==================== block 1
**src/rtl/stump_sequencer_pkg.sv**
```systemverilog
// Shared Stump definitions: FSM state encodings, opcode constants and CC flag
// positions, reused by the sequencer, the decoder and the datapath.
package stump_sequencer_pkg;

  typedef enum logic [1:0] {
    ST_FETCH   = 2'b00,
    ST_EXECUTE = 2'b01,
    ST_MEMORY  = 2'b10,
    ST_ILLEGAL = 2'b11
  } state_t;

  localparam logic [2:0] OP_LDST = 3'b110;
  localparam logic [2:0] OP_BCC  = 3'b111;

  // Bit positions of the {N,Z,V,C} flags inside CC and flags_in.
  localparam int FLAG_N = 3;
  localparam int FLAG_Z = 2;
  localparam int FLAG_V = 1;
  localparam int FLAG_C = 0;

  localparam int WAIT_W = 8;

  function automatic logic [2:0] opcode_of(input logic [15:0] instr);
    return instr[15:13];
  endfunction

endpackage

```
**src/rtl/stump_sequencer_wait_timer.sv**
```systemverilog
// Memory wait counter: counts stalled cycles and reports when the next stalled
// cycle reaches TIMEOUT, then restarts from zero.
module stump_wait_timer
  import stump_sequencer_pkg::*;
#(
  parameter int TIMEOUT = 15
) (
  input  logic clk,
  input  logic rst_n,
  input  logic clear,
  input  logic count,
  output logic expired
);

  logic [WAIT_W-1:0] cnt;

  assign expired = count && (cnt == WAIT_W'(TIMEOUT - 1));

  // NOTE: sequential state is written with <= only, so every always_ff reads
  // the pre-edge value of every register regardless of statement order.
  always_ff @(posedge clk) begin
    if (!rst_n)                cnt <= '0;
    else if (clear || expired) cnt <= '0;
    else if (count)            cnt <= cnt + WAIT_W'(1);
  end

endmodule

```
**src/rtl/stump_sequencer.sv**
```systemverilog
// Stump sequencing stage: FSM, instruction register, condition codes, retired
// counter and sticky bus-error flag, with a ready-handshaked memory request.
module stump_sequencer
  import stump_sequencer_pkg::*;
#(
  parameter int CNT_W   = 16,
  parameter int TIMEOUT = 15
) (
  input  logic             clk,
  input  logic             rst_n,
  input  logic             run,
  input  logic             mem_ready,
  input  logic [15:0]      mem_rdata,
  input  logic             cc_en,
  input  logic [3:0]       flags_in,
  output logic [1:0]       state,
  output logic [15:0]      ir,
  output logic [3:0]       cc,
  output logic             mem_req,
  output logic [CNT_W-1:0] retired,
  output logic             bus_error
);

  state_t state_q;
  logic   wait_clear;
  logic   wait_count;
  logic   expired;

  assign state   = state_q;
  assign mem_req = (state_q == ST_FETCH && run) || state_q == ST_MEMORY;

  // NOTE: both outputs get a default first so no path leaves them unassigned,
  // which would otherwise infer a latch.
  always_comb begin
    wait_clear = 1'b0;
    wait_count = 1'b0;
    unique case (state_q)
      ST_FETCH: begin
        if (!run || mem_ready) wait_clear = 1'b1;
        else                   wait_count = 1'b1;
      end
      ST_MEMORY: begin
        if (mem_ready) wait_clear = 1'b1;
        else           wait_count = 1'b1;
      end
      default: ;
    endcase
  end

  stump_wait_timer #(.TIMEOUT(TIMEOUT)) u_wait_timer (
    .clk     (clk),
    .rst_n   (rst_n),
    .clear   (wait_clear),
    .count   (wait_count),
    .expired (expired)
  );

  always_ff @(posedge clk) begin
    if (!rst_n) begin
      state_q   <= ST_FETCH;
      ir        <= 16'h0000;
      cc        <= 4'b0000;
      retired   <= '0;
      bus_error <= 1'b0;
    end else begin
      unique case (state_q)
        ST_FETCH: begin
          if (run && mem_ready) begin
            ir      <= mem_rdata;
            state_q <= ST_EXECUTE;
          end else if (expired) begin
            bus_error <= 1'b1;
          end
        end
        ST_EXECUTE: begin
          // Branches read CC but never write it, whatever the decoder asks.
          if (cc_en && opcode_of(ir) != OP_BCC) cc <= flags_in;
          if (opcode_of(ir) == OP_LDST) begin
            state_q <= ST_MEMORY;
          end else begin
            state_q <= ST_FETCH;
            retired <= retired + CNT_W'(1);
          end
        end
        ST_MEMORY: begin
          if (mem_ready) begin
            state_q <= ST_FETCH;
            retired <= retired + CNT_W'(1);
          end else if (expired) begin
            bus_error <= 1'b1;
            state_q   <= ST_FETCH;
          end
        end
        default: state_q <= ST_FETCH;
      endcase
    end
  end

endmodule
```
**config.mk**
```make
export PLATFORM = sky130hd
export DESIGN_NAME = stump_sequencer
export DESIGN_NICKNAME = d
export VERILOG_FILES = /design/src/rtl/stump_sequencer_pkg.sv /design/src/rtl/stump_sequencer_wait_timer.sv /design/src/rtl/stump_sequencer.sv
export SDC_FILE = /design/constraint.sdc
export NUM_CORES = 1
export LEC_CHECK = 0
export CORE_MARGIN = 2
export CORE_UTILIZATION = 41
export CTS_CLUSTER_DIAMETER = 150
export DETAILED_ROUTE_END_ITERATION = 8
export PLACE_DENSITY = 0.78
export SYNTH_ARGS = -nofsm -noshare
export SYNTH_HDL_FRONTEND = slang
export SYNTH_HIERARCHICAL = 1
export SYNTH_SLANG_ARGS = --single-unit
```
**constraint.sdc**
```tcl
create_clock -name clk -period 1.5 [get_ports clk]
set_input_delay 0.3 -clock clk [delete_from_list [all_inputs] [get_ports clk]]
set_output_delay 0.3 -clock clk [all_outputs]
set_load 0.005 [all_outputs]
```
==================== block 2
## src/rtl/capp_search_ctrl.sv

```systemverilog
// CAPP comparand/mask search sequencer: drives the compare array, captures match lines into tags, scans for count/first.
// Optional build macro CAPP_SEARCH_PERF_CNT_EN adds a saturating 16-bit search_cnt output.
module capp_search_ctrl #(
    parameter int WIDTH         = 32,
    parameter int CELLS         = 16,
    parameter int SETTLE_CYCLES = 1
) (
    input  logic                       CLK,
    input  logic                       RST_N,
    input  logic                       cmd_valid,
    output logic                       cmd_ready,
    input  logic [1:0]                 cmd_op,
    input  logic [WIDTH-1:0]           cmd_comparand,
    input  logic [WIDTH-1:0]           cmd_mask,
    output logic [WIDTH-1:0]           comparand,
    output logic [WIDTH-1:0]           mask,
    output logic                       perform_search,
    input  logic [CELLS-1:0]           match_in,
    output logic [CELLS-1:0]           tags,
    output logic                       rsp_valid,
    input  logic                       rsp_ready,
    output logic [$clog2(CELLS+1)-1:0] rsp_count,
    output logic [$clog2(CELLS)-1:0]   rsp_first,
    output logic                       rsp_any
`ifdef CAPP_SEARCH_PERF_CNT_EN
    ,
    output logic [15:0]                search_cnt
`endif
);

    localparam int CW = $clog2(CELLS + 1);
    localparam int IW = $clog2(CELLS);
    localparam int SW = (SETTLE_CYCLES > 1) ? $clog2(SETTLE_CYCLES) : 1;
    localparam logic [SW-1:0] SETTLE_LAST = SW'(SETTLE_CYCLES - 1);
    localparam logic [IW-1:0] IDX_LAST    = IW'(CELLS - 1);

    typedef enum logic [1:0] {
        ST_IDLE,
        ST_DRIVE,
        ST_SCAN,
        ST_RESP
    } state_t;

    state_t           state_q, state_d;
    logic [WIDTH-1:0] comparand_q, comparand_d;
    logic [WIDTH-1:0] mask_q, mask_d;
    logic [CELLS-1:0] tags_q, tags_d;
    logic             refine_q, refine_d;
    logic [SW-1:0]    settle_q, settle_d;
    logic [IW-1:0]    idx_q, idx_d;
    logic [CW-1:0]    acc_q, acc_d;
    logic [IW-1:0]    first_q, first_d;
    logic             found_q, found_d;
    logic [CW-1:0]    rsp_count_q, rsp_count_d;
    logic [IW-1:0]    rsp_first_q, rsp_first_d;
    logic             rsp_any_q, rsp_any_d;

    logic             cmd_accept;
    logic             bit_set;
    logic [CW-1:0]    acc_inc;
    logic [CELLS-1:0] capture_vec;

    // SEARCH_AND keeps a cell only if it was already tagged; plain SEARCH takes match_in as is.
    genvar gi;
    generate
        for (gi = 0; gi < CELLS; gi++) begin : g_capture
            assign capture_vec[gi] = match_in[gi] & (tags_q[gi] | ~refine_q);
        end
    endgenerate

    assign cmd_accept = cmd_valid && (state_q == ST_IDLE);
    assign bit_set    = tags_q[idx_q];
    assign acc_inc    = acc_q + CW'(bit_set);

    always_comb begin
        state_d     = state_q;
        comparand_d = comparand_q;
        mask_d      = mask_q;
        tags_d      = tags_q;
        refine_d    = refine_q;
        settle_d    = settle_q;
        idx_d       = idx_q;
        acc_d       = acc_q;
        first_d     = first_q;
        found_d     = found_q;
        rsp_count_d = rsp_count_q;
        rsp_first_d = rsp_first_q;
        rsp_any_d   = rsp_any_q;

        case (state_q)
            ST_IDLE: begin
                if (cmd_accept) begin
                    if (!cmd_op[1]) begin
                        comparand_d = cmd_comparand;
                        mask_d      = cmd_mask;
                        refine_d    = cmd_op[0];
                        settle_d    = '0;
                        state_d     = ST_DRIVE;
                    end else begin
                        tags_d  = cmd_op[0] ? '1 : '0;
                        idx_d   = '0;
                        acc_d   = '0;
                        first_d = '0;
                        found_d = 1'b0;
                        state_d = ST_SCAN;
                    end
                end
            end
            ST_DRIVE: begin
                if (settle_q == SETTLE_LAST) begin
                    tags_d  = capture_vec;
                    idx_d   = '0;
                    acc_d   = '0;
                    first_d = '0;
                    found_d = 1'b0;
                    state_d = ST_SCAN;
                end else begin
                    settle_d = settle_q + SW'(1);
                end
            end
            ST_SCAN: begin
                if (bit_set && !found_q) begin
                    first_d = idx_q;
                    found_d = 1'b1;
                end
                if (idx_q == IDX_LAST) begin
                    // Fold the final bit in directly so the result is ready on RESP entry.
                    rsp_count_d = acc_inc;
                    rsp_first_d = found_q ? first_q : (bit_set ? idx_q : '0);
                    rsp_any_d   = found_q | bit_set;
                    state_d     = ST_RESP;
                end else begin
                    idx_d = idx_q + IW'(1);
                    acc_d = acc_inc;
                end
            end
            ST_RESP: begin
                if (rsp_ready) begin
                    state_d = ST_IDLE;
                end
            end
            default: state_d = ST_IDLE;
        endcase
    end

    always_ff @(posedge CLK or negedge RST_N) begin
        if (!RST_N) begin
            state_q     <= ST_IDLE;
            comparand_q <= '0;
            mask_q      <= '0;
            tags_q      <= '0;
            refine_q    <= 1'b0;
            settle_q    <= '0;
            idx_q       <= '0;
            acc_q       <= '0;
            first_q     <= '0;
            found_q     <= 1'b0;
            rsp_count_q <= '0;
            rsp_first_q <= '0;
            rsp_any_q   <= 1'b0;
        end else begin
            state_q     <= state_d;
            comparand_q <= comparand_d;
            mask_q      <= mask_d;
            tags_q      <= tags_d;
            refine_q    <= refine_d;
            settle_q    <= settle_d;
            idx_q       <= idx_d;
            acc_q       <= acc_d;
            first_q     <= first_d;
            found_q     <= found_d;
            rsp_count_q <= rsp_count_d;
            rsp_first_q <= rsp_first_d;
            rsp_any_q   <= rsp_any_d;
        end
    end

    assign cmd_ready      = (state_q == ST_IDLE);
    assign perform_search = (state_q == ST_DRIVE);
    assign rsp_valid      = (state_q == ST_RESP);
    assign comparand      = comparand_q;
    assign mask           = mask_q;
    assign tags           = tags_q;
    assign rsp_count      = rsp_count_q;
    assign rsp_first      = rsp_first_q;
    assign rsp_any        = rsp_any_q;

`ifdef CAPP_SEARCH_PERF_CNT_EN
    logic [15:0] search_cnt_q, search_cnt_d;

    always_comb begin
        search_cnt_d = search_cnt_q;
        if (cmd_accept && !cmd_op[1] && (search_cnt_q != 16'hFFFF)) begin
            search_cnt_d = search_cnt_q + 16'd1;
        end
    end

    always_ff @(posedge CLK or negedge RST_N) begin
        if (!RST_N) begin
            search_cnt_q <= '0;
        end else begin
            search_cnt_q <= search_cnt_d;
        end
    end

    assign search_cnt = search_cnt_q;
`endif

endmodule

```

## config.mk

```make
export PLATFORM = sky130hd
export DESIGN_NAME = capp_search_ctrl
export DESIGN_NICKNAME = d
export VERILOG_FILES = /design/src/rtl/capp_search_ctrl.sv
export SDC_FILE = /design/constraint.sdc
export NUM_CORES = 1
export LEC_CHECK = 0
export ABC_AREA = 1
export CORE_MARGIN = 2
export CORE_UTILIZATION = 44
export DETAILED_ROUTE_END_ITERATION = 10
export GPL_TIMING_DRIVEN = 0
export MAX_ROUTING_LAYER = met4
export PLACE_DENSITY = 0.8
export SLEW_MARGIN = 20
export SYNTH_ARGS = -nofsm -noshare
export SYNTH_HDL_FRONTEND = slang
export SYNTH_SLANG_ARGS = --single-unit
```

## constraint.sdc

```tcl
create_clock -name CLK -period 3.7 [get_ports CLK]
set_input_delay 0.37 -clock CLK [delete_from_list [all_inputs] [get_ports CLK]]
set_output_delay 0.37 -clock CLK [all_outputs]
set_load 0.02 [all_outputs]
```

==================== block 3
$ cat src/rtl/din_sample_fifo.sv
// Circular sample FIFO between ADC capture and the demodulator datapath.
// Stores raw offset-binary words and emits signed, offset-corrected words on a registered read port.
module din_sample_fifo #(
  parameter int                        DIN_WORDLENGTH  = 16,
  parameter int                        DOUT_WORDLENGTH = 18,
  parameter int                        LOG2_DEPTH      = 4,
  parameter logic [DIN_WORDLENGTH-1:0] DIN_OFFSET      = DIN_WORDLENGTH'(32768)
) (
  input  logic                       CLK,
  input  logic                       RESET_N,
  input  logic                       DIN_IN_WEN,
  input  logic [DIN_WORDLENGTH-1:0]  DIN_IN_WDAT,
  output logic                       DIN_IN_FULL,
  input  logic                       DIN_OUT_REN,
  output logic [DOUT_WORDLENGTH-1:0] DIN_OUT_RDAT,
  output logic                       DIN_OUT_VALID,
  output logic                       DIN_OUT_EMPTY,
  output logic [LOG2_DEPTH:0]        DIN_COUNT,
  output logic                       DIN_OVERFLOW,
  output logic                       DIN_UNDERFLOW,
  input  logic                       DIN_CLR_ERR
);

  localparam int                  DEPTH     = 1 << LOG2_DEPTH;
  localparam int                  EXT_WIDTH = DOUT_WORDLENGTH - DIN_WORDLENGTH;
  localparam logic [LOG2_DEPTH:0] DEPTH_C   = {1'b1, {LOG2_DEPTH{1'b0}}};

  logic [DIN_WORDLENGTH-1:0]  mem_q [DEPTH];

  logic [LOG2_DEPTH-1:0]      wrPtr_q, wrPtr_d;
  logic [LOG2_DEPTH-1:0]      rdPtr_q, rdPtr_d;
  logic [LOG2_DEPTH:0]        count_q, count_d;
  logic                       full_q, full_d;
  logic                       empty_q, empty_d;
  logic [DOUT_WORDLENGTH-1:0] rdat_q, rdat_d;
  logic                       valid_q, valid_d;
  logic                       overflow_q, overflow_d;
  logic                       underflow_q, underflow_d;

  logic                       rdAcc;
  logic                       wrAcc;
  logic [DOUT_WORDLENGTH-1:0] rdWordExt;
  logic [DOUT_WORDLENGTH-1:0] offsetExt;

  // A write into a full FIFO is only taken when a read frees a slot in the same cycle.
  assign rdAcc = DIN_OUT_REN & ~empty_q;
  assign wrAcc = DIN_IN_WEN & (~full_q | rdAcc);

  assign rdWordExt = {{EXT_WIDTH{1'b0}}, mem_q[rdPtr_q]};
  assign offsetExt = {{EXT_WIDTH{1'b0}}, DIN_OFFSET};

  always_comb begin
    wrPtr_d     = wrPtr_q;
    rdPtr_d     = rdPtr_q;
    count_d     = count_q;
    rdat_d      = rdat_q;
    valid_d     = 1'b0;
    overflow_d  = overflow_q;
    underflow_d = underflow_q;

    if (wrAcc) begin
      wrPtr_d = wrPtr_q + 1'b1;
    end
    if (rdAcc) begin
      rdPtr_d = rdPtr_q + 1'b1;
      rdat_d  = rdWordExt - offsetExt;
      valid_d = 1'b1;
    end

    case ({wrAcc, rdAcc})
      2'b10:   count_d = count_q + 1'b1;
      2'b01:   count_d = count_q - 1'b1;
      default: count_d = count_q;
    endcase

    // Clearing loses to a fresh error event in the same cycle.
    if (DIN_CLR_ERR) begin
      overflow_d  = 1'b0;
      underflow_d = 1'b0;
    end
    if (DIN_IN_WEN & ~wrAcc) begin
      overflow_d = 1'b1;
    end
    if (DIN_OUT_REN & empty_q) begin
      underflow_d = 1'b1;
    end

    full_d  = (count_d == DEPTH_C);
    empty_d = (count_d == '0);
  end

  always_ff @(posedge CLK) begin
    if (!RESET_N) begin
      wrPtr_q     <= '0;
      rdPtr_q     <= '0;
      count_q     <= '0;
      full_q      <= 1'b0;
      empty_q     <= 1'b1;
      rdat_q      <= '0;
      valid_q     <= 1'b0;
      overflow_q  <= 1'b0;
      underflow_q <= 1'b0;
    end else begin
      wrPtr_q     <= wrPtr_d;
      rdPtr_q     <= rdPtr_d;
      count_q     <= count_d;
      full_q      <= full_d;
      empty_q     <= empty_d;
      rdat_q      <= rdat_d;
      valid_q     <= valid_d;
      overflow_q  <= overflow_d;
      underflow_q <= underflow_d;
    end
  end

  // Storage is not cleared by reset, but a write presented during reset is ignored.
  always_ff @(posedge CLK) begin
    if (RESET_N && wrAcc) begin
      mem_q[wrPtr_q] <= DIN_IN_WDAT;
    end
  end

  assign DIN_IN_FULL   = full_q;
  assign DIN_OUT_EMPTY = empty_q;
  assign DIN_COUNT     = count_q;
  assign DIN_OUT_RDAT  = rdat_q;
  assign DIN_OUT_VALID = valid_q;
  assign DIN_OVERFLOW  = overflow_q;
  assign DIN_UNDERFLOW = underflow_q;

endmodule

$ cat config.mk
export PLATFORM = sky130hd
export DESIGN_NAME = din_sample_fifo
export DESIGN_NICKNAME = d
export VERILOG_FILES = /design/src/rtl/din_sample_fifo.sv
export SDC_FILE = /design/constraint.sdc
export NUM_CORES = 1
export LEC_CHECK = 0
export CELL_PAD_IN_SITES_DETAIL_PLACEMENT = 0
export CELL_PAD_IN_SITES_GLOBAL_PLACEMENT = 2
export CORE_ASPECT_RATIO = 1.25
export CORE_MARGIN = 2
export CORE_UTILIZATION = 30
export DETAILED_ROUTE_END_ITERATION = 7
export HOLD_SLACK_MARGIN = 0.05
export PLACE_DENSITY = 0.51
export SETUP_SLACK_MARGIN = 0.5
export SLEW_MARGIN = 40
export SYNTH_ARGS = -nofsm -noshare
export SYNTH_HDL_FRONTEND = slang
export SYNTH_SLANG_ARGS = --single-unit
$ cat constraint.sdc
create_clock -name CLK -period 4.45 [get_ports CLK]
set_clock_uncertainty 0.05 [all_clocks]
set_input_delay 0.89 -clock CLK [delete_from_list [all_inputs] [get_ports CLK]]
set_output_delay 0.89 -clock CLK [all_outputs]
set_load 0.01 [all_outputs]
==================== block 4
<file path="config.mk">
export PLATFORM = sky130hd
export DESIGN_NAME = mano_ctrl_seq
export DESIGN_NICKNAME = d
export VERILOG_FILES = /design/src/rtl/mano_ctrl_seq.sv
export SDC_FILE = /design/constraint.sdc
export NUM_CORES = 1
export LEC_CHECK = 0
export CAP_MARGIN = 30
export CELL_PAD_IN_SITES_DETAIL_PLACEMENT = 1
export CELL_PAD_IN_SITES_GLOBAL_PLACEMENT = 1
export CORE_MARGIN = 3
export CORE_UTILIZATION = 25
export DETAILED_ROUTE_END_ITERATION = 12
export GPL_ROUTABILITY_DRIVEN = 0
export PLACE_DENSITY_LB_ADDON = 0.3
export SLEW_MARGIN = 20
export SYNTH_ARGS = -nofsm -noshare
export SYNTH_HDL_FRONTEND = slang
export SYNTH_SLANG_ARGS = --single-unit
</file>
<file path="constraint.sdc">
create_clock -name CLK -period 2.9 [get_ports CLK]
set_clock_uncertainty 0.2 [all_clocks]
set_input_delay 0.58 -clock CLK [delete_from_list [all_inputs] [get_ports CLK]]
set_output_delay 0.58 -clock CLK [all_outputs]
set_load 0.005 [all_outputs]
</file>
<file path="src/rtl/mano_ctrl_seq.sv">
// Timing and control unit for the Mano basic computer: SC, S and I registers plus strobe decode.
// Define MANO_INTERRUPT_EN to compile in the R/IEN interrupt cycle and the ION/IOF instructions.
module mano_ctrl_seq #(
  parameter int unsigned SC_W         = 4,
  parameter bit          RUN_ON_RESET = 1'b1
) (
  input  logic            CLK,
  input  logic            RST_N,
  input  logic            START,
  input  logic [15:0]     IR_Q,
  input  logic            AC_SIGN,
  input  logic            AC_ZERO,
  input  logic            E_Q,
  input  logic            DR_ZERO,
  input  logic            FGI,
  input  logic            FGO,
  output logic [SC_W-1:0] SC_Q,
  output logic            S_Q,
  output logic            I_Q,
  output logic [2:0]      BUS_SEL,
  output logic            LD_AR,
  output logic            INR_AR,
  output logic            CLR_AR,
  output logic            LD_PC,
  output logic            INR_PC,
  output logic            CLR_PC,
  output logic            LD_DR,
  output logic            INR_DR,
  output logic            LD_IR,
  output logic            LD_TR,
  output logic            INR_AC,
  output logic            MEM_RD,
  output logic            MEM_WR,
  output logic [2:0]      AC_OP,
  output logic [1:0]      E_OP
);

  localparam logic [2:0] BusNone = 3'd0;
  localparam logic [2:0] BusAr   = 3'd1;
  localparam logic [2:0] BusPc   = 3'd2;
  localparam logic [2:0] BusDr   = 3'd3;
  localparam logic [2:0] BusAc   = 3'd4;
  localparam logic [2:0] BusIr   = 3'd5;
  localparam logic [2:0] BusTr   = 3'd6;
  localparam logic [2:0] BusMem  = 3'd7;

  logic [SC_W-1:0] sc_q, sc_d;
  logic s_q, s_d, i_q, i_d, r_q, r_d, ien_q, ien_d;
  logic fin, hlt, int_cyc, d7;

  assign d7      = (IR_Q[14:12] == 3'd7);
  // R only rises after T2, so R=1 during T0..T2 always means the interrupt cycle.
  assign int_cyc = r_q && (sc_q <= SC_W'(2));

  assign SC_Q = sc_q;
  assign S_Q  = s_q;
  assign I_Q  = i_q;

  always_ff @(posedge CLK or negedge RST_N) begin
    if (!RST_N) begin
      sc_q  <= '0;
      s_q   <= RUN_ON_RESET;
      i_q   <= 1'b0;
      r_q   <= 1'b0;
      ien_q <= 1'b0;
    end else begin
      sc_q  <= sc_d;
      s_q   <= s_d;
      i_q   <= i_d;
      r_q   <= r_d;
      ien_q <= ien_d;
    end
  end

`ifdef MANO_INTERRUPT_EN
  logic ion, iof;
  assign ion = s_q && d7 && i_q && (sc_q == SC_W'(3)) && (IR_Q == 16'hF080);
  assign iof = s_q && d7 && i_q && (sc_q == SC_W'(3)) && (IR_Q == 16'hF040);
`else
  logic unused_int;
  assign unused_int = FGI ^ FGO ^ ien_q;
`endif

  always_comb begin
    sc_d  = sc_q;
    s_d   = s_q;
    i_d   = i_q;
    r_d   = r_q;
    ien_d = ien_q;
    if (!s_q) begin
      if (START) begin
        s_d  = 1'b1;
        sc_d = '0;
      end
    end else begin
      sc_d = fin ? '0 : sc_q + 1'b1;
      if (hlt) s_d = 1'b0;
      if (!int_cyc && (sc_q == SC_W'(2))) i_d = IR_Q[15];
`ifdef MANO_INTERRUPT_EN
      if ((sc_q > SC_W'(2)) && ien_q && (FGI || FGO)) r_d = 1'b1;
      if (int_cyc && (sc_q == SC_W'(2))) begin
        r_d   = 1'b0;
        ien_d = 1'b0;
      end
      if (ion) ien_d = 1'b1;
      if (iof) ien_d = 1'b0;
`else
      r_d   = 1'b0;
      ien_d = 1'b0;
`endif
    end
  end

  always_comb begin
    BUS_SEL = BusNone;
    LD_AR   = 1'b0;
    INR_AR  = 1'b0;
    CLR_AR  = 1'b0;
    LD_PC   = 1'b0;
    INR_PC  = 1'b0;
    CLR_PC  = 1'b0;
    LD_DR   = 1'b0;
    INR_DR  = 1'b0;
    LD_IR   = 1'b0;
    LD_TR   = 1'b0;
    INR_AC  = 1'b0;
    MEM_RD  = 1'b0;
    MEM_WR  = 1'b0;
    AC_OP   = 3'd0;
    E_OP    = 2'd0;
    fin     = 1'b0;
    hlt     = 1'b0;
    // Gating on RST_N keeps the T0 decode quiet while reset holds S=1.
    if (RST_N && s_q) begin
      if (int_cyc) begin
        case (sc_q)
          SC_W'(0): begin CLR_AR = 1'b1; BUS_SEL = BusPc; LD_TR = 1'b1; end
          SC_W'(1): begin BUS_SEL = BusTr; MEM_WR = 1'b1; CLR_PC = 1'b1; end
          default:  begin INR_PC = 1'b1; fin = 1'b1; end
        endcase
      end else begin
        case (sc_q)
          SC_W'(0): begin BUS_SEL = BusPc; LD_AR = 1'b1; end
          SC_W'(1): begin BUS_SEL = BusMem; MEM_RD = 1'b1; LD_IR = 1'b1; INR_PC = 1'b1; end
          SC_W'(2): begin BUS_SEL = BusIr; LD_AR = 1'b1; end
          SC_W'(3): begin
            if (!d7) begin
              if (i_q) begin BUS_SEL = BusMem; MEM_RD = 1'b1; LD_AR = 1'b1; end
            end else begin
              fin = 1'b1;
              if (!i_q) begin
                if (IR_Q[11])     AC_OP = 3'd4;
                else if (IR_Q[9]) AC_OP = 3'd5;
                else if (IR_Q[7]) AC_OP = 3'd6;
                else if (IR_Q[6]) AC_OP = 3'd7;
                if (IR_Q[10])     E_OP = 2'd1;
                else if (IR_Q[8]) E_OP = 2'd2;
                INR_AC = IR_Q[5];
                INR_PC = (IR_Q[4] && !AC_SIGN) || (IR_Q[3] && AC_SIGN) ||
                         (IR_Q[2] && AC_ZERO) || (IR_Q[1] && !E_Q);
                hlt    = IR_Q[0];
              end
            end
          end
          SC_W'(4): begin
            case (IR_Q[14:12])
              3'd0, 3'd1, 3'd2, 3'd6: begin BUS_SEL = BusMem; MEM_RD = 1'b1; LD_DR = 1'b1; end
              3'd3: begin BUS_SEL = BusAc; MEM_WR = 1'b1; fin = 1'b1; end
              3'd4: begin BUS_SEL = BusAr; LD_PC = 1'b1; fin = 1'b1; end
              3'd5: begin BUS_SEL = BusPc; MEM_WR = 1'b1; INR_AR = 1'b1; end
              default: fin = 1'b1;
            endcase
          end
          SC_W'(5): begin
            case (IR_Q[14:12])
              3'd0: begin AC_OP = 3'd1; fin = 1'b1; end
              3'd1: begin AC_OP = 3'd2; fin = 1'b1; end
              3'd2: begin AC_OP = 3'd3; fin = 1'b1; end
              3'd5: begin BUS_SEL = BusAr; LD_PC = 1'b1; fin = 1'b1; end
              3'd6: INR_DR = 1'b1;
              default: fin = 1'b1;
            endcase
          end
          SC_W'(6): begin
            if (IR_Q[14:12] == 3'd6) begin
              BUS_SEL = BusDr;
              MEM_WR  = 1'b1;
              INR_PC  = DR_ZERO;
            end
            fin = 1'b1;
          end
          default: fin = 1'b1;
        endcase
      end
    end
  end

endmodule

</file>

==> notes/layouts.md <==
Pictures saved along the way, in no particular order.

Met3 routing.
Plate I
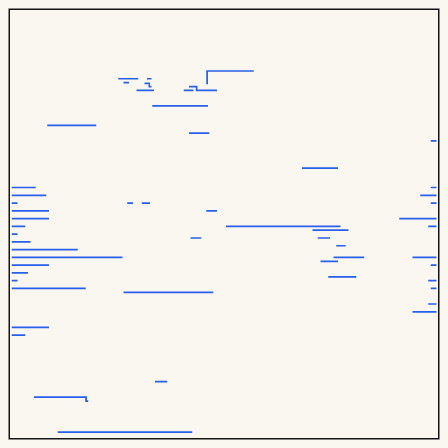
Plate II
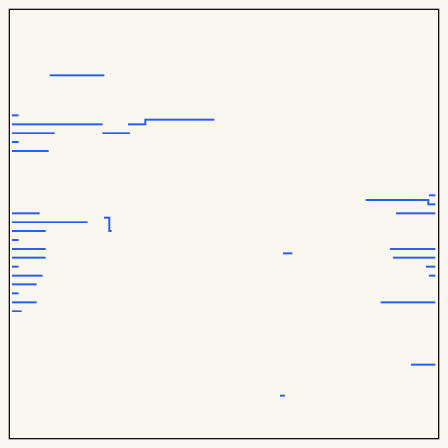
Plate III
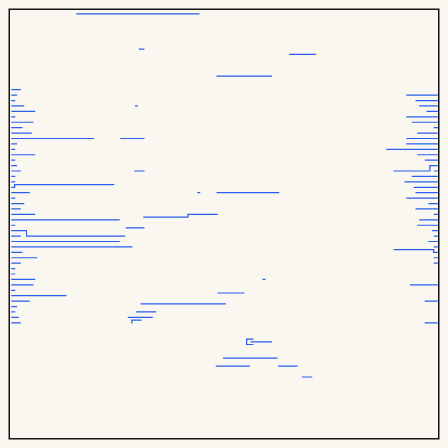
Plate IV
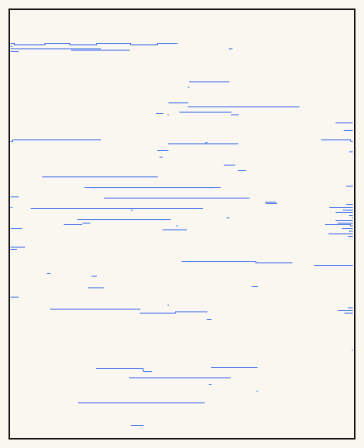
Block 1 is Plate I.
Block 4 is Plate II.
Block 3 is Plate IV.
Block 2 is Plate III.

Fig. 1: block 3, where the registers sit
Other sequential cells in the stronger gray, the rest of the logic in the fainter gray.
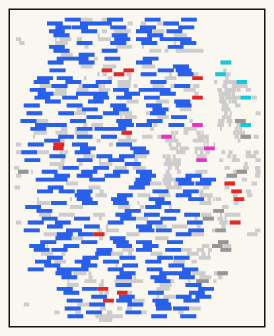
color	name in the netlist	flops
blue	`mem_q`	256
cyan	`DIN_COUNT`	5
magenta	`wrPtr_q`	4
red	`DIN_OUT_RDAT`	16

Fig. 2: block 3, track usage over the die
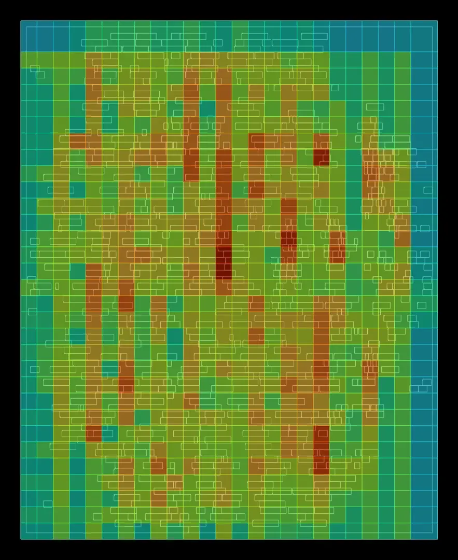
GRT met1 Usage: 0.190
gr usage total: 0.146
met2 Usage GRT: 0.252

==> out/results.tsv, block 3 <==
stage	metric	value	unit
synth	ys_area	11200	um2
hold_path	hold_path_end	DIN_OUT_RDAT[2]	
clocking	cts_hold_buffers	0	
floorplan	fp-row-count	79	
placement	place_congestion	0.704	
power_and_ir_drop	combinationalPowerShare	0.127	
flow_run	warnings	30	
final_timing	rsz0062_at_grt	false	
route	avgRoutedWirePerCell	24.0	um
clocking	path_clk_slew	0.06	ns
route	viasPerCell	4.84	
power_and_ir_drop	finalPower	6.46	mW
synth	yosys_cells	565	
final_timing	period_used_share	0.741	
run_status	status	completed	
block 3: flip-flops by register name (all words and copies together), names as in the netlist, named ones only:
| name | count |
|---|---|
| DIN_IN_FULL | 1 |
| DIN_UNDERFLOW | 1 |
| wrPtr_q | 4 |
| rdPtr_q | 4 |
| DIN_OUT_RDAT | 16 |
| DIN_OUT_VALID | 1 |
| DIN_OUT_EMPTY | 1 |
| DIN_OVERFLOW | 1 |
| DIN_COUNT | 5 |
| mem_q | 256 |
block 3: area by class of cell:
class                   instances  area, um2  area share
clock buffers                  40        810      0.0601
clock inverters                15        149      0.0111
inverters                       8       30.0     0.00223
multi-input cells             232       2660       0.197
flip-flops and latches        294       8450       0.627
well taps                     486        608      0.0451
repair buffers                 81        766      0.0568
block 3: cells by family (layout without fill, tap and decap cells):
family | count (synthesis) | in the layout
flops | 294 | 294
xor+xnor | 10 | 10
simple gates | 67 | 67
compound gates | 80 | 80
fa+ha+maj | 8 | 8
mux | 67 | 67
buf+inv | 39 | 144
block 3: stage by stage:
step,util,cells
floorplan,-,565
finish,0.363,1156
global placement,0.337,1100
global route,0.363,1156
CTS,0.363,1156
detailed placement,0.338,1101
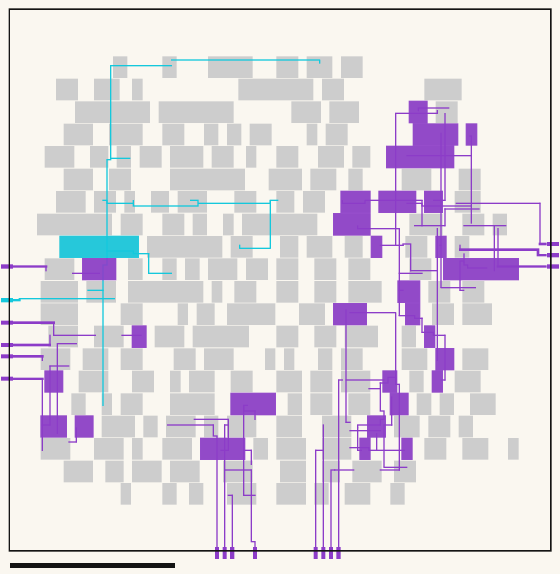
Fig. 3. Nets reached from selected ports (block 4).
Scale bar: 20 um.
color	port	direction	edge	end cells	buffers	wire
cyan	`S_Q`	output	left	1	1	129 um
purple	`IR_Q`	input	8 bottom, 5 left, 3 right	29	22	526 um
PortBufs: 46
IO Pins: 52

Fig. 4: block 4, I/O pins on the die edge
Pins as bars across the die edge, other pins in gray.
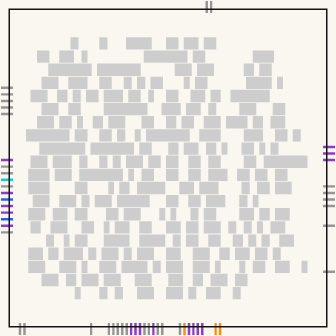
color	port	pins	direction	edge
orange	`AC_OP`	3	output	bottom
purple	`IR_Q`	16	input	8 bottom, 5 left, 3 right
blue	`E_OP`	2	output	left
cyan	`S_Q`	1	output	left
all pins by edge	24 bottom, 17 left, 9 right, 2 top
die height: 65.4 um
Die Width: 65.4 um

==> out/results.tsv, block 4 <==
stage	metric	value	unit
layout	syn2layout_area_growth	106	%
clocking	cts_hold_buffers	0	
power_and_ir_drop	combinationalPowerShare	0.808	
synth	edf_count	0	
critical_path	max_stage_delay	0.50	ns
critical_path	crit_end	LD_IR	
layout	dominant_cells	logic gates	
synth	ys_seq_share	0.172	
critical_path	rr_endpoint	SC_Q[1]	
critical_path	rr_worst_depth	7	
synth	yosysTopAreaCell	dfrtp_1	
hold_path	hold_class	reg2reg	
synth	synthCells	119	
layout	seq_area	151	um2
run_status	status	completed	
global_route	grt_util_met3	0.0325	
layout	comb_cells	100	
critical_path	path_common_cell	clkdlybuf4s50_1	
power_and_ir_drop	ir_worst_vdd	455	uV
clocking	insertion_delay	0.26	ns
## block 4: through the flow
| step | hold WS [ns] | area, um2 | setup WS, ns | cells | power (mW) |
|---|---|---|---|---|---|
| 4_1_cts | 0.439 | 1760 | -0.000627 | 244 | 1.16 |
| 5_1_grt | 0.512 | 1820 | -0.0319 | 246 | 1.32 |
| 2_1_floorplan | 0.0844 | 890 | 0.317 | 121 | 0.547 |
| 6_report | 0.486 | 1820 | 0.0537 | 246 | 1.23 |
| 3_3_place_gp | 0.427 | 1610 | -0.706 | 237 | 0.952 |
| 3_5_place_dp | 0.444 | 1610 | -0.762 | 237 | 0.985 |
## block 4: synthesized netlist by cell type, types with 3 or more instances
cell / instances
buf_4: 3
nand3b_1: 5
a21oi_1: 8
ha_1: 8
inv_1: 8
o21ai_0: 10
dfrtp_1: 5
and2_1: 6
nor3_1: 4
nor2_1: 8
nand2_1: 6
nand3_1: 8
## block 4: logic make-up (layout without fill, tap and decap cells)
logic type,Yosys count,in the layout,synth area share
AOI/OAI and AO/OA,35,35,0.261
other,1,3,0.00425
DFF,6,6,0.172
and+or+nand+nor,50,50,0.322
buffers and inverters,15,96,0.0794
adders and majority gates,8,8,0.113
muxes,4,4,0.0482
Fig. 5: block 2, routed metal, one color a layer
Only two layers are drawn.
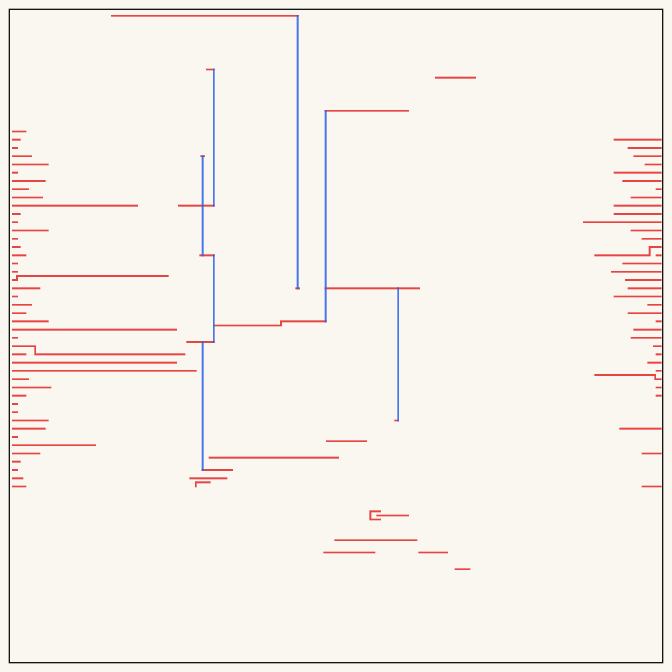
color	layer	wire length
blue	met4	175 um
red	met3	612 um

Fig. 6: block 2, I/O pins on the die edge
Pins as bars across the die edge, other pins in gray.
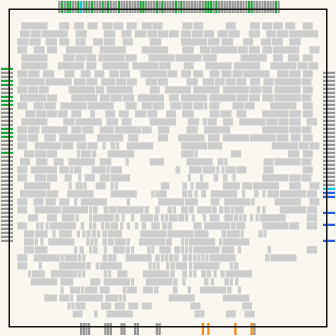
color	port	pins	direction	edge
green	`cmd_comparand`	32	input	22 top, 10 left
orange	`rsp_first`	4	output	bottom
cyan	`cmd_op`	2	input	1 top, 1 right
blue	`rsp_count`	5	output	right
PortBufs: 178
die height: 107 um
Die Width: 107 um

==> out/results.tsv, block 2 <==
stage	metric	value	unit
critical_path	crit_chain	inv_1 -> ha_1 -> clkdlybuf4s50_1	
synth	xor_share	0.00931	
route	ant_nets	0	
clocking	cts-root-buf	clkbuf_8	
power_and_ir_drop	p_clk	0.676	mW
synth	synthSimpleGateAreaFrac	0.109	
layout	comb_share	0.254	
final_timing	whs	0.425	ns
floorplan	n_tap_cell	136	
synth	synth_cell_types	30	
route	routed_wl	11600	um
flow_run	max_cap_violations	0	
layout	antenna_cells	0	
final_timing	fin_crit	2.31	ns
floorplan	pin_count	179	
power_and_ir_drop	leakagePower	3.09	nW
critical_path	rr_endpoint	acc_q[4]	
layout	dominant_cells	flip-flops and latches	
power_and_ir_drop	combinationalPowerShare	0.561	
critical_path	worstSetupStartpointType	flop	
synth	syn-num-nets	495	
synth	aoi_share	0.0780	
critical_path	cp-end-kind	primary output	
layout	fin_cells	733	
power_and_ir_drop	comb_power	3.48	mW
route	num_vias	3613	
critical_path	criticalPathCategory	reg2out	
run_status	status	completed	
critical_path	setup.worst_path.start	state_q[0]	
final_timing	finalSetupTns	0	ns
-- block 2: sequential cells by signal, indices dropped and copies added (netlist names), 2 cells and up --
name	count
acc_q	5
mask	32
rsp_first	4
state_q	2
first_q	4
comparand	32
idx_q	4
tags	16
rsp_count	5
-- block 2: worst reg2reg max path: stages, from the launching register on --
cell and delay (ns):
dfrtp_1 0.37, buf_2 0.18, inv_1 0.15, nand3_1 0.09
nand2_1 0.08, nand2_1 0.05, nand3_1 0.09, nand2_2 0.12
ha_1 0.22, ha_1 0.21, nand3_1 0.10, xor2_1 0.15
inv_1 0.07, o22ai_1 0.15
-- block 2: cells in the mapped netlist (all sizes together) --
cell type,instances
a32o,1
o21ai,16
dfrtp,107
inv,41
ha,8
o31ai,1
xor2,5
nand2,77
mux2,64
o21bai,1
nor2,11
a22oi,16
a21oi,9
o22ai,1
nand3,28
buf,13
clkbuf,2
-- block 2: routing by layer --
| metal | GRT usage | up-vias | part of all wire |
|---|---|---|---|
| li1 | - | 1715 | - |
| met1 | 0.257 | 1767 | 0.41 |
| met2 | 0.356 | 115 | 0.53 |
| met3 | 0.0327 | 16 | 0.053 |
| met4 | 0.0687 | 0 | 0.015 |
| met5 | - | - | 0 |
Fig. 7: block 1, routed metal, one color a layer
Only two layers are drawn.
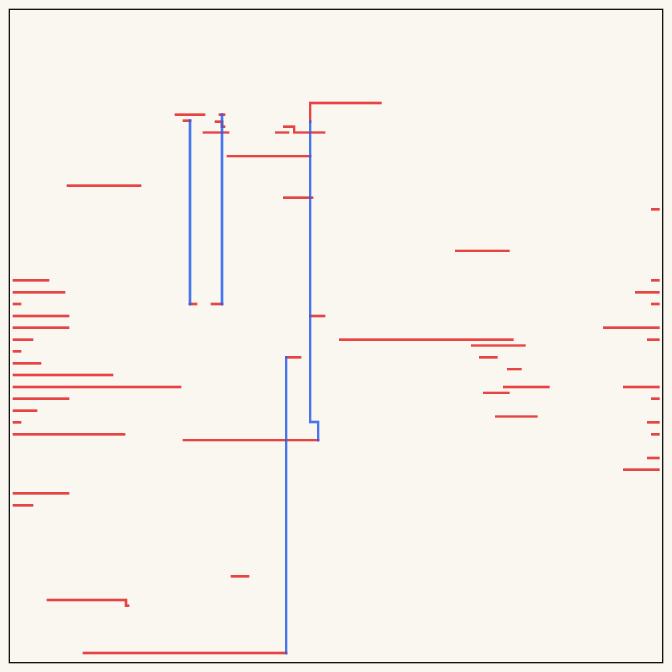
color	layer	wire length
blue	met4	114 um
red	met3	262 um

Fig. 8: block 1, track usage over the die
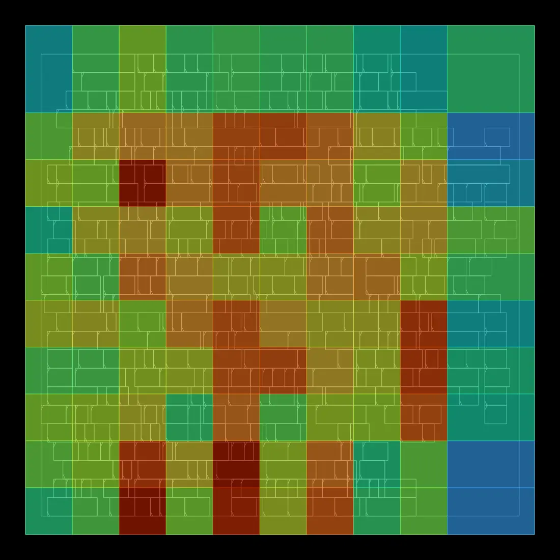
global routing's busiest layer: met2
Util after Layout: 0.763
gr usage total: 0.233
met2 Usage GRT: 0.405

==> out/results.tsv, block 1 <==
stage	metric	value	unit
clocking	post_cts_buffers	9	
placement	pre_cts_slack	-0.541	ns
run_status	status	finished with violations	
critical_path	max_stage_delay	0.42	ns
power_and_ir_drop	combinationalPowerShare	0.129	
layout	dominant_cells	logic gates	
final_timing	worst_slack	-0.169	ns
synth	yosys_cells	246	
placement	hpwl	4130	um
power_and_ir_drop	power.internal	2.01	mW
critical_path	worstSetupStartpointType	flop	
synth	top_area_frac	0.456	
run_status	violations	setup timing	
final_timing	setup_viol	14	
route	viasPerCell	5.20	
layout	inverters	6	
synth	synthCells	246	
final_timing	fin_skew	0.00906	ns
global_route	antenna_found_initial	0	
synth	ys_top_cells_by_area	dfxtp_1 46%, nand2_1 8.6%, a21oi_1 7.5%, mux2i_1 3.9%, nor2_1 3.1%	
==> block 1: cells in the mapped netlist, drive strengths merged (2+ instances only) <==
cell type	number
nor3	4
or4	6
o31ai	6
nor4b	2
or3	7
buf	3
nand3b	2
xnor2	2
nand2	47
a21oi	31
mux2i	8
nand3	7
o311ai	2
nor2	17
nand4	9
dfxtp	47
nor4	2
nor2b	2
nand2b	5
clkbuf	9
inv	5
xor2	2
o21ai	7
ha	3
==> block 1: worst paths after layout <==
path | to | depth (start not counted) | from
worst min register to register | ir[11] | 2 | ir[11]
worst max register to register | u_wait_timer/cnt[7] | 6 | state[0]
worst max-delay path | u_wait_timer/cnt[7] | 6 | state[0]
worst min-delay path | ir[11] | 2 | ir[11]
==> block 1: logic make-up (layout without fill, tap and decap cells) <==
logic type,Yosys count,in the layout,share of synthesized area
compound gates,52,52,0.155
buf+inv,18,141,0.0352
simple gates,114,114,0.280
mux,8,8,0.0388
xor+xnor,4,4,0.0170
fa+ha+maj,3,3,0.0182
flops,47,47,0.456
==> block 1: worst register-to-register path: stages (launching register included) <==
cell     delay [ns]
dfxtp_4        0.36
buf_6          0.12
nor3_2         0.16
buf_4          0.15
nand4_1        0.24
or3_4          0.42
a21oi_2        0.15

==================== block 5
Fig. 9: block 5, routed metal, one color a layer
Only two layers are drawn.
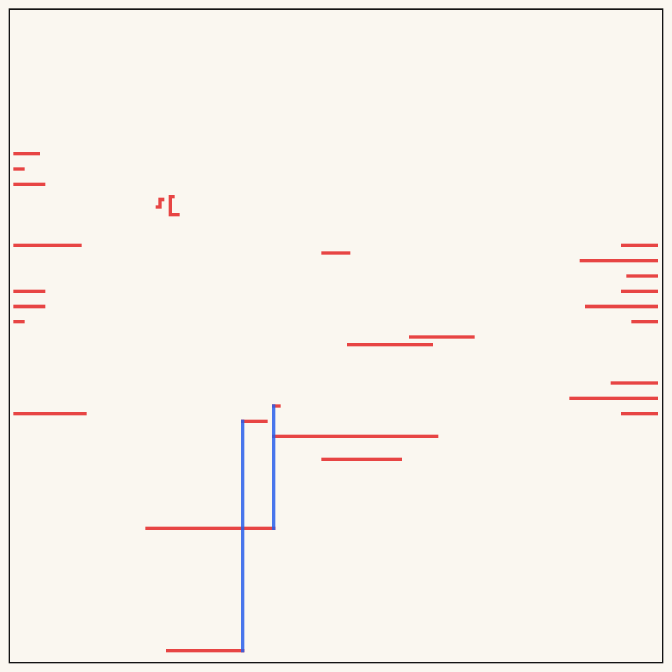

**config.mk**
```make
export PLATFORM = sky130hd
export DESIGN_NAME = multicycle_controller
export DESIGN_NICKNAME = d
export VERILOG_FILES = /design/src/rtl/multicycle_controller.sv
export SDC_FILE = /design/constraint.sdc
export NUM_CORES = 1
export LEC_CHECK = 0
export CORE_MARGIN = 2
export CORE_UTILIZATION = 43
export DETAILED_ROUTE_END_ITERATION = 8
export PLACE_DENSITY = 0.88
export SYNTH_ARGS = -nofsm -noshare
export SYNTH_HDL_FRONTEND = slang
export SYNTH_SLANG_ARGS = --single-unit
export TNS_END_PERCENT = 10
```
**constraint.sdc**
```tcl
create_clock -name clk -period 3.2 [get_ports clk]
set_input_delay 0.48 -clock clk [delete_from_list [all_inputs] [get_ports clk]]
set_output_delay 0.48 -clock clk [all_outputs]
set_load 0.01 [all_outputs]
```
**src/rtl/multicycle_controller.sv**
```systemverilog
// multicycle_controller
//   Multi-cycle RV32I control sequencer. Each instruction walks through
//   FETCH -> DECODE -> EXEC -> (MEM) -> (WB) and the datapath selects are
//   decoded combinationally from the registered state and the instruction.
//   A wait counter guards every memory request; a request that waits too
//   long, or an illegal instruction (when trapping is enabled), parks the
//   controller in TRAP until reset.
//
//   Ports
//     clk, rst_n         clock (rising edge), async active-low reset
//     inst               instruction register contents
//     BrEq, BrLt         branch comparator results
//     mem_ready          memory completes the current request this cycle
//     IRWen, PCWen       IR / PC write enables
//     PCsel              0 = PC+4, 1 = ALU result
//     RegWen             register-file write
//     BrUn               unsigned branch compare
//     Asel, Bsel         ALU operand selects (rs1/PC, rs2/imm)
//     MemReq, MemRW      memory request, 0 = read / 1 = write
//     imm_sel            0 I, 1 S, 2 B, 3 U, 4 J, 5 none
//     Alu_sel            ALU operation
//     WBsel              0 mem, 1 ALU, 2 PC+4
//     mem_size           0 byte, 1 half, 2 word
//     mem_unsigned       zero-extend load data
//     illegal, timeout   sticky trap-cause flags
//     state              current FSM state
//
//   state  | meaning
//   IDLE   | one settling cycle after reset release
//   FETCH  | read instruction, load IR on mem_ready
//   DECODE | validate instruction, trap or skip illegal ones
//   EXEC   | ALU operation; branches resolve and finish here
//   MEM    | load/store access
//   WB     | register write-back and PC update
//   TRAP   | all strobes off until reset

module multicycle_controller #(
    parameter int unsigned MEM_TIMEOUT     = 16,
    parameter bit          TRAP_ON_ILLEGAL = 1'b1
) (
    input  logic        clk,
    input  logic        rst_n,
    input  logic [31:0] inst,
    input  logic        BrEq,
    input  logic        BrLt,
    input  logic        mem_ready,
    output logic        IRWen,
    output logic        PCWen,
    output logic        PCsel,
    output logic        RegWen,
    output logic        BrUn,
    output logic        Asel,
    output logic        Bsel,
    output logic        MemReq,
    output logic        MemRW,
    output logic [2:0]  imm_sel,
    output logic [3:0]  Alu_sel,
    output logic [1:0]  WBsel,
    output logic [1:0]  mem_size,
    output logic        mem_unsigned,
    output logic        illegal,
    output logic        timeout,
    output logic [2:0]  state
);

    typedef enum logic [2:0] {
        S_IDLE   = 3'd0,
        S_FETCH  = 3'd1,
        S_DECODE = 3'd2,
        S_EXEC   = 3'd3,
        S_MEM    = 3'd4,
        S_WB     = 3'd5,
        S_TRAP   = 3'd6
    } state_t;

    localparam logic [4:0] OPC_LOAD   = 5'b00000;
    localparam logic [4:0] OPC_OPIMM  = 5'b00100;
    localparam logic [4:0] OPC_AUIPC  = 5'b00101;
    localparam logic [4:0] OPC_STORE  = 5'b01000;
    localparam logic [4:0] OPC_OP     = 5'b01100;
    localparam logic [4:0] OPC_LUI    = 5'b01101;
    localparam logic [4:0] OPC_BRANCH = 5'b11000;
    localparam logic [4:0] OPC_JALR   = 5'b11001;
    localparam logic [4:0] OPC_JAL    = 5'b11011;

    localparam logic [3:0] ALU_ADD = 4'd0, ALU_SUB = 4'd1, ALU_SLL = 4'd2,
                           ALU_SLT = 4'd3, ALU_SLTU = 4'd4, ALU_XOR = 4'd5,
                           ALU_SRL = 4'd6, ALU_SRA = 4'd7, ALU_OR = 4'd8,
                           ALU_AND = 4'd9, ALU_PASSB = 4'd10;

    // Count of wait cycles already spent; the cycle that would make it
    // MEM_TIMEOUT traps unless mem_ready arrives in that same cycle.
    localparam logic [7:0] WAIT_LAST = 8'(MEM_TIMEOUT - 1);

    state_t     state_q, state_d;
    logic [7:0] wait_q, wait_d;
    logic       illegal_q, illegal_d;
    logic       timeout_q, timeout_d;

    logic [4:0] opcode;
    logic [2:0] funct3;
    logic [6:0] funct7;
    logic       is_load, is_store, is_branch, is_jump;
    logic       inst_illegal, br_taken;
    logic [3:0] dec_alu;
    logic       dec_asel, dec_bsel;
    logic [2:0] dec_imm;
    logic       unused_inst;

    assign opcode      = inst[6:2];
    assign funct3      = inst[14:12];
    assign funct7      = inst[31:25];
    assign unused_inst = ^{inst[24:15], inst[11:7], inst[1:0]};

    assign is_load   = (opcode == OPC_LOAD);
    assign is_store  = (opcode == OPC_STORE);
    assign is_branch = (opcode == OPC_BRANCH);
    assign is_jump   = (opcode == OPC_JAL) || (opcode == OPC_JALR);

    function automatic logic [3:0] alu_from_f3(input logic [2:0] f3, input logic alt);
        case (f3)
            3'b000:  return alt ? ALU_SUB : ALU_ADD;
            3'b001:  return ALU_SLL;
            3'b010:  return ALU_SLT;
            3'b011:  return ALU_SLTU;
            3'b100:  return ALU_XOR;
            3'b101:  return alt ? ALU_SRA : ALU_SRL;
            3'b110:  return ALU_OR;
            default: return ALU_AND;
        endcase
    endfunction

    always_comb begin
        inst_illegal = 1'b0;
        case (opcode)
            OPC_OP:     inst_illegal = !((funct7 == 7'h00) ||
                                         ((funct7 == 7'h20) && ((funct3 == 3'b000) || (funct3 == 3'b101))));
            OPC_OPIMM:  inst_illegal = ((funct3 == 3'b001) && (funct7 != 7'h00)) ||
                                       ((funct3 == 3'b101) && (funct7 != 7'h00) && (funct7 != 7'h20));
            OPC_LOAD:   inst_illegal = (funct3 == 3'b011) || (funct3 == 3'b110) || (funct3 == 3'b111);
            OPC_STORE:  inst_illegal = (funct3 >= 3'b011);
            OPC_BRANCH: inst_illegal = (funct3 == 3'b010) || (funct3 == 3'b011);
            OPC_JALR:   inst_illegal = (funct3 != 3'b000);
            OPC_LUI, OPC_AUIPC, OPC_JAL: inst_illegal = 1'b0;
            default:    inst_illegal = 1'b1;
        endcase
    end

    always_comb begin
        dec_alu  = ALU_ADD;
        dec_asel = 1'b0;
        dec_bsel = 1'b1;
        dec_imm  = 3'd0;
        case (opcode)
            OPC_OP: begin
                dec_alu  = alu_from_f3(funct3, inst[30]);
                dec_bsel = 1'b0;
                dec_imm  = 3'd5;
            end
            // ADDI's immediate may set bit 30; only the shifts use it as a selector.
            OPC_OPIMM:  dec_alu  = alu_from_f3(funct3, inst[30] && (funct3 == 3'b101));
            OPC_STORE:  dec_imm  = 3'd1;
            OPC_BRANCH: begin dec_asel = 1'b1; dec_imm = 3'd2; end
            OPC_JAL:    begin dec_asel = 1'b1; dec_imm = 3'd4; end
            OPC_LUI:    begin dec_alu  = ALU_PASSB; dec_imm = 3'd3; end
            OPC_AUIPC:  begin dec_asel = 1'b1; dec_imm = 3'd3; end
            default:    ;
        endcase
    end

    always_comb begin
        case (funct3)
            3'b000:        br_taken = BrEq;
            3'b001:        br_taken = !BrEq;
            3'b100, 3'b110: br_taken = BrLt;
            3'b101, 3'b111: br_taken = !BrLt;
            default:       br_taken = 1'b0;
        endcase
    end

    always_comb begin
        state_d      = state_q;
        wait_d       = 8'd0;
        illegal_d    = illegal_q;
        timeout_d    = timeout_q;
        IRWen        = 1'b0;
        PCWen        = 1'b0;
        PCsel        = 1'b0;
        RegWen       = 1'b0;
        BrUn         = 1'b0;
        Asel         = 1'b0;
        Bsel         = 1'b0;
        MemReq       = 1'b0;
        MemRW        = 1'b0;
        imm_sel      = 3'd5;
        Alu_sel      = ALU_ADD;
        WBsel        = 2'd0;
        mem_size     = 2'd0;
        mem_unsigned = 1'b0;

        if (state_q == S_EXEC || state_q == S_MEM || state_q == S_WB) begin
            Alu_sel = dec_alu;
            Asel    = dec_asel;
            Bsel    = dec_bsel;
            imm_sel = dec_imm;
        end

        case (state_q)
            S_IDLE: state_d = S_FETCH;
            S_FETCH: begin
                MemReq   = 1'b1;
                mem_size = 2'd2;
                if (mem_ready) begin
                    IRWen   = 1'b1;
                    state_d = S_DECODE;
                end else if (wait_q == WAIT_LAST) begin
                    timeout_d = 1'b1;
                    state_d   = S_TRAP;
                end else begin
                    wait_d = wait_q + 8'd1;
                end
            end
            S_DECODE: begin
                if (!inst_illegal) begin
                    state_d = S_EXEC;
                end else if (TRAP_ON_ILLEGAL) begin
                    illegal_d = 1'b1;
                    state_d   = S_TRAP;
                end else begin
                    PCWen   = 1'b1;
                    state_d = S_FETCH;
                end
            end
            S_EXEC: begin
                if (is_branch) begin
                    BrUn    = funct3[1];
                    PCWen   = 1'b1;
                    PCsel   = br_taken;
                    state_d = S_FETCH;
                end else if (is_load || is_store) begin
                    state_d = S_MEM;
                end else begin
                    state_d = S_WB;
                end
            end
            S_MEM: begin
                MemReq       = 1'b1;
                MemRW        = is_store;
                mem_size     = funct3[1:0];
                mem_unsigned = funct3[2];
                if (mem_ready) begin
                    if (is_store) begin
                        PCWen   = 1'b1;
                        state_d = S_FETCH;
                    end else begin
                        state_d = S_WB;
                    end
                end else if (wait_q == WAIT_LAST) begin
                    timeout_d = 1'b1;
                    state_d   = S_TRAP;
                end else begin
                    wait_d = wait_q + 8'd1;
                end
            end
            S_WB: begin
                RegWen  = 1'b1;
                PCWen   = 1'b1;
                WBsel   = is_load ? 2'd0 : (is_jump ? 2'd2 : 2'd1);
                PCsel   = is_jump;
                state_d = S_FETCH;
            end
            S_TRAP:  ;
            default: state_d = S_IDLE;
        endcase
    end

    always_ff @(posedge clk or negedge rst_n) begin
        if (!rst_n) begin
            state_q   <= S_IDLE;
            wait_q    <= 8'd0;
            illegal_q <= 1'b0;
            timeout_q <= 1'b0;
        end else begin
            state_q   <= state_d;
            wait_q    <= wait_d;
            illegal_q <= illegal_d;
            timeout_q <= timeout_d;
        end
    end

    assign illegal = illegal_q;
    assign timeout = timeout_q;
    assign state   = state_q;

endmodule

```
==================== block 6
## config.mk

```make
export PLATFORM = sky130hd
export DESIGN_NAME = dmem_arbiter
export DESIGN_NICKNAME = d
export VERILOG_FILES = /design/src/rtl/dmem_arbiter.sv
export SDC_FILE = /design/constraint.sdc
export NUM_CORES = 1
export LEC_CHECK = 0
export ABC_AREA = 1
export CORE_MARGIN = 8
export CORE_UTILIZATION = 39
export DETAILED_ROUTE_END_ITERATION = 8
export PLACE_DENSITY = 0.86
export SLEW_MARGIN = 20
export SYNTH_ARGS = -nofsm -noshare
export SYNTH_HDL_FRONTEND = slang
export SYNTH_SLANG_ARGS = --single-unit
```

## constraint.sdc

```tcl
create_clock -name clk -period 1.55 [get_ports clk]
set_input_delay 0.155 -clock clk [delete_from_list [all_inputs] [get_ports clk]]
set_output_delay 0.155 -clock clk [all_outputs]
set_load 0.05 [all_outputs]
```

## src/rtl/dmem_arbiter.sv

```systemverilog
// dmem_arbiter
//   Shares the data-SRAM port between the core load/store stage and a
//   secondary bus master (debug/DMA). The core always wins because its
//   pipeline cannot stall. The secondary master is served in cycles where
//   the core leaves memory idle.
//
// Ports
//   clk, reset        clock, asynchronous active-low reset
//   core_rd/wr/addr/wr_dat, core_rd_dat   core data-memory side
//   s_req/we/size/addr/wdata, s_gnt       secondary request/grant
//   s_rvalid, s_rdata                     secondary completion pulse + data
//   s_starve                              secondary blocked too long (status)
//   mem_rd/wr/addr/wr_dat, mem_rd_dat     SRAM side (async read, sync write)
module dmem_arbiter #(
    parameter int XLEN         = 32,
    parameter int CNT_W        = 8,
    parameter int STARVE_LIMIT = 16
) (
    input  logic            clk,
    input  logic            reset,
    input  logic            core_rd,
    input  logic            core_wr,
    input  logic [XLEN-1:0] core_addr,
    input  logic [XLEN-1:0] core_wr_dat,
    output logic [XLEN-1:0] core_rd_dat,
    input  logic            s_req,
    input  logic            s_we,
    input  logic [1:0]      s_size,
    input  logic [XLEN-1:0] s_addr,
    input  logic [XLEN-1:0] s_wdata,
    output logic            s_gnt,
    output logic            s_rvalid,
    output logic [XLEN-1:0] s_rdata,
    output logic            s_starve,
    output logic            mem_rd,
    output logic            mem_wr,
    output logic [XLEN-1:0] mem_addr,
    output logic [XLEN-1:0] mem_wr_dat,
    input  logic [XLEN-1:0] mem_rd_dat
);

    typedef enum logic [1:0] {
        IDLE = 2'd0,
        PEND = 2'd1,
        RESP = 2'd2
    } state_t;

    // One extra bit so a limit equal to the counter's maximum still compares.
    localparam logic [CNT_W:0] LIMIT = (CNT_W+1)'(STARVE_LIMIT);

    function automatic logic [XLEN-1:0] size_mask(input logic [1:0] sz,
                                                  input logic [XLEN-1:0] d);
        logic [XLEN-1:0] r;
        case (sz)
            2'b00:   r = {{(XLEN-8){1'b0}},  d[7:0]};
            2'b01:   r = {{(XLEN-16){1'b0}}, d[15:0]};
            default: r = d;
        endcase
        return r;
    endfunction

    state_t            state_q, state_d;
    logic              we_q;
    logic [1:0]        size_q;
    logic [XLEN-1:0]   addr_q;
    logic [XLEN-1:0]   wdata_q;
    logic [CNT_W-1:0]  wait_cnt;
    logic [XLEN-1:0]   rdata_q;

    logic              core_act;
    logic              latch_en;   // accept a new secondary request
    logic              access_en;  // secondary access owns memory this cycle
    logic              stall_en;   // secondary blocked by the core

    assign core_act    = core_rd | core_wr;
    assign core_rd_dat = mem_rd_dat;
    assign s_rdata     = rdata_q;
    assign s_starve    = (state_q == PEND) && ({1'b0, wait_cnt} >= LIMIT);

    // Next-state and handshake outputs
    always_comb begin
        state_d   = state_q;
        s_gnt     = 1'b0;
        s_rvalid  = 1'b0;
        latch_en  = 1'b0;
        access_en = 1'b0;
        stall_en  = 1'b0;
        case (state_q)
            IDLE: begin
                s_gnt = 1'b1;
                if (s_req) begin
                    latch_en = 1'b1;
                    state_d  = PEND;
                end
            end
            PEND: begin
                if (!core_act) begin
                    access_en = 1'b1;
                    state_d   = RESP;
                end else begin
                    stall_en = 1'b1;
                end
            end
            RESP: begin
                s_rvalid = 1'b1;
                state_d  = IDLE;
            end
            default: state_d = IDLE;
        endcase
    end

    always_ff @(posedge clk or negedge reset) begin
        if (!reset) state_q <= IDLE;
        else        state_q <= state_d;
    end

    // Latched request, wait counter and response data
    always_ff @(posedge clk or negedge reset) begin
        if (!reset) begin
            we_q     <= 1'b0;
            size_q   <= 2'b00;
            addr_q   <= '0;
            wdata_q  <= '0;
            wait_cnt <= '0;
            rdata_q  <= '0;
        end else begin
            if (latch_en) begin
                we_q    <= s_we;
                size_q  <= s_size;
                addr_q  <= s_addr;
                wdata_q <= size_mask(s_size, s_wdata);
            end
            if (access_en) begin
                rdata_q  <= we_q ? '0 : size_mask(size_q, mem_rd_dat);
                wait_cnt <= '0;
            end else if (stall_en && wait_cnt != {CNT_W{1'b1}}) begin
                wait_cnt <= wait_cnt + 1'b1;
            end
        end
    end

    // Memory port mux: core first, then a pending secondary access
    always_comb begin
        mem_rd     = 1'b0;
        mem_wr     = 1'b0;
        mem_addr   = '0;
        mem_wr_dat = '0;
        if (core_act) begin
            mem_rd     = core_rd;
            mem_wr     = core_wr;
            mem_addr   = core_addr;
            mem_wr_dat = core_wr_dat;
        end else if (state_q == PEND) begin
            mem_rd     = ~we_q;
            mem_wr     = we_q;
            mem_addr   = addr_q;
            mem_wr_dat = wdata_q;
        end
    end

endmodule
```

==================== block 7
`config.mk`:
```
export PLATFORM = sky130hd
export DESIGN_NAME = obi_txn_tracker_flat
export DESIGN_NICKNAME = d
export VERILOG_FILES = /design/src/rtl/obi_txn_tracker_if.sv /design/src/rtl/obi_txn_tracker.sv /design/src/flat_wrapper.sv
export SDC_FILE = /design/constraint.sdc
export NUM_CORES = 1
export LEC_CHECK = 0
export CORE_MARGIN = 8
export CORE_UTILIZATION = 45
export DETAILED_ROUTE_END_ITERATION = 8
export GPL_ROUTABILITY_DRIVEN = 0
export GPL_TIMING_DRIVEN = 0
export PLACE_DENSITY_LB_ADDON = 0.1
export SYNTH_ARGS = -nofsm -noshare
export SYNTH_HDL_FRONTEND = slang
export SYNTH_SLANG_ARGS = --single-unit
```
`constraint.sdc`:
```
create_clock -name clock -period 4.7 [get_ports clock]
set_clock_uncertainty 0.05 [all_clocks]
set_input_delay 0.705 -clock clock [delete_from_list [all_inputs] [get_ports clock]]
set_output_delay 0.705 -clock clock [all_outputs]
set_load 0.03 [all_outputs]
```
`src/rtl/obi_txn_tracker_if.sv`:
```
// obi_txn_tracker_if: OBI request/response bus plus tracker status outputs.
// The tracker connects to slave and the driving side connects to master.
interface obi_txn_tracker_if #(
    parameter int ADDR_W  = 32,
    parameter int DATA_W  = 32,
    parameter int MAX_PND = 2
);
    localparam int BE_W  = DATA_W / 8;
    localparam int CNT_W = $clog2(MAX_PND + 1);

    logic              req;
    logic              gnt;
    logic [ADDR_W-1:0] addr;
    logic              we;
    logic [BE_W-1:0]   be;
    logic [DATA_W-1:0] wdata;
    logic              rvalid;
    logic [CNT_W-1:0]  pnd_cnt;
    logic              full;
    logic              empty;
    logic              rsp_valid;
    logic [ADDR_W-1:0] rsp_addr;
    logic              rsp_we;
    logic [BE_W-1:0]   rsp_be;
    logic              err_unexp_rvalid;
    logic              err_overflow;
    logic              err_req_drop;
    logic              err_req_unstable;
    logic              err_any;

    modport master (
        output req, gnt, addr, we, be, wdata, rvalid,
        input  pnd_cnt, full, empty, rsp_valid, rsp_addr, rsp_we, rsp_be,
               err_unexp_rvalid, err_overflow, err_req_drop, err_req_unstable, err_any
    );
    modport slave (
        input  req, gnt, addr, we, be, wdata, rvalid,
        output pnd_cnt, full, empty, rsp_valid, rsp_addr, rsp_we, rsp_be,
               err_unexp_rvalid, err_overflow, err_req_drop, err_req_unstable, err_any
    );
endinterface

```
`src/rtl/obi_txn_tracker.sv`:
```
// obi_txn_tracker: in-order OBI outstanding-transaction tracker with sticky violation flags.
// Request-stability checking is built only when OBI_TXN_TRACKER_STABILITY_EN is defined.
module obi_txn_tracker #(
    parameter int ADDR_W  = 32,
    parameter int DATA_W  = 32,
    parameter int MAX_PND = 2
) (
    input logic              clock,
    input logic              reset,
    obi_txn_tracker_if.slave bus
);
    localparam int BE_W  = DATA_W / 8;
    localparam int CNT_W = $clog2(MAX_PND + 1);
    localparam int PTR_W = MAX_PND > 1 ? $clog2(MAX_PND) : 1;
    localparam logic [PTR_W-1:0] PTR_LAST = PTR_W'(MAX_PND - 1);
    localparam logic [CNT_W-1:0] CNT_MAX  = CNT_W'(MAX_PND);

    logic [ADDR_W-1:0] addr_q [MAX_PND];
    logic              we_q   [MAX_PND];
    logic [BE_W-1:0]   be_q   [MAX_PND];
    logic [PTR_W-1:0]  wr_ptr_q, wr_ptr_d, rd_ptr_q, rd_ptr_d;
    logic [CNT_W-1:0]  cnt_q, cnt_d;
    logic              unexp_q, unexp_d, ovf_q, ovf_d;
    logic              accept, retire, push, full, empty;
    logic              err_drop, err_unst;

    always_comb begin
        empty    = cnt_q == '0;
        full     = cnt_q == CNT_MAX;
        accept   = bus.req & bus.gnt;
        retire   = bus.rvalid & !empty;
        push     = accept & (!full | retire);
        cnt_d    = cnt_q + CNT_W'(push) - CNT_W'(retire);
        wr_ptr_d = push ? (wr_ptr_q == PTR_LAST ? '0 : wr_ptr_q + 1'b1) : wr_ptr_q;
        rd_ptr_d = retire ? (rd_ptr_q == PTR_LAST ? '0 : rd_ptr_q + 1'b1) : rd_ptr_q;
        unexp_d  = unexp_q | (bus.rvalid & empty);
        ovf_d    = ovf_q | (accept & full & !retire);
    end

    always_ff @(posedge clock or posedge reset) begin
        if (reset) begin
            cnt_q    <= '0;
            wr_ptr_q <= '0;
            rd_ptr_q <= '0;
            unexp_q  <= 1'b0;
            ovf_q    <= 1'b0;
        end else begin
            cnt_q    <= cnt_d;
            wr_ptr_q <= wr_ptr_d;
            rd_ptr_q <= rd_ptr_d;
            unexp_q  <= unexp_d;
            ovf_q    <= ovf_d;
        end
    end

    // Queue payload is deliberately unreset; the pointers and count alone define validity.
    always_ff @(posedge clock) begin
        if (push) begin
            addr_q[wr_ptr_q] <= bus.addr;
            we_q[wr_ptr_q]   <= bus.we;
            be_q[wr_ptr_q]   <= bus.be;
        end
    end

`ifdef OBI_TXN_TRACKER_STABILITY_EN
    logic                          wait_q, drop_q, drop_d, unst_q, unst_d;
    logic [ADDR_W+BE_W+DATA_W:0]   cap_q, fields;

    always_comb begin
        fields = {bus.addr, bus.we, bus.be, bus.wdata};
        drop_d = drop_q | (wait_q & !bus.req);
        unst_d = unst_q | (wait_q & bus.req & (fields != cap_q));
    end

    always_ff @(posedge clock or posedge reset) begin
        if (reset) begin
            wait_q <= 1'b0;
            drop_q <= 1'b0;
            unst_q <= 1'b0;
        end else begin
            wait_q <= bus.req & !bus.gnt;
            drop_q <= drop_d;
            unst_q <= unst_d;
        end
    end

    always_ff @(posedge clock) begin
        if (bus.req & !bus.gnt) cap_q <= fields;
    end

    assign err_drop = drop_q;
    assign err_unst = unst_q;
`else
    assign err_drop = 1'b0;
    assign err_unst = 1'b0;
`endif

    assign bus.pnd_cnt          = cnt_q;
    assign bus.full             = full;
    assign bus.empty            = empty;
    assign bus.rsp_valid        = retire;
    assign bus.rsp_addr         = addr_q[rd_ptr_q];
    assign bus.rsp_we           = we_q[rd_ptr_q];
    assign bus.rsp_be           = be_q[rd_ptr_q];
    assign bus.err_unexp_rvalid = unexp_q;
    assign bus.err_overflow     = ovf_q;
    assign bus.err_req_drop     = err_drop;
    assign bus.err_req_unstable = err_unst;
    assign bus.err_any          = unexp_q | ovf_q | err_drop | err_unst;
endmodule

```
`src/flat_wrapper.sv`:
```
// flat-port wrapper written by rule: the top's interface ports become plain ports
module obi_txn_tracker_flat 
#(
    parameter int ADDR_W  = 32,
    parameter int DATA_W  = 32,
    parameter int MAX_PND = 2
)
  (clock, reset, bus_req, bus_gnt, bus_addr, bus_we, bus_be, bus_wdata, bus_rvalid, bus_pnd_cnt, bus_full, bus_empty, bus_rsp_valid, bus_rsp_addr, bus_rsp_we, bus_rsp_be, bus_err_unexp_rvalid, bus_err_overflow, bus_err_req_drop, bus_err_req_unstable, bus_err_any);
  obi_txn_tracker_if #(.ADDR_W(ADDR_W), .DATA_W(DATA_W), .MAX_PND(MAX_PND)) bus_i ();
  input logic clock;
  input logic reset;
  input wire logic [$bits(bus_i.req)-1:0] bus_req;
  input wire logic [$bits(bus_i.gnt)-1:0] bus_gnt;
  input wire logic [$bits(bus_i.addr)-1:0] bus_addr;
  input wire logic [$bits(bus_i.we)-1:0] bus_we;
  input wire logic [$bits(bus_i.be)-1:0] bus_be;
  input wire logic [$bits(bus_i.wdata)-1:0] bus_wdata;
  input wire logic [$bits(bus_i.rvalid)-1:0] bus_rvalid;
  output wire logic [$bits(bus_i.pnd_cnt)-1:0] bus_pnd_cnt;
  output wire logic [$bits(bus_i.full)-1:0] bus_full;
  output wire logic [$bits(bus_i.empty)-1:0] bus_empty;
  output wire logic [$bits(bus_i.rsp_valid)-1:0] bus_rsp_valid;
  output wire logic [$bits(bus_i.rsp_addr)-1:0] bus_rsp_addr;
  output wire logic [$bits(bus_i.rsp_we)-1:0] bus_rsp_we;
  output wire logic [$bits(bus_i.rsp_be)-1:0] bus_rsp_be;
  output wire logic [$bits(bus_i.err_unexp_rvalid)-1:0] bus_err_unexp_rvalid;
  output wire logic [$bits(bus_i.err_overflow)-1:0] bus_err_overflow;
  output wire logic [$bits(bus_i.err_req_drop)-1:0] bus_err_req_drop;
  output wire logic [$bits(bus_i.err_req_unstable)-1:0] bus_err_req_unstable;
  output wire logic [$bits(bus_i.err_any)-1:0] bus_err_any;
  assign bus_i.req = bus_req;
  assign bus_i.gnt = bus_gnt;
  assign bus_i.addr = bus_addr;
  assign bus_i.we = bus_we;
  assign bus_i.be = bus_be;
  assign bus_i.wdata = bus_wdata;
  assign bus_i.rvalid = bus_rvalid;
  assign bus_pnd_cnt = bus_i.pnd_cnt;
  assign bus_full = bus_i.full;
  assign bus_empty = bus_i.empty;
  assign bus_rsp_valid = bus_i.rsp_valid;
  assign bus_rsp_addr = bus_i.rsp_addr;
  assign bus_rsp_we = bus_i.rsp_we;
  assign bus_rsp_be = bus_i.rsp_be;
  assign bus_err_unexp_rvalid = bus_i.err_unexp_rvalid;
  assign bus_err_overflow = bus_i.err_overflow;
  assign bus_err_req_drop = bus_i.err_req_drop;
  assign bus_err_req_unstable = bus_i.err_req_unstable;
  assign bus_err_any = bus_i.err_any;
  obi_txn_tracker #(.ADDR_W(ADDR_W), .DATA_W(DATA_W), .MAX_PND(MAX_PND)) u_core (.clock(clock), .reset(reset), .bus(bus_i));
endmodule
```
==================== block 8
### config.mk
export PLATFORM = sky130hd
export DESIGN_NAME = uart_tx_mmio
export DESIGN_NICKNAME = d
export VERILOG_FILES = /design/src/rtl/uart_pkg.sv /design/src/rtl/uart_tx_mmio_sync_fifo.sv /design/src/rtl/uart_tx_mmio.sv
export SDC_FILE = /design/constraint.sdc
export NUM_CORES = 1
export LEC_CHECK = 0
export ABC_AREA = 1
export ABC_CLOCK_PERIOD_IN_PS = 2900
export CORE_MARGIN = 2
export CORE_UTILIZATION = 50
export DETAILED_ROUTE_END_ITERATION = 8
export PLACE_DENSITY = 0.88
export SYNTH_ARGS = -nofsm -noshare
export SYNTH_HDL_FRONTEND = slang
export SYNTH_SLANG_ARGS = --single-unit
### constraint.sdc
create_clock -name clk -period 2.9 [get_ports clk]
set_input_delay 0.725 -clock clk [delete_from_list [all_inputs] [get_ports clk]]
set_output_delay 0.725 -clock clk [all_outputs]
set_load 0.1 [all_outputs]
### src/rtl/uart_pkg.sv
// Shared types and constants for the memory-mapped UART transmitter.
package uart_pkg;

  // Transmit FSM states.
  typedef enum logic [1:0] {
    IDLE  = 2'd0,
    START = 2'd1,
    DATA  = 2'd2,
    STOP  = 2'd3
  } tx_state_e;

  // Word offsets on the bus.
  localparam logic [1:0] ADDR_TXDATA = 2'd0;
  localparam logic [1:0] ADDR_STATUS = 2'd1;
  localparam logic [1:0] ADDR_CTRL   = 2'd2;

  // STATUS register bit positions.
  localparam int ST_BUSY      = 0;
  localparam int ST_FULL      = 1;
  localparam int ST_EMPTY     = 2;
  localparam int ST_OVF       = 3;
  localparam int ST_COUNT_LSB = 4;

endpackage

### src/rtl/uart_tx_mmio_sync_fifo.sv
// Small first-word-fall-through FIFO with push/pop, full/empty and occupancy count.
module sync_fifo #(
  parameter int WIDTH = 8,
  parameter int DEPTH = 4,
  localparam int AW = (DEPTH > 1) ? $clog2(DEPTH) : 1,
  localparam int CW = $clog2(DEPTH + 1)
) (
  input  logic             clk,
  input  logic             reset,
  input  logic             push_i,
  input  logic [WIDTH-1:0] wdata_i,
  input  logic             pop_i,
  output logic [WIDTH-1:0] rdata_o,
  output logic             full_o,
  output logic             empty_o,
  output logic [CW-1:0]    count_o
);

  logic [WIDTH-1:0] mem_q [DEPTH];
  logic [AW-1:0]    wr_ptr_q, wr_ptr_d;
  logic [AW-1:0]    rd_ptr_q, rd_ptr_d;
  logic [CW-1:0]    count_q, count_d;
  logic             do_push, do_pop;

  assign full_o  = (count_q == CW'(DEPTH));
  assign empty_o = (count_q == '0);
  assign count_o = count_q;
  assign rdata_o = mem_q[rd_ptr_q];

  // A push into a full FIFO still lands when a pop frees the slot in the same cycle.
  assign do_push = push_i && (!full_o || pop_i);
  assign do_pop  = pop_i && !empty_o;

  // Next pointer and occupancy values.
  always_comb begin
    // NOTE: every always_comb output gets a default first so no path leaves it unassigned (no latch).
    wr_ptr_d = wr_ptr_q;
    rd_ptr_d = rd_ptr_q;
    count_d  = count_q;
    if (do_push) wr_ptr_d = wr_ptr_q + AW'(1);
    if (do_pop)  rd_ptr_d = rd_ptr_q + AW'(1);
    count_d = count_q + CW'(do_push) - CW'(do_pop);
  end

  // Pointer and count registers.
  always_ff @(posedge clk) begin
    // NOTE: sequential state uses non-blocking assignments so all flops update together at the edge.
    if (reset) begin
      wr_ptr_q <= '0;
      rd_ptr_q <= '0;
      count_q  <= '0;
    end else begin
      wr_ptr_q <= wr_ptr_d;
      rd_ptr_q <= rd_ptr_d;
      count_q  <= count_d;
    end
  end

  // Storage array.
  always_ff @(posedge clk) begin
    // NOTE: the array is deliberately not reset; count gates every read, so stale contents are never observed.
    if (do_push) mem_q[wr_ptr_q] <= wdata_i;
  end

endmodule

### src/rtl/uart_tx_mmio.sv
// Bus-slave UART transmitter: register decode, TX FIFO and 8N1 serialiser.
module uart_tx_mmio
  import uart_pkg::*;
#(
  parameter int CLKS_PER_BIT = 16,
  parameter int FIFO_DEPTH   = 4
) (
  input  logic        clk,
  input  logic        reset,
  input  logic        we_i,
  input  logic [1:0]  addr_i,
  input  logic [31:0] wdata_i,
  output logic [31:0] rdata_o,
  output logic        tx_o,
  output logic        tx_empty_o
);

  localparam int CW = $clog2(FIFO_DEPTH + 1);

  tx_state_e   state_q, state_d;
  logic [15:0] baud_q, baud_d;
  logic [2:0]  bit_idx_q, bit_idx_d;
  logic [7:0]  shift_q, shift_d;
  logic        tx_q, tx_d;
  logic        enable_q, enable_d;
  logic        ovf_q, ovf_d;

  logic          fifo_push, fifo_pop, fifo_full, fifo_empty;
  logic [7:0]    fifo_rdata;
  logic [CW-1:0] fifo_count;
  logic          last_tick;
  logic          unused_wdata;

  assign unused_wdata = ^wdata_i[31:8];

  assign fifo_push = we_i && (addr_i == ADDR_TXDATA);
  assign last_tick = (baud_q == 16'(CLKS_PER_BIT - 1));

  sync_fifo #(.WIDTH(8), .DEPTH(FIFO_DEPTH)) u_fifo (
    .clk     (clk),
    .reset   (reset),
    .push_i  (fifo_push),
    .wdata_i (wdata_i[7:0]),
    .pop_i   (fifo_pop),
    .rdata_o (fifo_rdata),
    .full_o  (fifo_full),
    .empty_o (fifo_empty),
    .count_o (fifo_count)
  );

  // Transmit FSM: next state, baud/bit counters, shifter, and the registered line level.
  always_comb begin
    state_d   = state_q;
    baud_d    = baud_q;
    bit_idx_d = bit_idx_q;
    shift_d   = shift_q;
    fifo_pop  = 1'b0;
    unique case (state_q)
      IDLE: begin
        baud_d    = '0;
        bit_idx_d = '0;
        if (enable_q && !fifo_empty) begin
          fifo_pop = 1'b1;
          shift_d  = fifo_rdata;
          state_d  = START;
        end
      end
      START: begin
        if (last_tick) begin
          baud_d  = '0;
          state_d = DATA;
        end else begin
          baud_d = baud_q + 16'd1;
        end
      end
      DATA: begin
        if (last_tick) begin
          baud_d  = '0;
          shift_d = {1'b0, shift_q[7:1]};
          if (bit_idx_q == 3'd7) begin
            bit_idx_d = '0;
            state_d   = STOP;
          end else begin
            bit_idx_d = bit_idx_q + 3'd1;
          end
        end else begin
          baud_d = baud_q + 16'd1;
        end
      end
      STOP: begin
        if (last_tick) begin
          baud_d = '0;
          // Chain straight into the next frame when a byte is waiting.
          if (enable_q && !fifo_empty) begin
            fifo_pop = 1'b1;
            shift_d  = fifo_rdata;
            state_d  = START;
          end else begin
            state_d = IDLE;
          end
        end else begin
          baud_d = baud_q + 16'd1;
        end
      end
      default: state_d = IDLE;
    endcase

    // The line level follows the state being entered so tx_o changes on the same edge.
    unique case (state_d)
      START:   tx_d = 1'b0;
      DATA:    tx_d = shift_d[0];
      default: tx_d = 1'b1;
    endcase
  end

  // Control and sticky-overflow register updates; overflow set wins over clear.
  always_comb begin
    enable_d = enable_q;
    ovf_d    = ovf_q;
    if (we_i && (addr_i == ADDR_CTRL))                   enable_d = wdata_i[0];
    if (we_i && (addr_i == ADDR_STATUS) && wdata_i[3])   ovf_d    = 1'b0;
    if (fifo_push && fifo_full && !fifo_pop)             ovf_d    = 1'b1;
  end

  // Read mux; reads have no side effects.
  always_comb begin
    rdata_o = '0;
    unique case (addr_i)
      ADDR_STATUS: begin
        rdata_o[ST_BUSY]             = (state_q != IDLE);
        rdata_o[ST_FULL]             = fifo_full;
        rdata_o[ST_EMPTY]            = fifo_empty;
        rdata_o[ST_OVF]              = ovf_q;
        rdata_o[ST_COUNT_LSB +: 4]   = 4'(fifo_count);
      end
      ADDR_CTRL: rdata_o[0] = enable_q;
      default:   rdata_o = '0;
    endcase
  end

  // State registers.
  always_ff @(posedge clk) begin
    if (reset) begin
      state_q   <= IDLE;
      baud_q    <= '0;
      bit_idx_q <= '0;
      shift_q   <= '0;
      tx_q      <= 1'b1;
      enable_q  <= 1'b1;
      ovf_q     <= 1'b0;
    end else begin
      state_q   <= state_d;
      baud_q    <= baud_d;
      bit_idx_q <= bit_idx_d;
      shift_q   <= shift_d;
      tx_q      <= tx_d;
      enable_q  <= enable_d;
      ovf_q     <= ovf_d;
    end
  end

  assign tx_o       = tx_q;
  assign tx_empty_o = fifo_empty && (state_q == IDLE);

endmodule

Fig. 10: block 7, track usage over the die
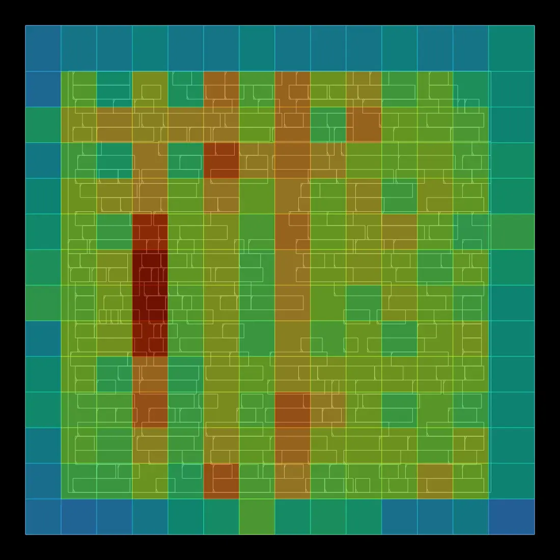
GRT met1 Usage: 0.125
global routing's busiest layer: met2

Fig. 11: block 7, where the registers sit
Other sequential cells in the stronger gray, the rest of the logic in the fainter gray.
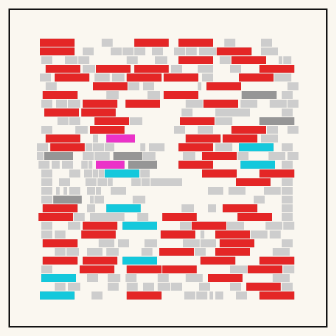
color	name in the netlist	flops
cyan	`u_core.be_q`	8
magenta	`u_core.bus.pnd_cnt`	2
red	`u_core.addr_q`	64
not colored	6
Seq area share: 0.555
Reg area: 2370 um2
Seq group: 0.893 mW

==> out/results.tsv, block 7 <==
stage	metric	value	unit
run_status	status	completed	
final_timing	period_used_share	0.644	
critical_path	crit_chain	clkdlybuf4s50_1 -> inv_1 -> nor2_2 -> clkdlybuf4s50_1	
placement	placed_area	4070	um2
synth	ys.flops	80	
final_timing	hold_viol	0	
floorplan	n_tap_cell	80	
power_and_ir_drop	pwr-share-seq	0.386	
critical_path	worstPathArrival	2.27	ns
synth	ys_seq_share	0.773	
synth	yosys_warnings	0	
clocking	post_cts_buffers	0	
route	viasPerCell	4.84	
power_and_ir_drop	comb_power	0.889	mW
global_route	grt_max_degree	38	
block 7: synthesized netlist by cell type (2+ instances only):
library cell  count
mux2_4           20
buf_6             3
dfrtp_1           6
a21oi_1           3
inv_1             2
xor2_1            2
nand2_1           2
mux2_2           17
buf_4             2
edfxtp_1         74
and2b_1           2
nor2_2            2
block 7: worst min path at each step:
stage | cells past startpoint | start | endpoint
after floorplan | 1 | u_core.wr_ptr_q | u_core.wr_ptr_q
after global placement | 1 | u_core.wr_ptr_q | u_core.wr_ptr_q
after detailed placement | 1 | u_core.bus.err_unexp_rvalid | u_core.bus.err_unexp_rvalid
after CTS | 1 | u_core.bus.err_unexp_rvalid | u_core.bus.err_unexp_rvalid
after global routing | 1 | u_core.bus.err_unexp_rvalid | u_core.bus.err_unexp_rvalid
final | 1 | u_core.bus.err_unexp_rvalid | u_core.bus.err_unexp_rvalid
block 7: worst max-delay path: cells and delay by family:
family,cells,cell delay (ns)
buffers and inverters,3,1.41
AND/OR/NAND/NOR,1,0.15
block 7: routing by layer:
metal	vias to the layer above	GRT usage	part of all wire
met4	0	0.0673	0.015
li1	763	-	-
met5	-	0	0
met3	8	0.0514	0.079
met2	57	0.192	0.49
met1	769	0.125	0.42
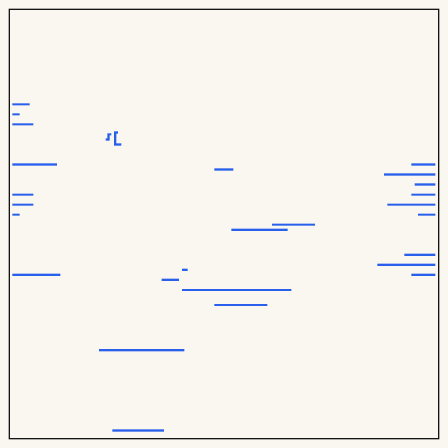
Fig. 12. Met3 routing (block 5).
longest straight run	14.5 um
share of all routed wire	4.0%
met3 Usage GRT: 0.0335
final wirelength: 3070 um

About Fig. 9:
color	layer	wire length
red	met3	121 um
blue	met4	31.3 um

==> out/results.tsv, block 5 <==
stage	metric	value	unit
run_status	status	completed	
synth	top_area_frac	0.259	
synth	yosys_warnings	0	
clocking	post_cts_buffers	0	
final_timing	slew_violations	0	
floorplan	pin_count	63	
placement	place_congestion	0.808	
hold_path	hold_class	reg2reg	
floorplan	core	2760	um2
layout	final_area	1750	um2
synth	ys.flop_type	dfrtp_1	
critical_path	critPathTopFamily	buffers and inverters	
layout	finalNetCount	247	
global_route	busiest_layer	met1	
synth	async_reset_ff_frac	1.00	
clocking	path_clk_slew	0.07	ns
layout	syn2layout_area_growth	39.6	%
clocking	cts_buffers	3	
placement	dp.cells	235	
placement	placed_area	1720	um2
placement	pre_cts_slack	0.216	ns
clocking	cts-root-buf	clkbuf_4	
clocking	cts_max_level	1	
layout	layout.cells.most_common	clkdlybuf4s50_1	
synth	ys.flops	13	
final_timing	fin_crit	2.98	ns
-- block 5: worst reg2reg max path, stage by stage (launching register included) --
cell	delay [ns]
dfrtp_1	0.43
nor4_1	0.37
nor2b_1	0.28
o21ai_0	0.16
nand2_1	0.09
o221ai_1	0.10
-- block 5: state kept, by name (all words and copies together), names as in the netlist --
name	cells
wait_q	8
state	3
timeout	1
illegal	1
-- block 5: cells by family after synthesis --
logic type | Yosys count | synth area share
adder cells (fa/ha/maj) | 1 | 0.00998
XOR/XNOR | 10 | 0.0699
AND/OR/NAND/NOR | 79 | 0.348
multiplexers | 2 | 0.0160
buffers and inverters | 15 | 0.0808
AND-OR/OR-AND | 40 | 0.216
flip-flops | 13 | 0.259
-- block 5: cells in the mapped netlist (4+ instances only) --
master    count
inv_1         6
a31oi_1       5
nor2_2        5
nor4_1        4
nand2_1      16
nand3_1       4
nor2_1       19
o21ai_0       9
xor2_1        6
buf_6         5
dfrtp_1      13
a21oi_1       7
xnor2_1       4
nand2b_1      4
-- block 5: metal layers --
layer	up-vias	routed length (um)
met5	-	0
met3	5	121
met1	637	1500
met4	0	31
li1	666	-
met2	34	1420
Fig. 13: block 8, where the registers sit
Other sequential cells in the stronger gray, the rest of the logic in the fainter gray.
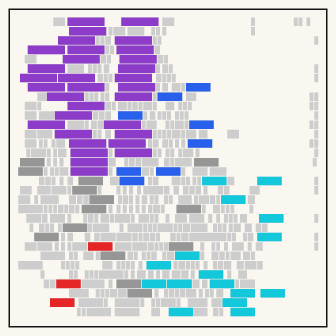
color	name in the netlist	flops
red	`u_fifo.count_o`	3
cyan	`baud_q`	16
purple	`u_fifo.mem_q`	32
blue	`shift_q`	8
not colored	14
Reg area: 1780 um2
Seq group: 1.28 mW
Util after Layout: 0.579
Seq area share: 0.405

==> out/results.tsv, block 8 <==
stage	metric	value	unit
synth	ys_area	3860	um2
layout	fillCellCount	620	
critical_path	path_max_fanout	7	
clocking	cts-root-buf	clkbuf_8	
layout	antenna_cells	0	
synth	synth_cell_types	42	
power_and_ir_drop	comb_power	1.51	mW
synth	ys_seq_share	0.462	
final_timing	slew_violations	0	
run_status	status	completed	
power_and_ir_drop	p_per_area	818	nW/um2
route	drt_iter0_drc	175	
synth	ys.flops	73	
clocking	clockBufferDepth	2	
layout	drive_gt1_frac	0.132	
critical_path	worstPathRequired	2.17	ns
final_timing	finalSetupTns	0	ns
power_and_ir_drop	power.internal	2.03	mW
placement	place_congestion	0.845	
power_and_ir_drop	finalPower	3.60	mW
clocking	cts_hold_buffers	0	
block 8: logic make-up after synthesis:
kind of cell | count (synthesis) | synth area share
DFF | 73 | 0.462
AOI/OAI and AO/OA | 52 | 0.0847
xor gates and xnor gates | 3 | 0.00681
adders and majority gates | 19 | 0.0636
other | 1 | 0.000972
buffers and inverters | 89 | 0.112
and+or+nand+nor | 236 | 0.270
block 8: layer usage:
metal  vias up  share of wire  wire length, um  global-route usage
met5         -              0                0                   0
met4         0          0.015              114              0.0808
met3        11          0.054              401              0.0386
met2        94           0.53             3940               0.328
met1      1415           0.40             2940               0.205
li1       1533              -                -                   -
block 8: synthesized netlist by cell type, types with 5 or more instances:
cell type / count / area (um2)
dfxtp_1: 41 / 821
nand3_1: 29 / 145
a21oi_1: 21 / 105
nand2_1: 130 / 488
o21ai_0: 9 / 45.0
inv_2: 6 / 22.5
buf_4: 25 / 188
inv_1: 50 / 188
ha_1: 18 / 225
o211ai_1: 5 / 37.5
nor2_1: 44 / 165
edfxtp_1: 32 / 961
o21ai_1: 5 / 25.0
nand4_1: 6 / 37.5
nor2_2: 7 / 43.8
Fig. 14: block 6, I/O pins on the die edge
Pins as bars across the die edge, other pins in gray.
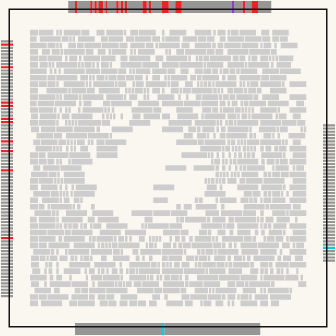
color	port	pins	direction	edge
cyan	`s_size`	2	input	1 bottom, 1 right
red	`mem_addr`	32	output	22 top, 10 left
purple	`s_req`	1	input	top
PortBufs: 300
die height: 133 um
Die Width: 133 um

==> out/results.tsv, block 6 <==
stage	metric	value	unit
run_status	status	finished with violations	
run_status	violations	setup timing	
final_timing	setup_viol	74	
synth	mux_share	0	
flow_run	warnings	31	
layout	lay_top_cells	246 x nand2_1, 166 x clkdlybuf4s50_1, 111 x buf_12, 109 x dfrtp_1, 51 x buf_4	
layout	layout.cells.most_common	nand2_1	
final_timing	finalSetupTns	-20.89	ns
final_timing	worst_slack	-0.372	ns
final_timing	fmax	520	MHz
synth	yosys_warnings	0	
global_route	gr-usage-all-layers	0.252	
placement	placed_area	9530	um2
layout	drive_gt1_frac	0.280	
synth	ys_area	5370	um2
critical_path	crit_chain	inv_2 -> nand2_4 -> nor2_4 -> buf_8 -> buf_12 -> a22o_1 -> buf_12	
clocking	path_clk_slew	0.08	ns
final_timing	whs	0.242	ns
synth	syn_area_per_cell	8.20	um2
critical_path	path_max_fanout	7	
critical_path	worstSetupPathDepth	7	
critical_path	worstPathArrival	1.77	ns
critical_path	critPathTopFamily	buffers and inverters	
critical_path	cp-end-kind	primary output	
final_timing	slew_violations	0	
## block 6: timing repair
| item | CTS | global route |
|---|---|---|
| pin swaps | 6 | 3 |
| resized | 41 | 28 |
| endpoints found under the setup margin | 71 | 113 |
| hold endpoints to repair | 18 | 0 |
| buffers inserted | 7 | 3 |
| cloned | 4 | 3 |
| hold buffers | 1 | 0 |
## block 6: power by group
group	switching [mW]	total, mW	internal (mW)	leakage (nW)
sequential	0.787	4.86	4.07	1.40
clock	1.04	2.42	1.38	0.158
combinational	5.27	8.61	3.34	3.30
total	7.09	15.9	8.79	4.86
## block 6: final cells by class
| class | count | area (um2) | area share |
|---|---|---|---|
| Multi-Input combinational cell | 432 | 2540 | 0.243 |
| Clock inverter | 4 | 45.0 | 0.00431 |
| Inverter | 39 | 149 | 0.0142 |
| Clock buffer | 12 | 267 | 0.0255 |
| Timing Repair Buffer | 340 | 4500 | 0.430 |
| Tap cell | 180 | 225 | 0.0215 |
| Sequential cell | 109 | 2730 | 0.261 |
## block 6: layer usage
layer,share of wire,vias up,track usage
met3,0.074,51,0.0685
met2,0.54,324,0.460
met4,0.032,0,0.0998
li1,-,2636,-
met1,0.35,2851,0.269
met5,0,-,0


==> layout pictures side by side <==
Routed metal, one color a layer.
Only two layers are drawn.
picture 1
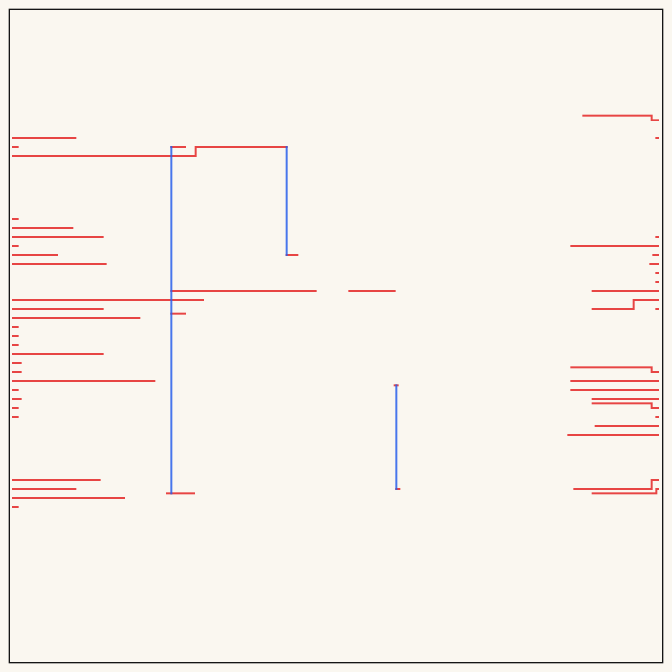
picture 2
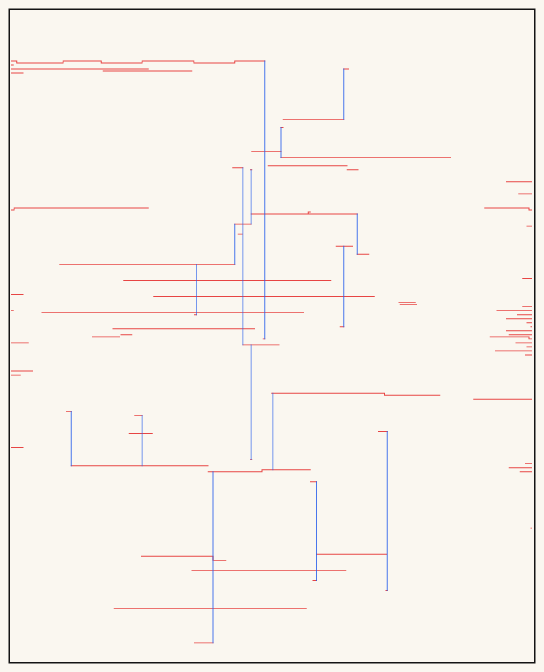
picture 3
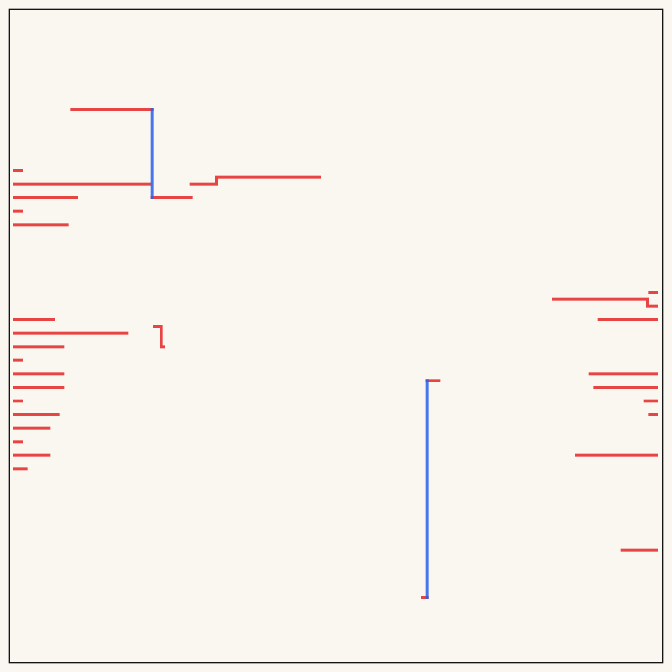
picture 4
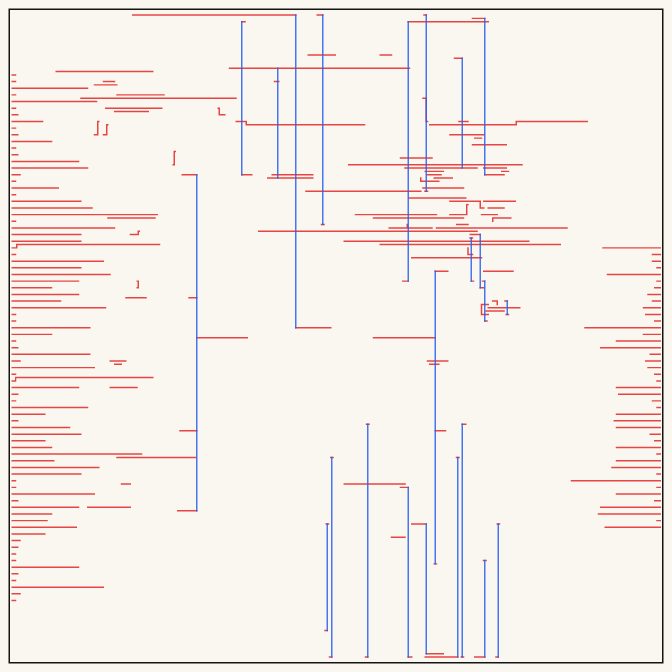
picture 5
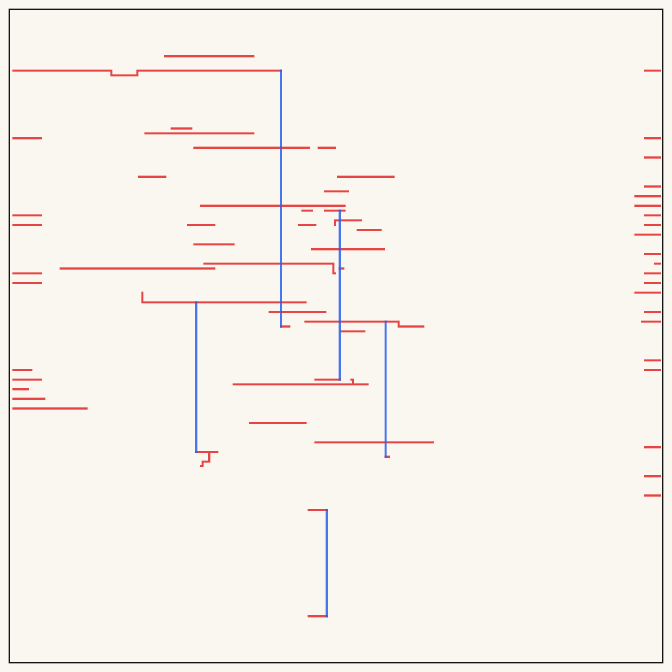
The one with the least wire is picture 3.
The one with the most wire is picture 2.
block 6: picture 4
block 4: picture 3
block 8: picture 5
block 3: picture 2
block 7: picture 1

Key to picture 5:
color	layer	wire length
blue	met4	115 um
red	met3	401 um


==> gallery <==
Where the registers sit.
Other sequential cells in the stronger gray, the rest of the logic in the fainter gray.
(a)
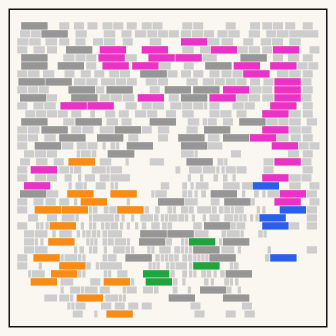
(b)
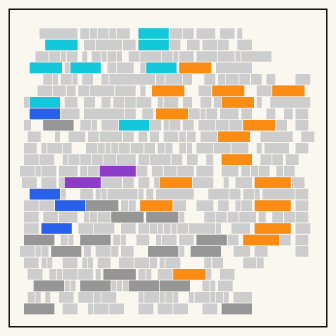
(c)
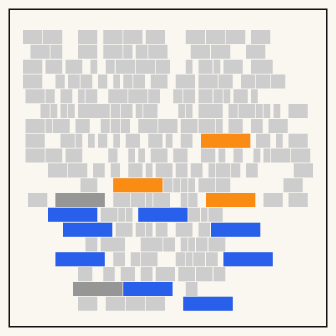
(d)
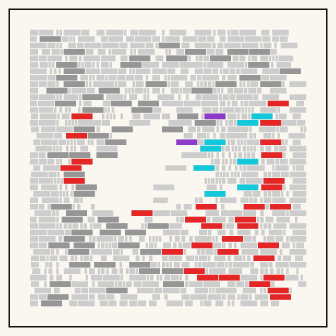
(c) -> block 5
(b) -> block 1
(a) -> block 2
(d) -> block 6
Of these, most cells: (d)
Of these, fewest cells: (c)

Key to (d):
color	name in the netlist	flops
purple	`state_q`	2
red	`wdata_q`	32
cyan	`wait_cnt`	8
not colored	67

Power and IR drop assume default switching activity.
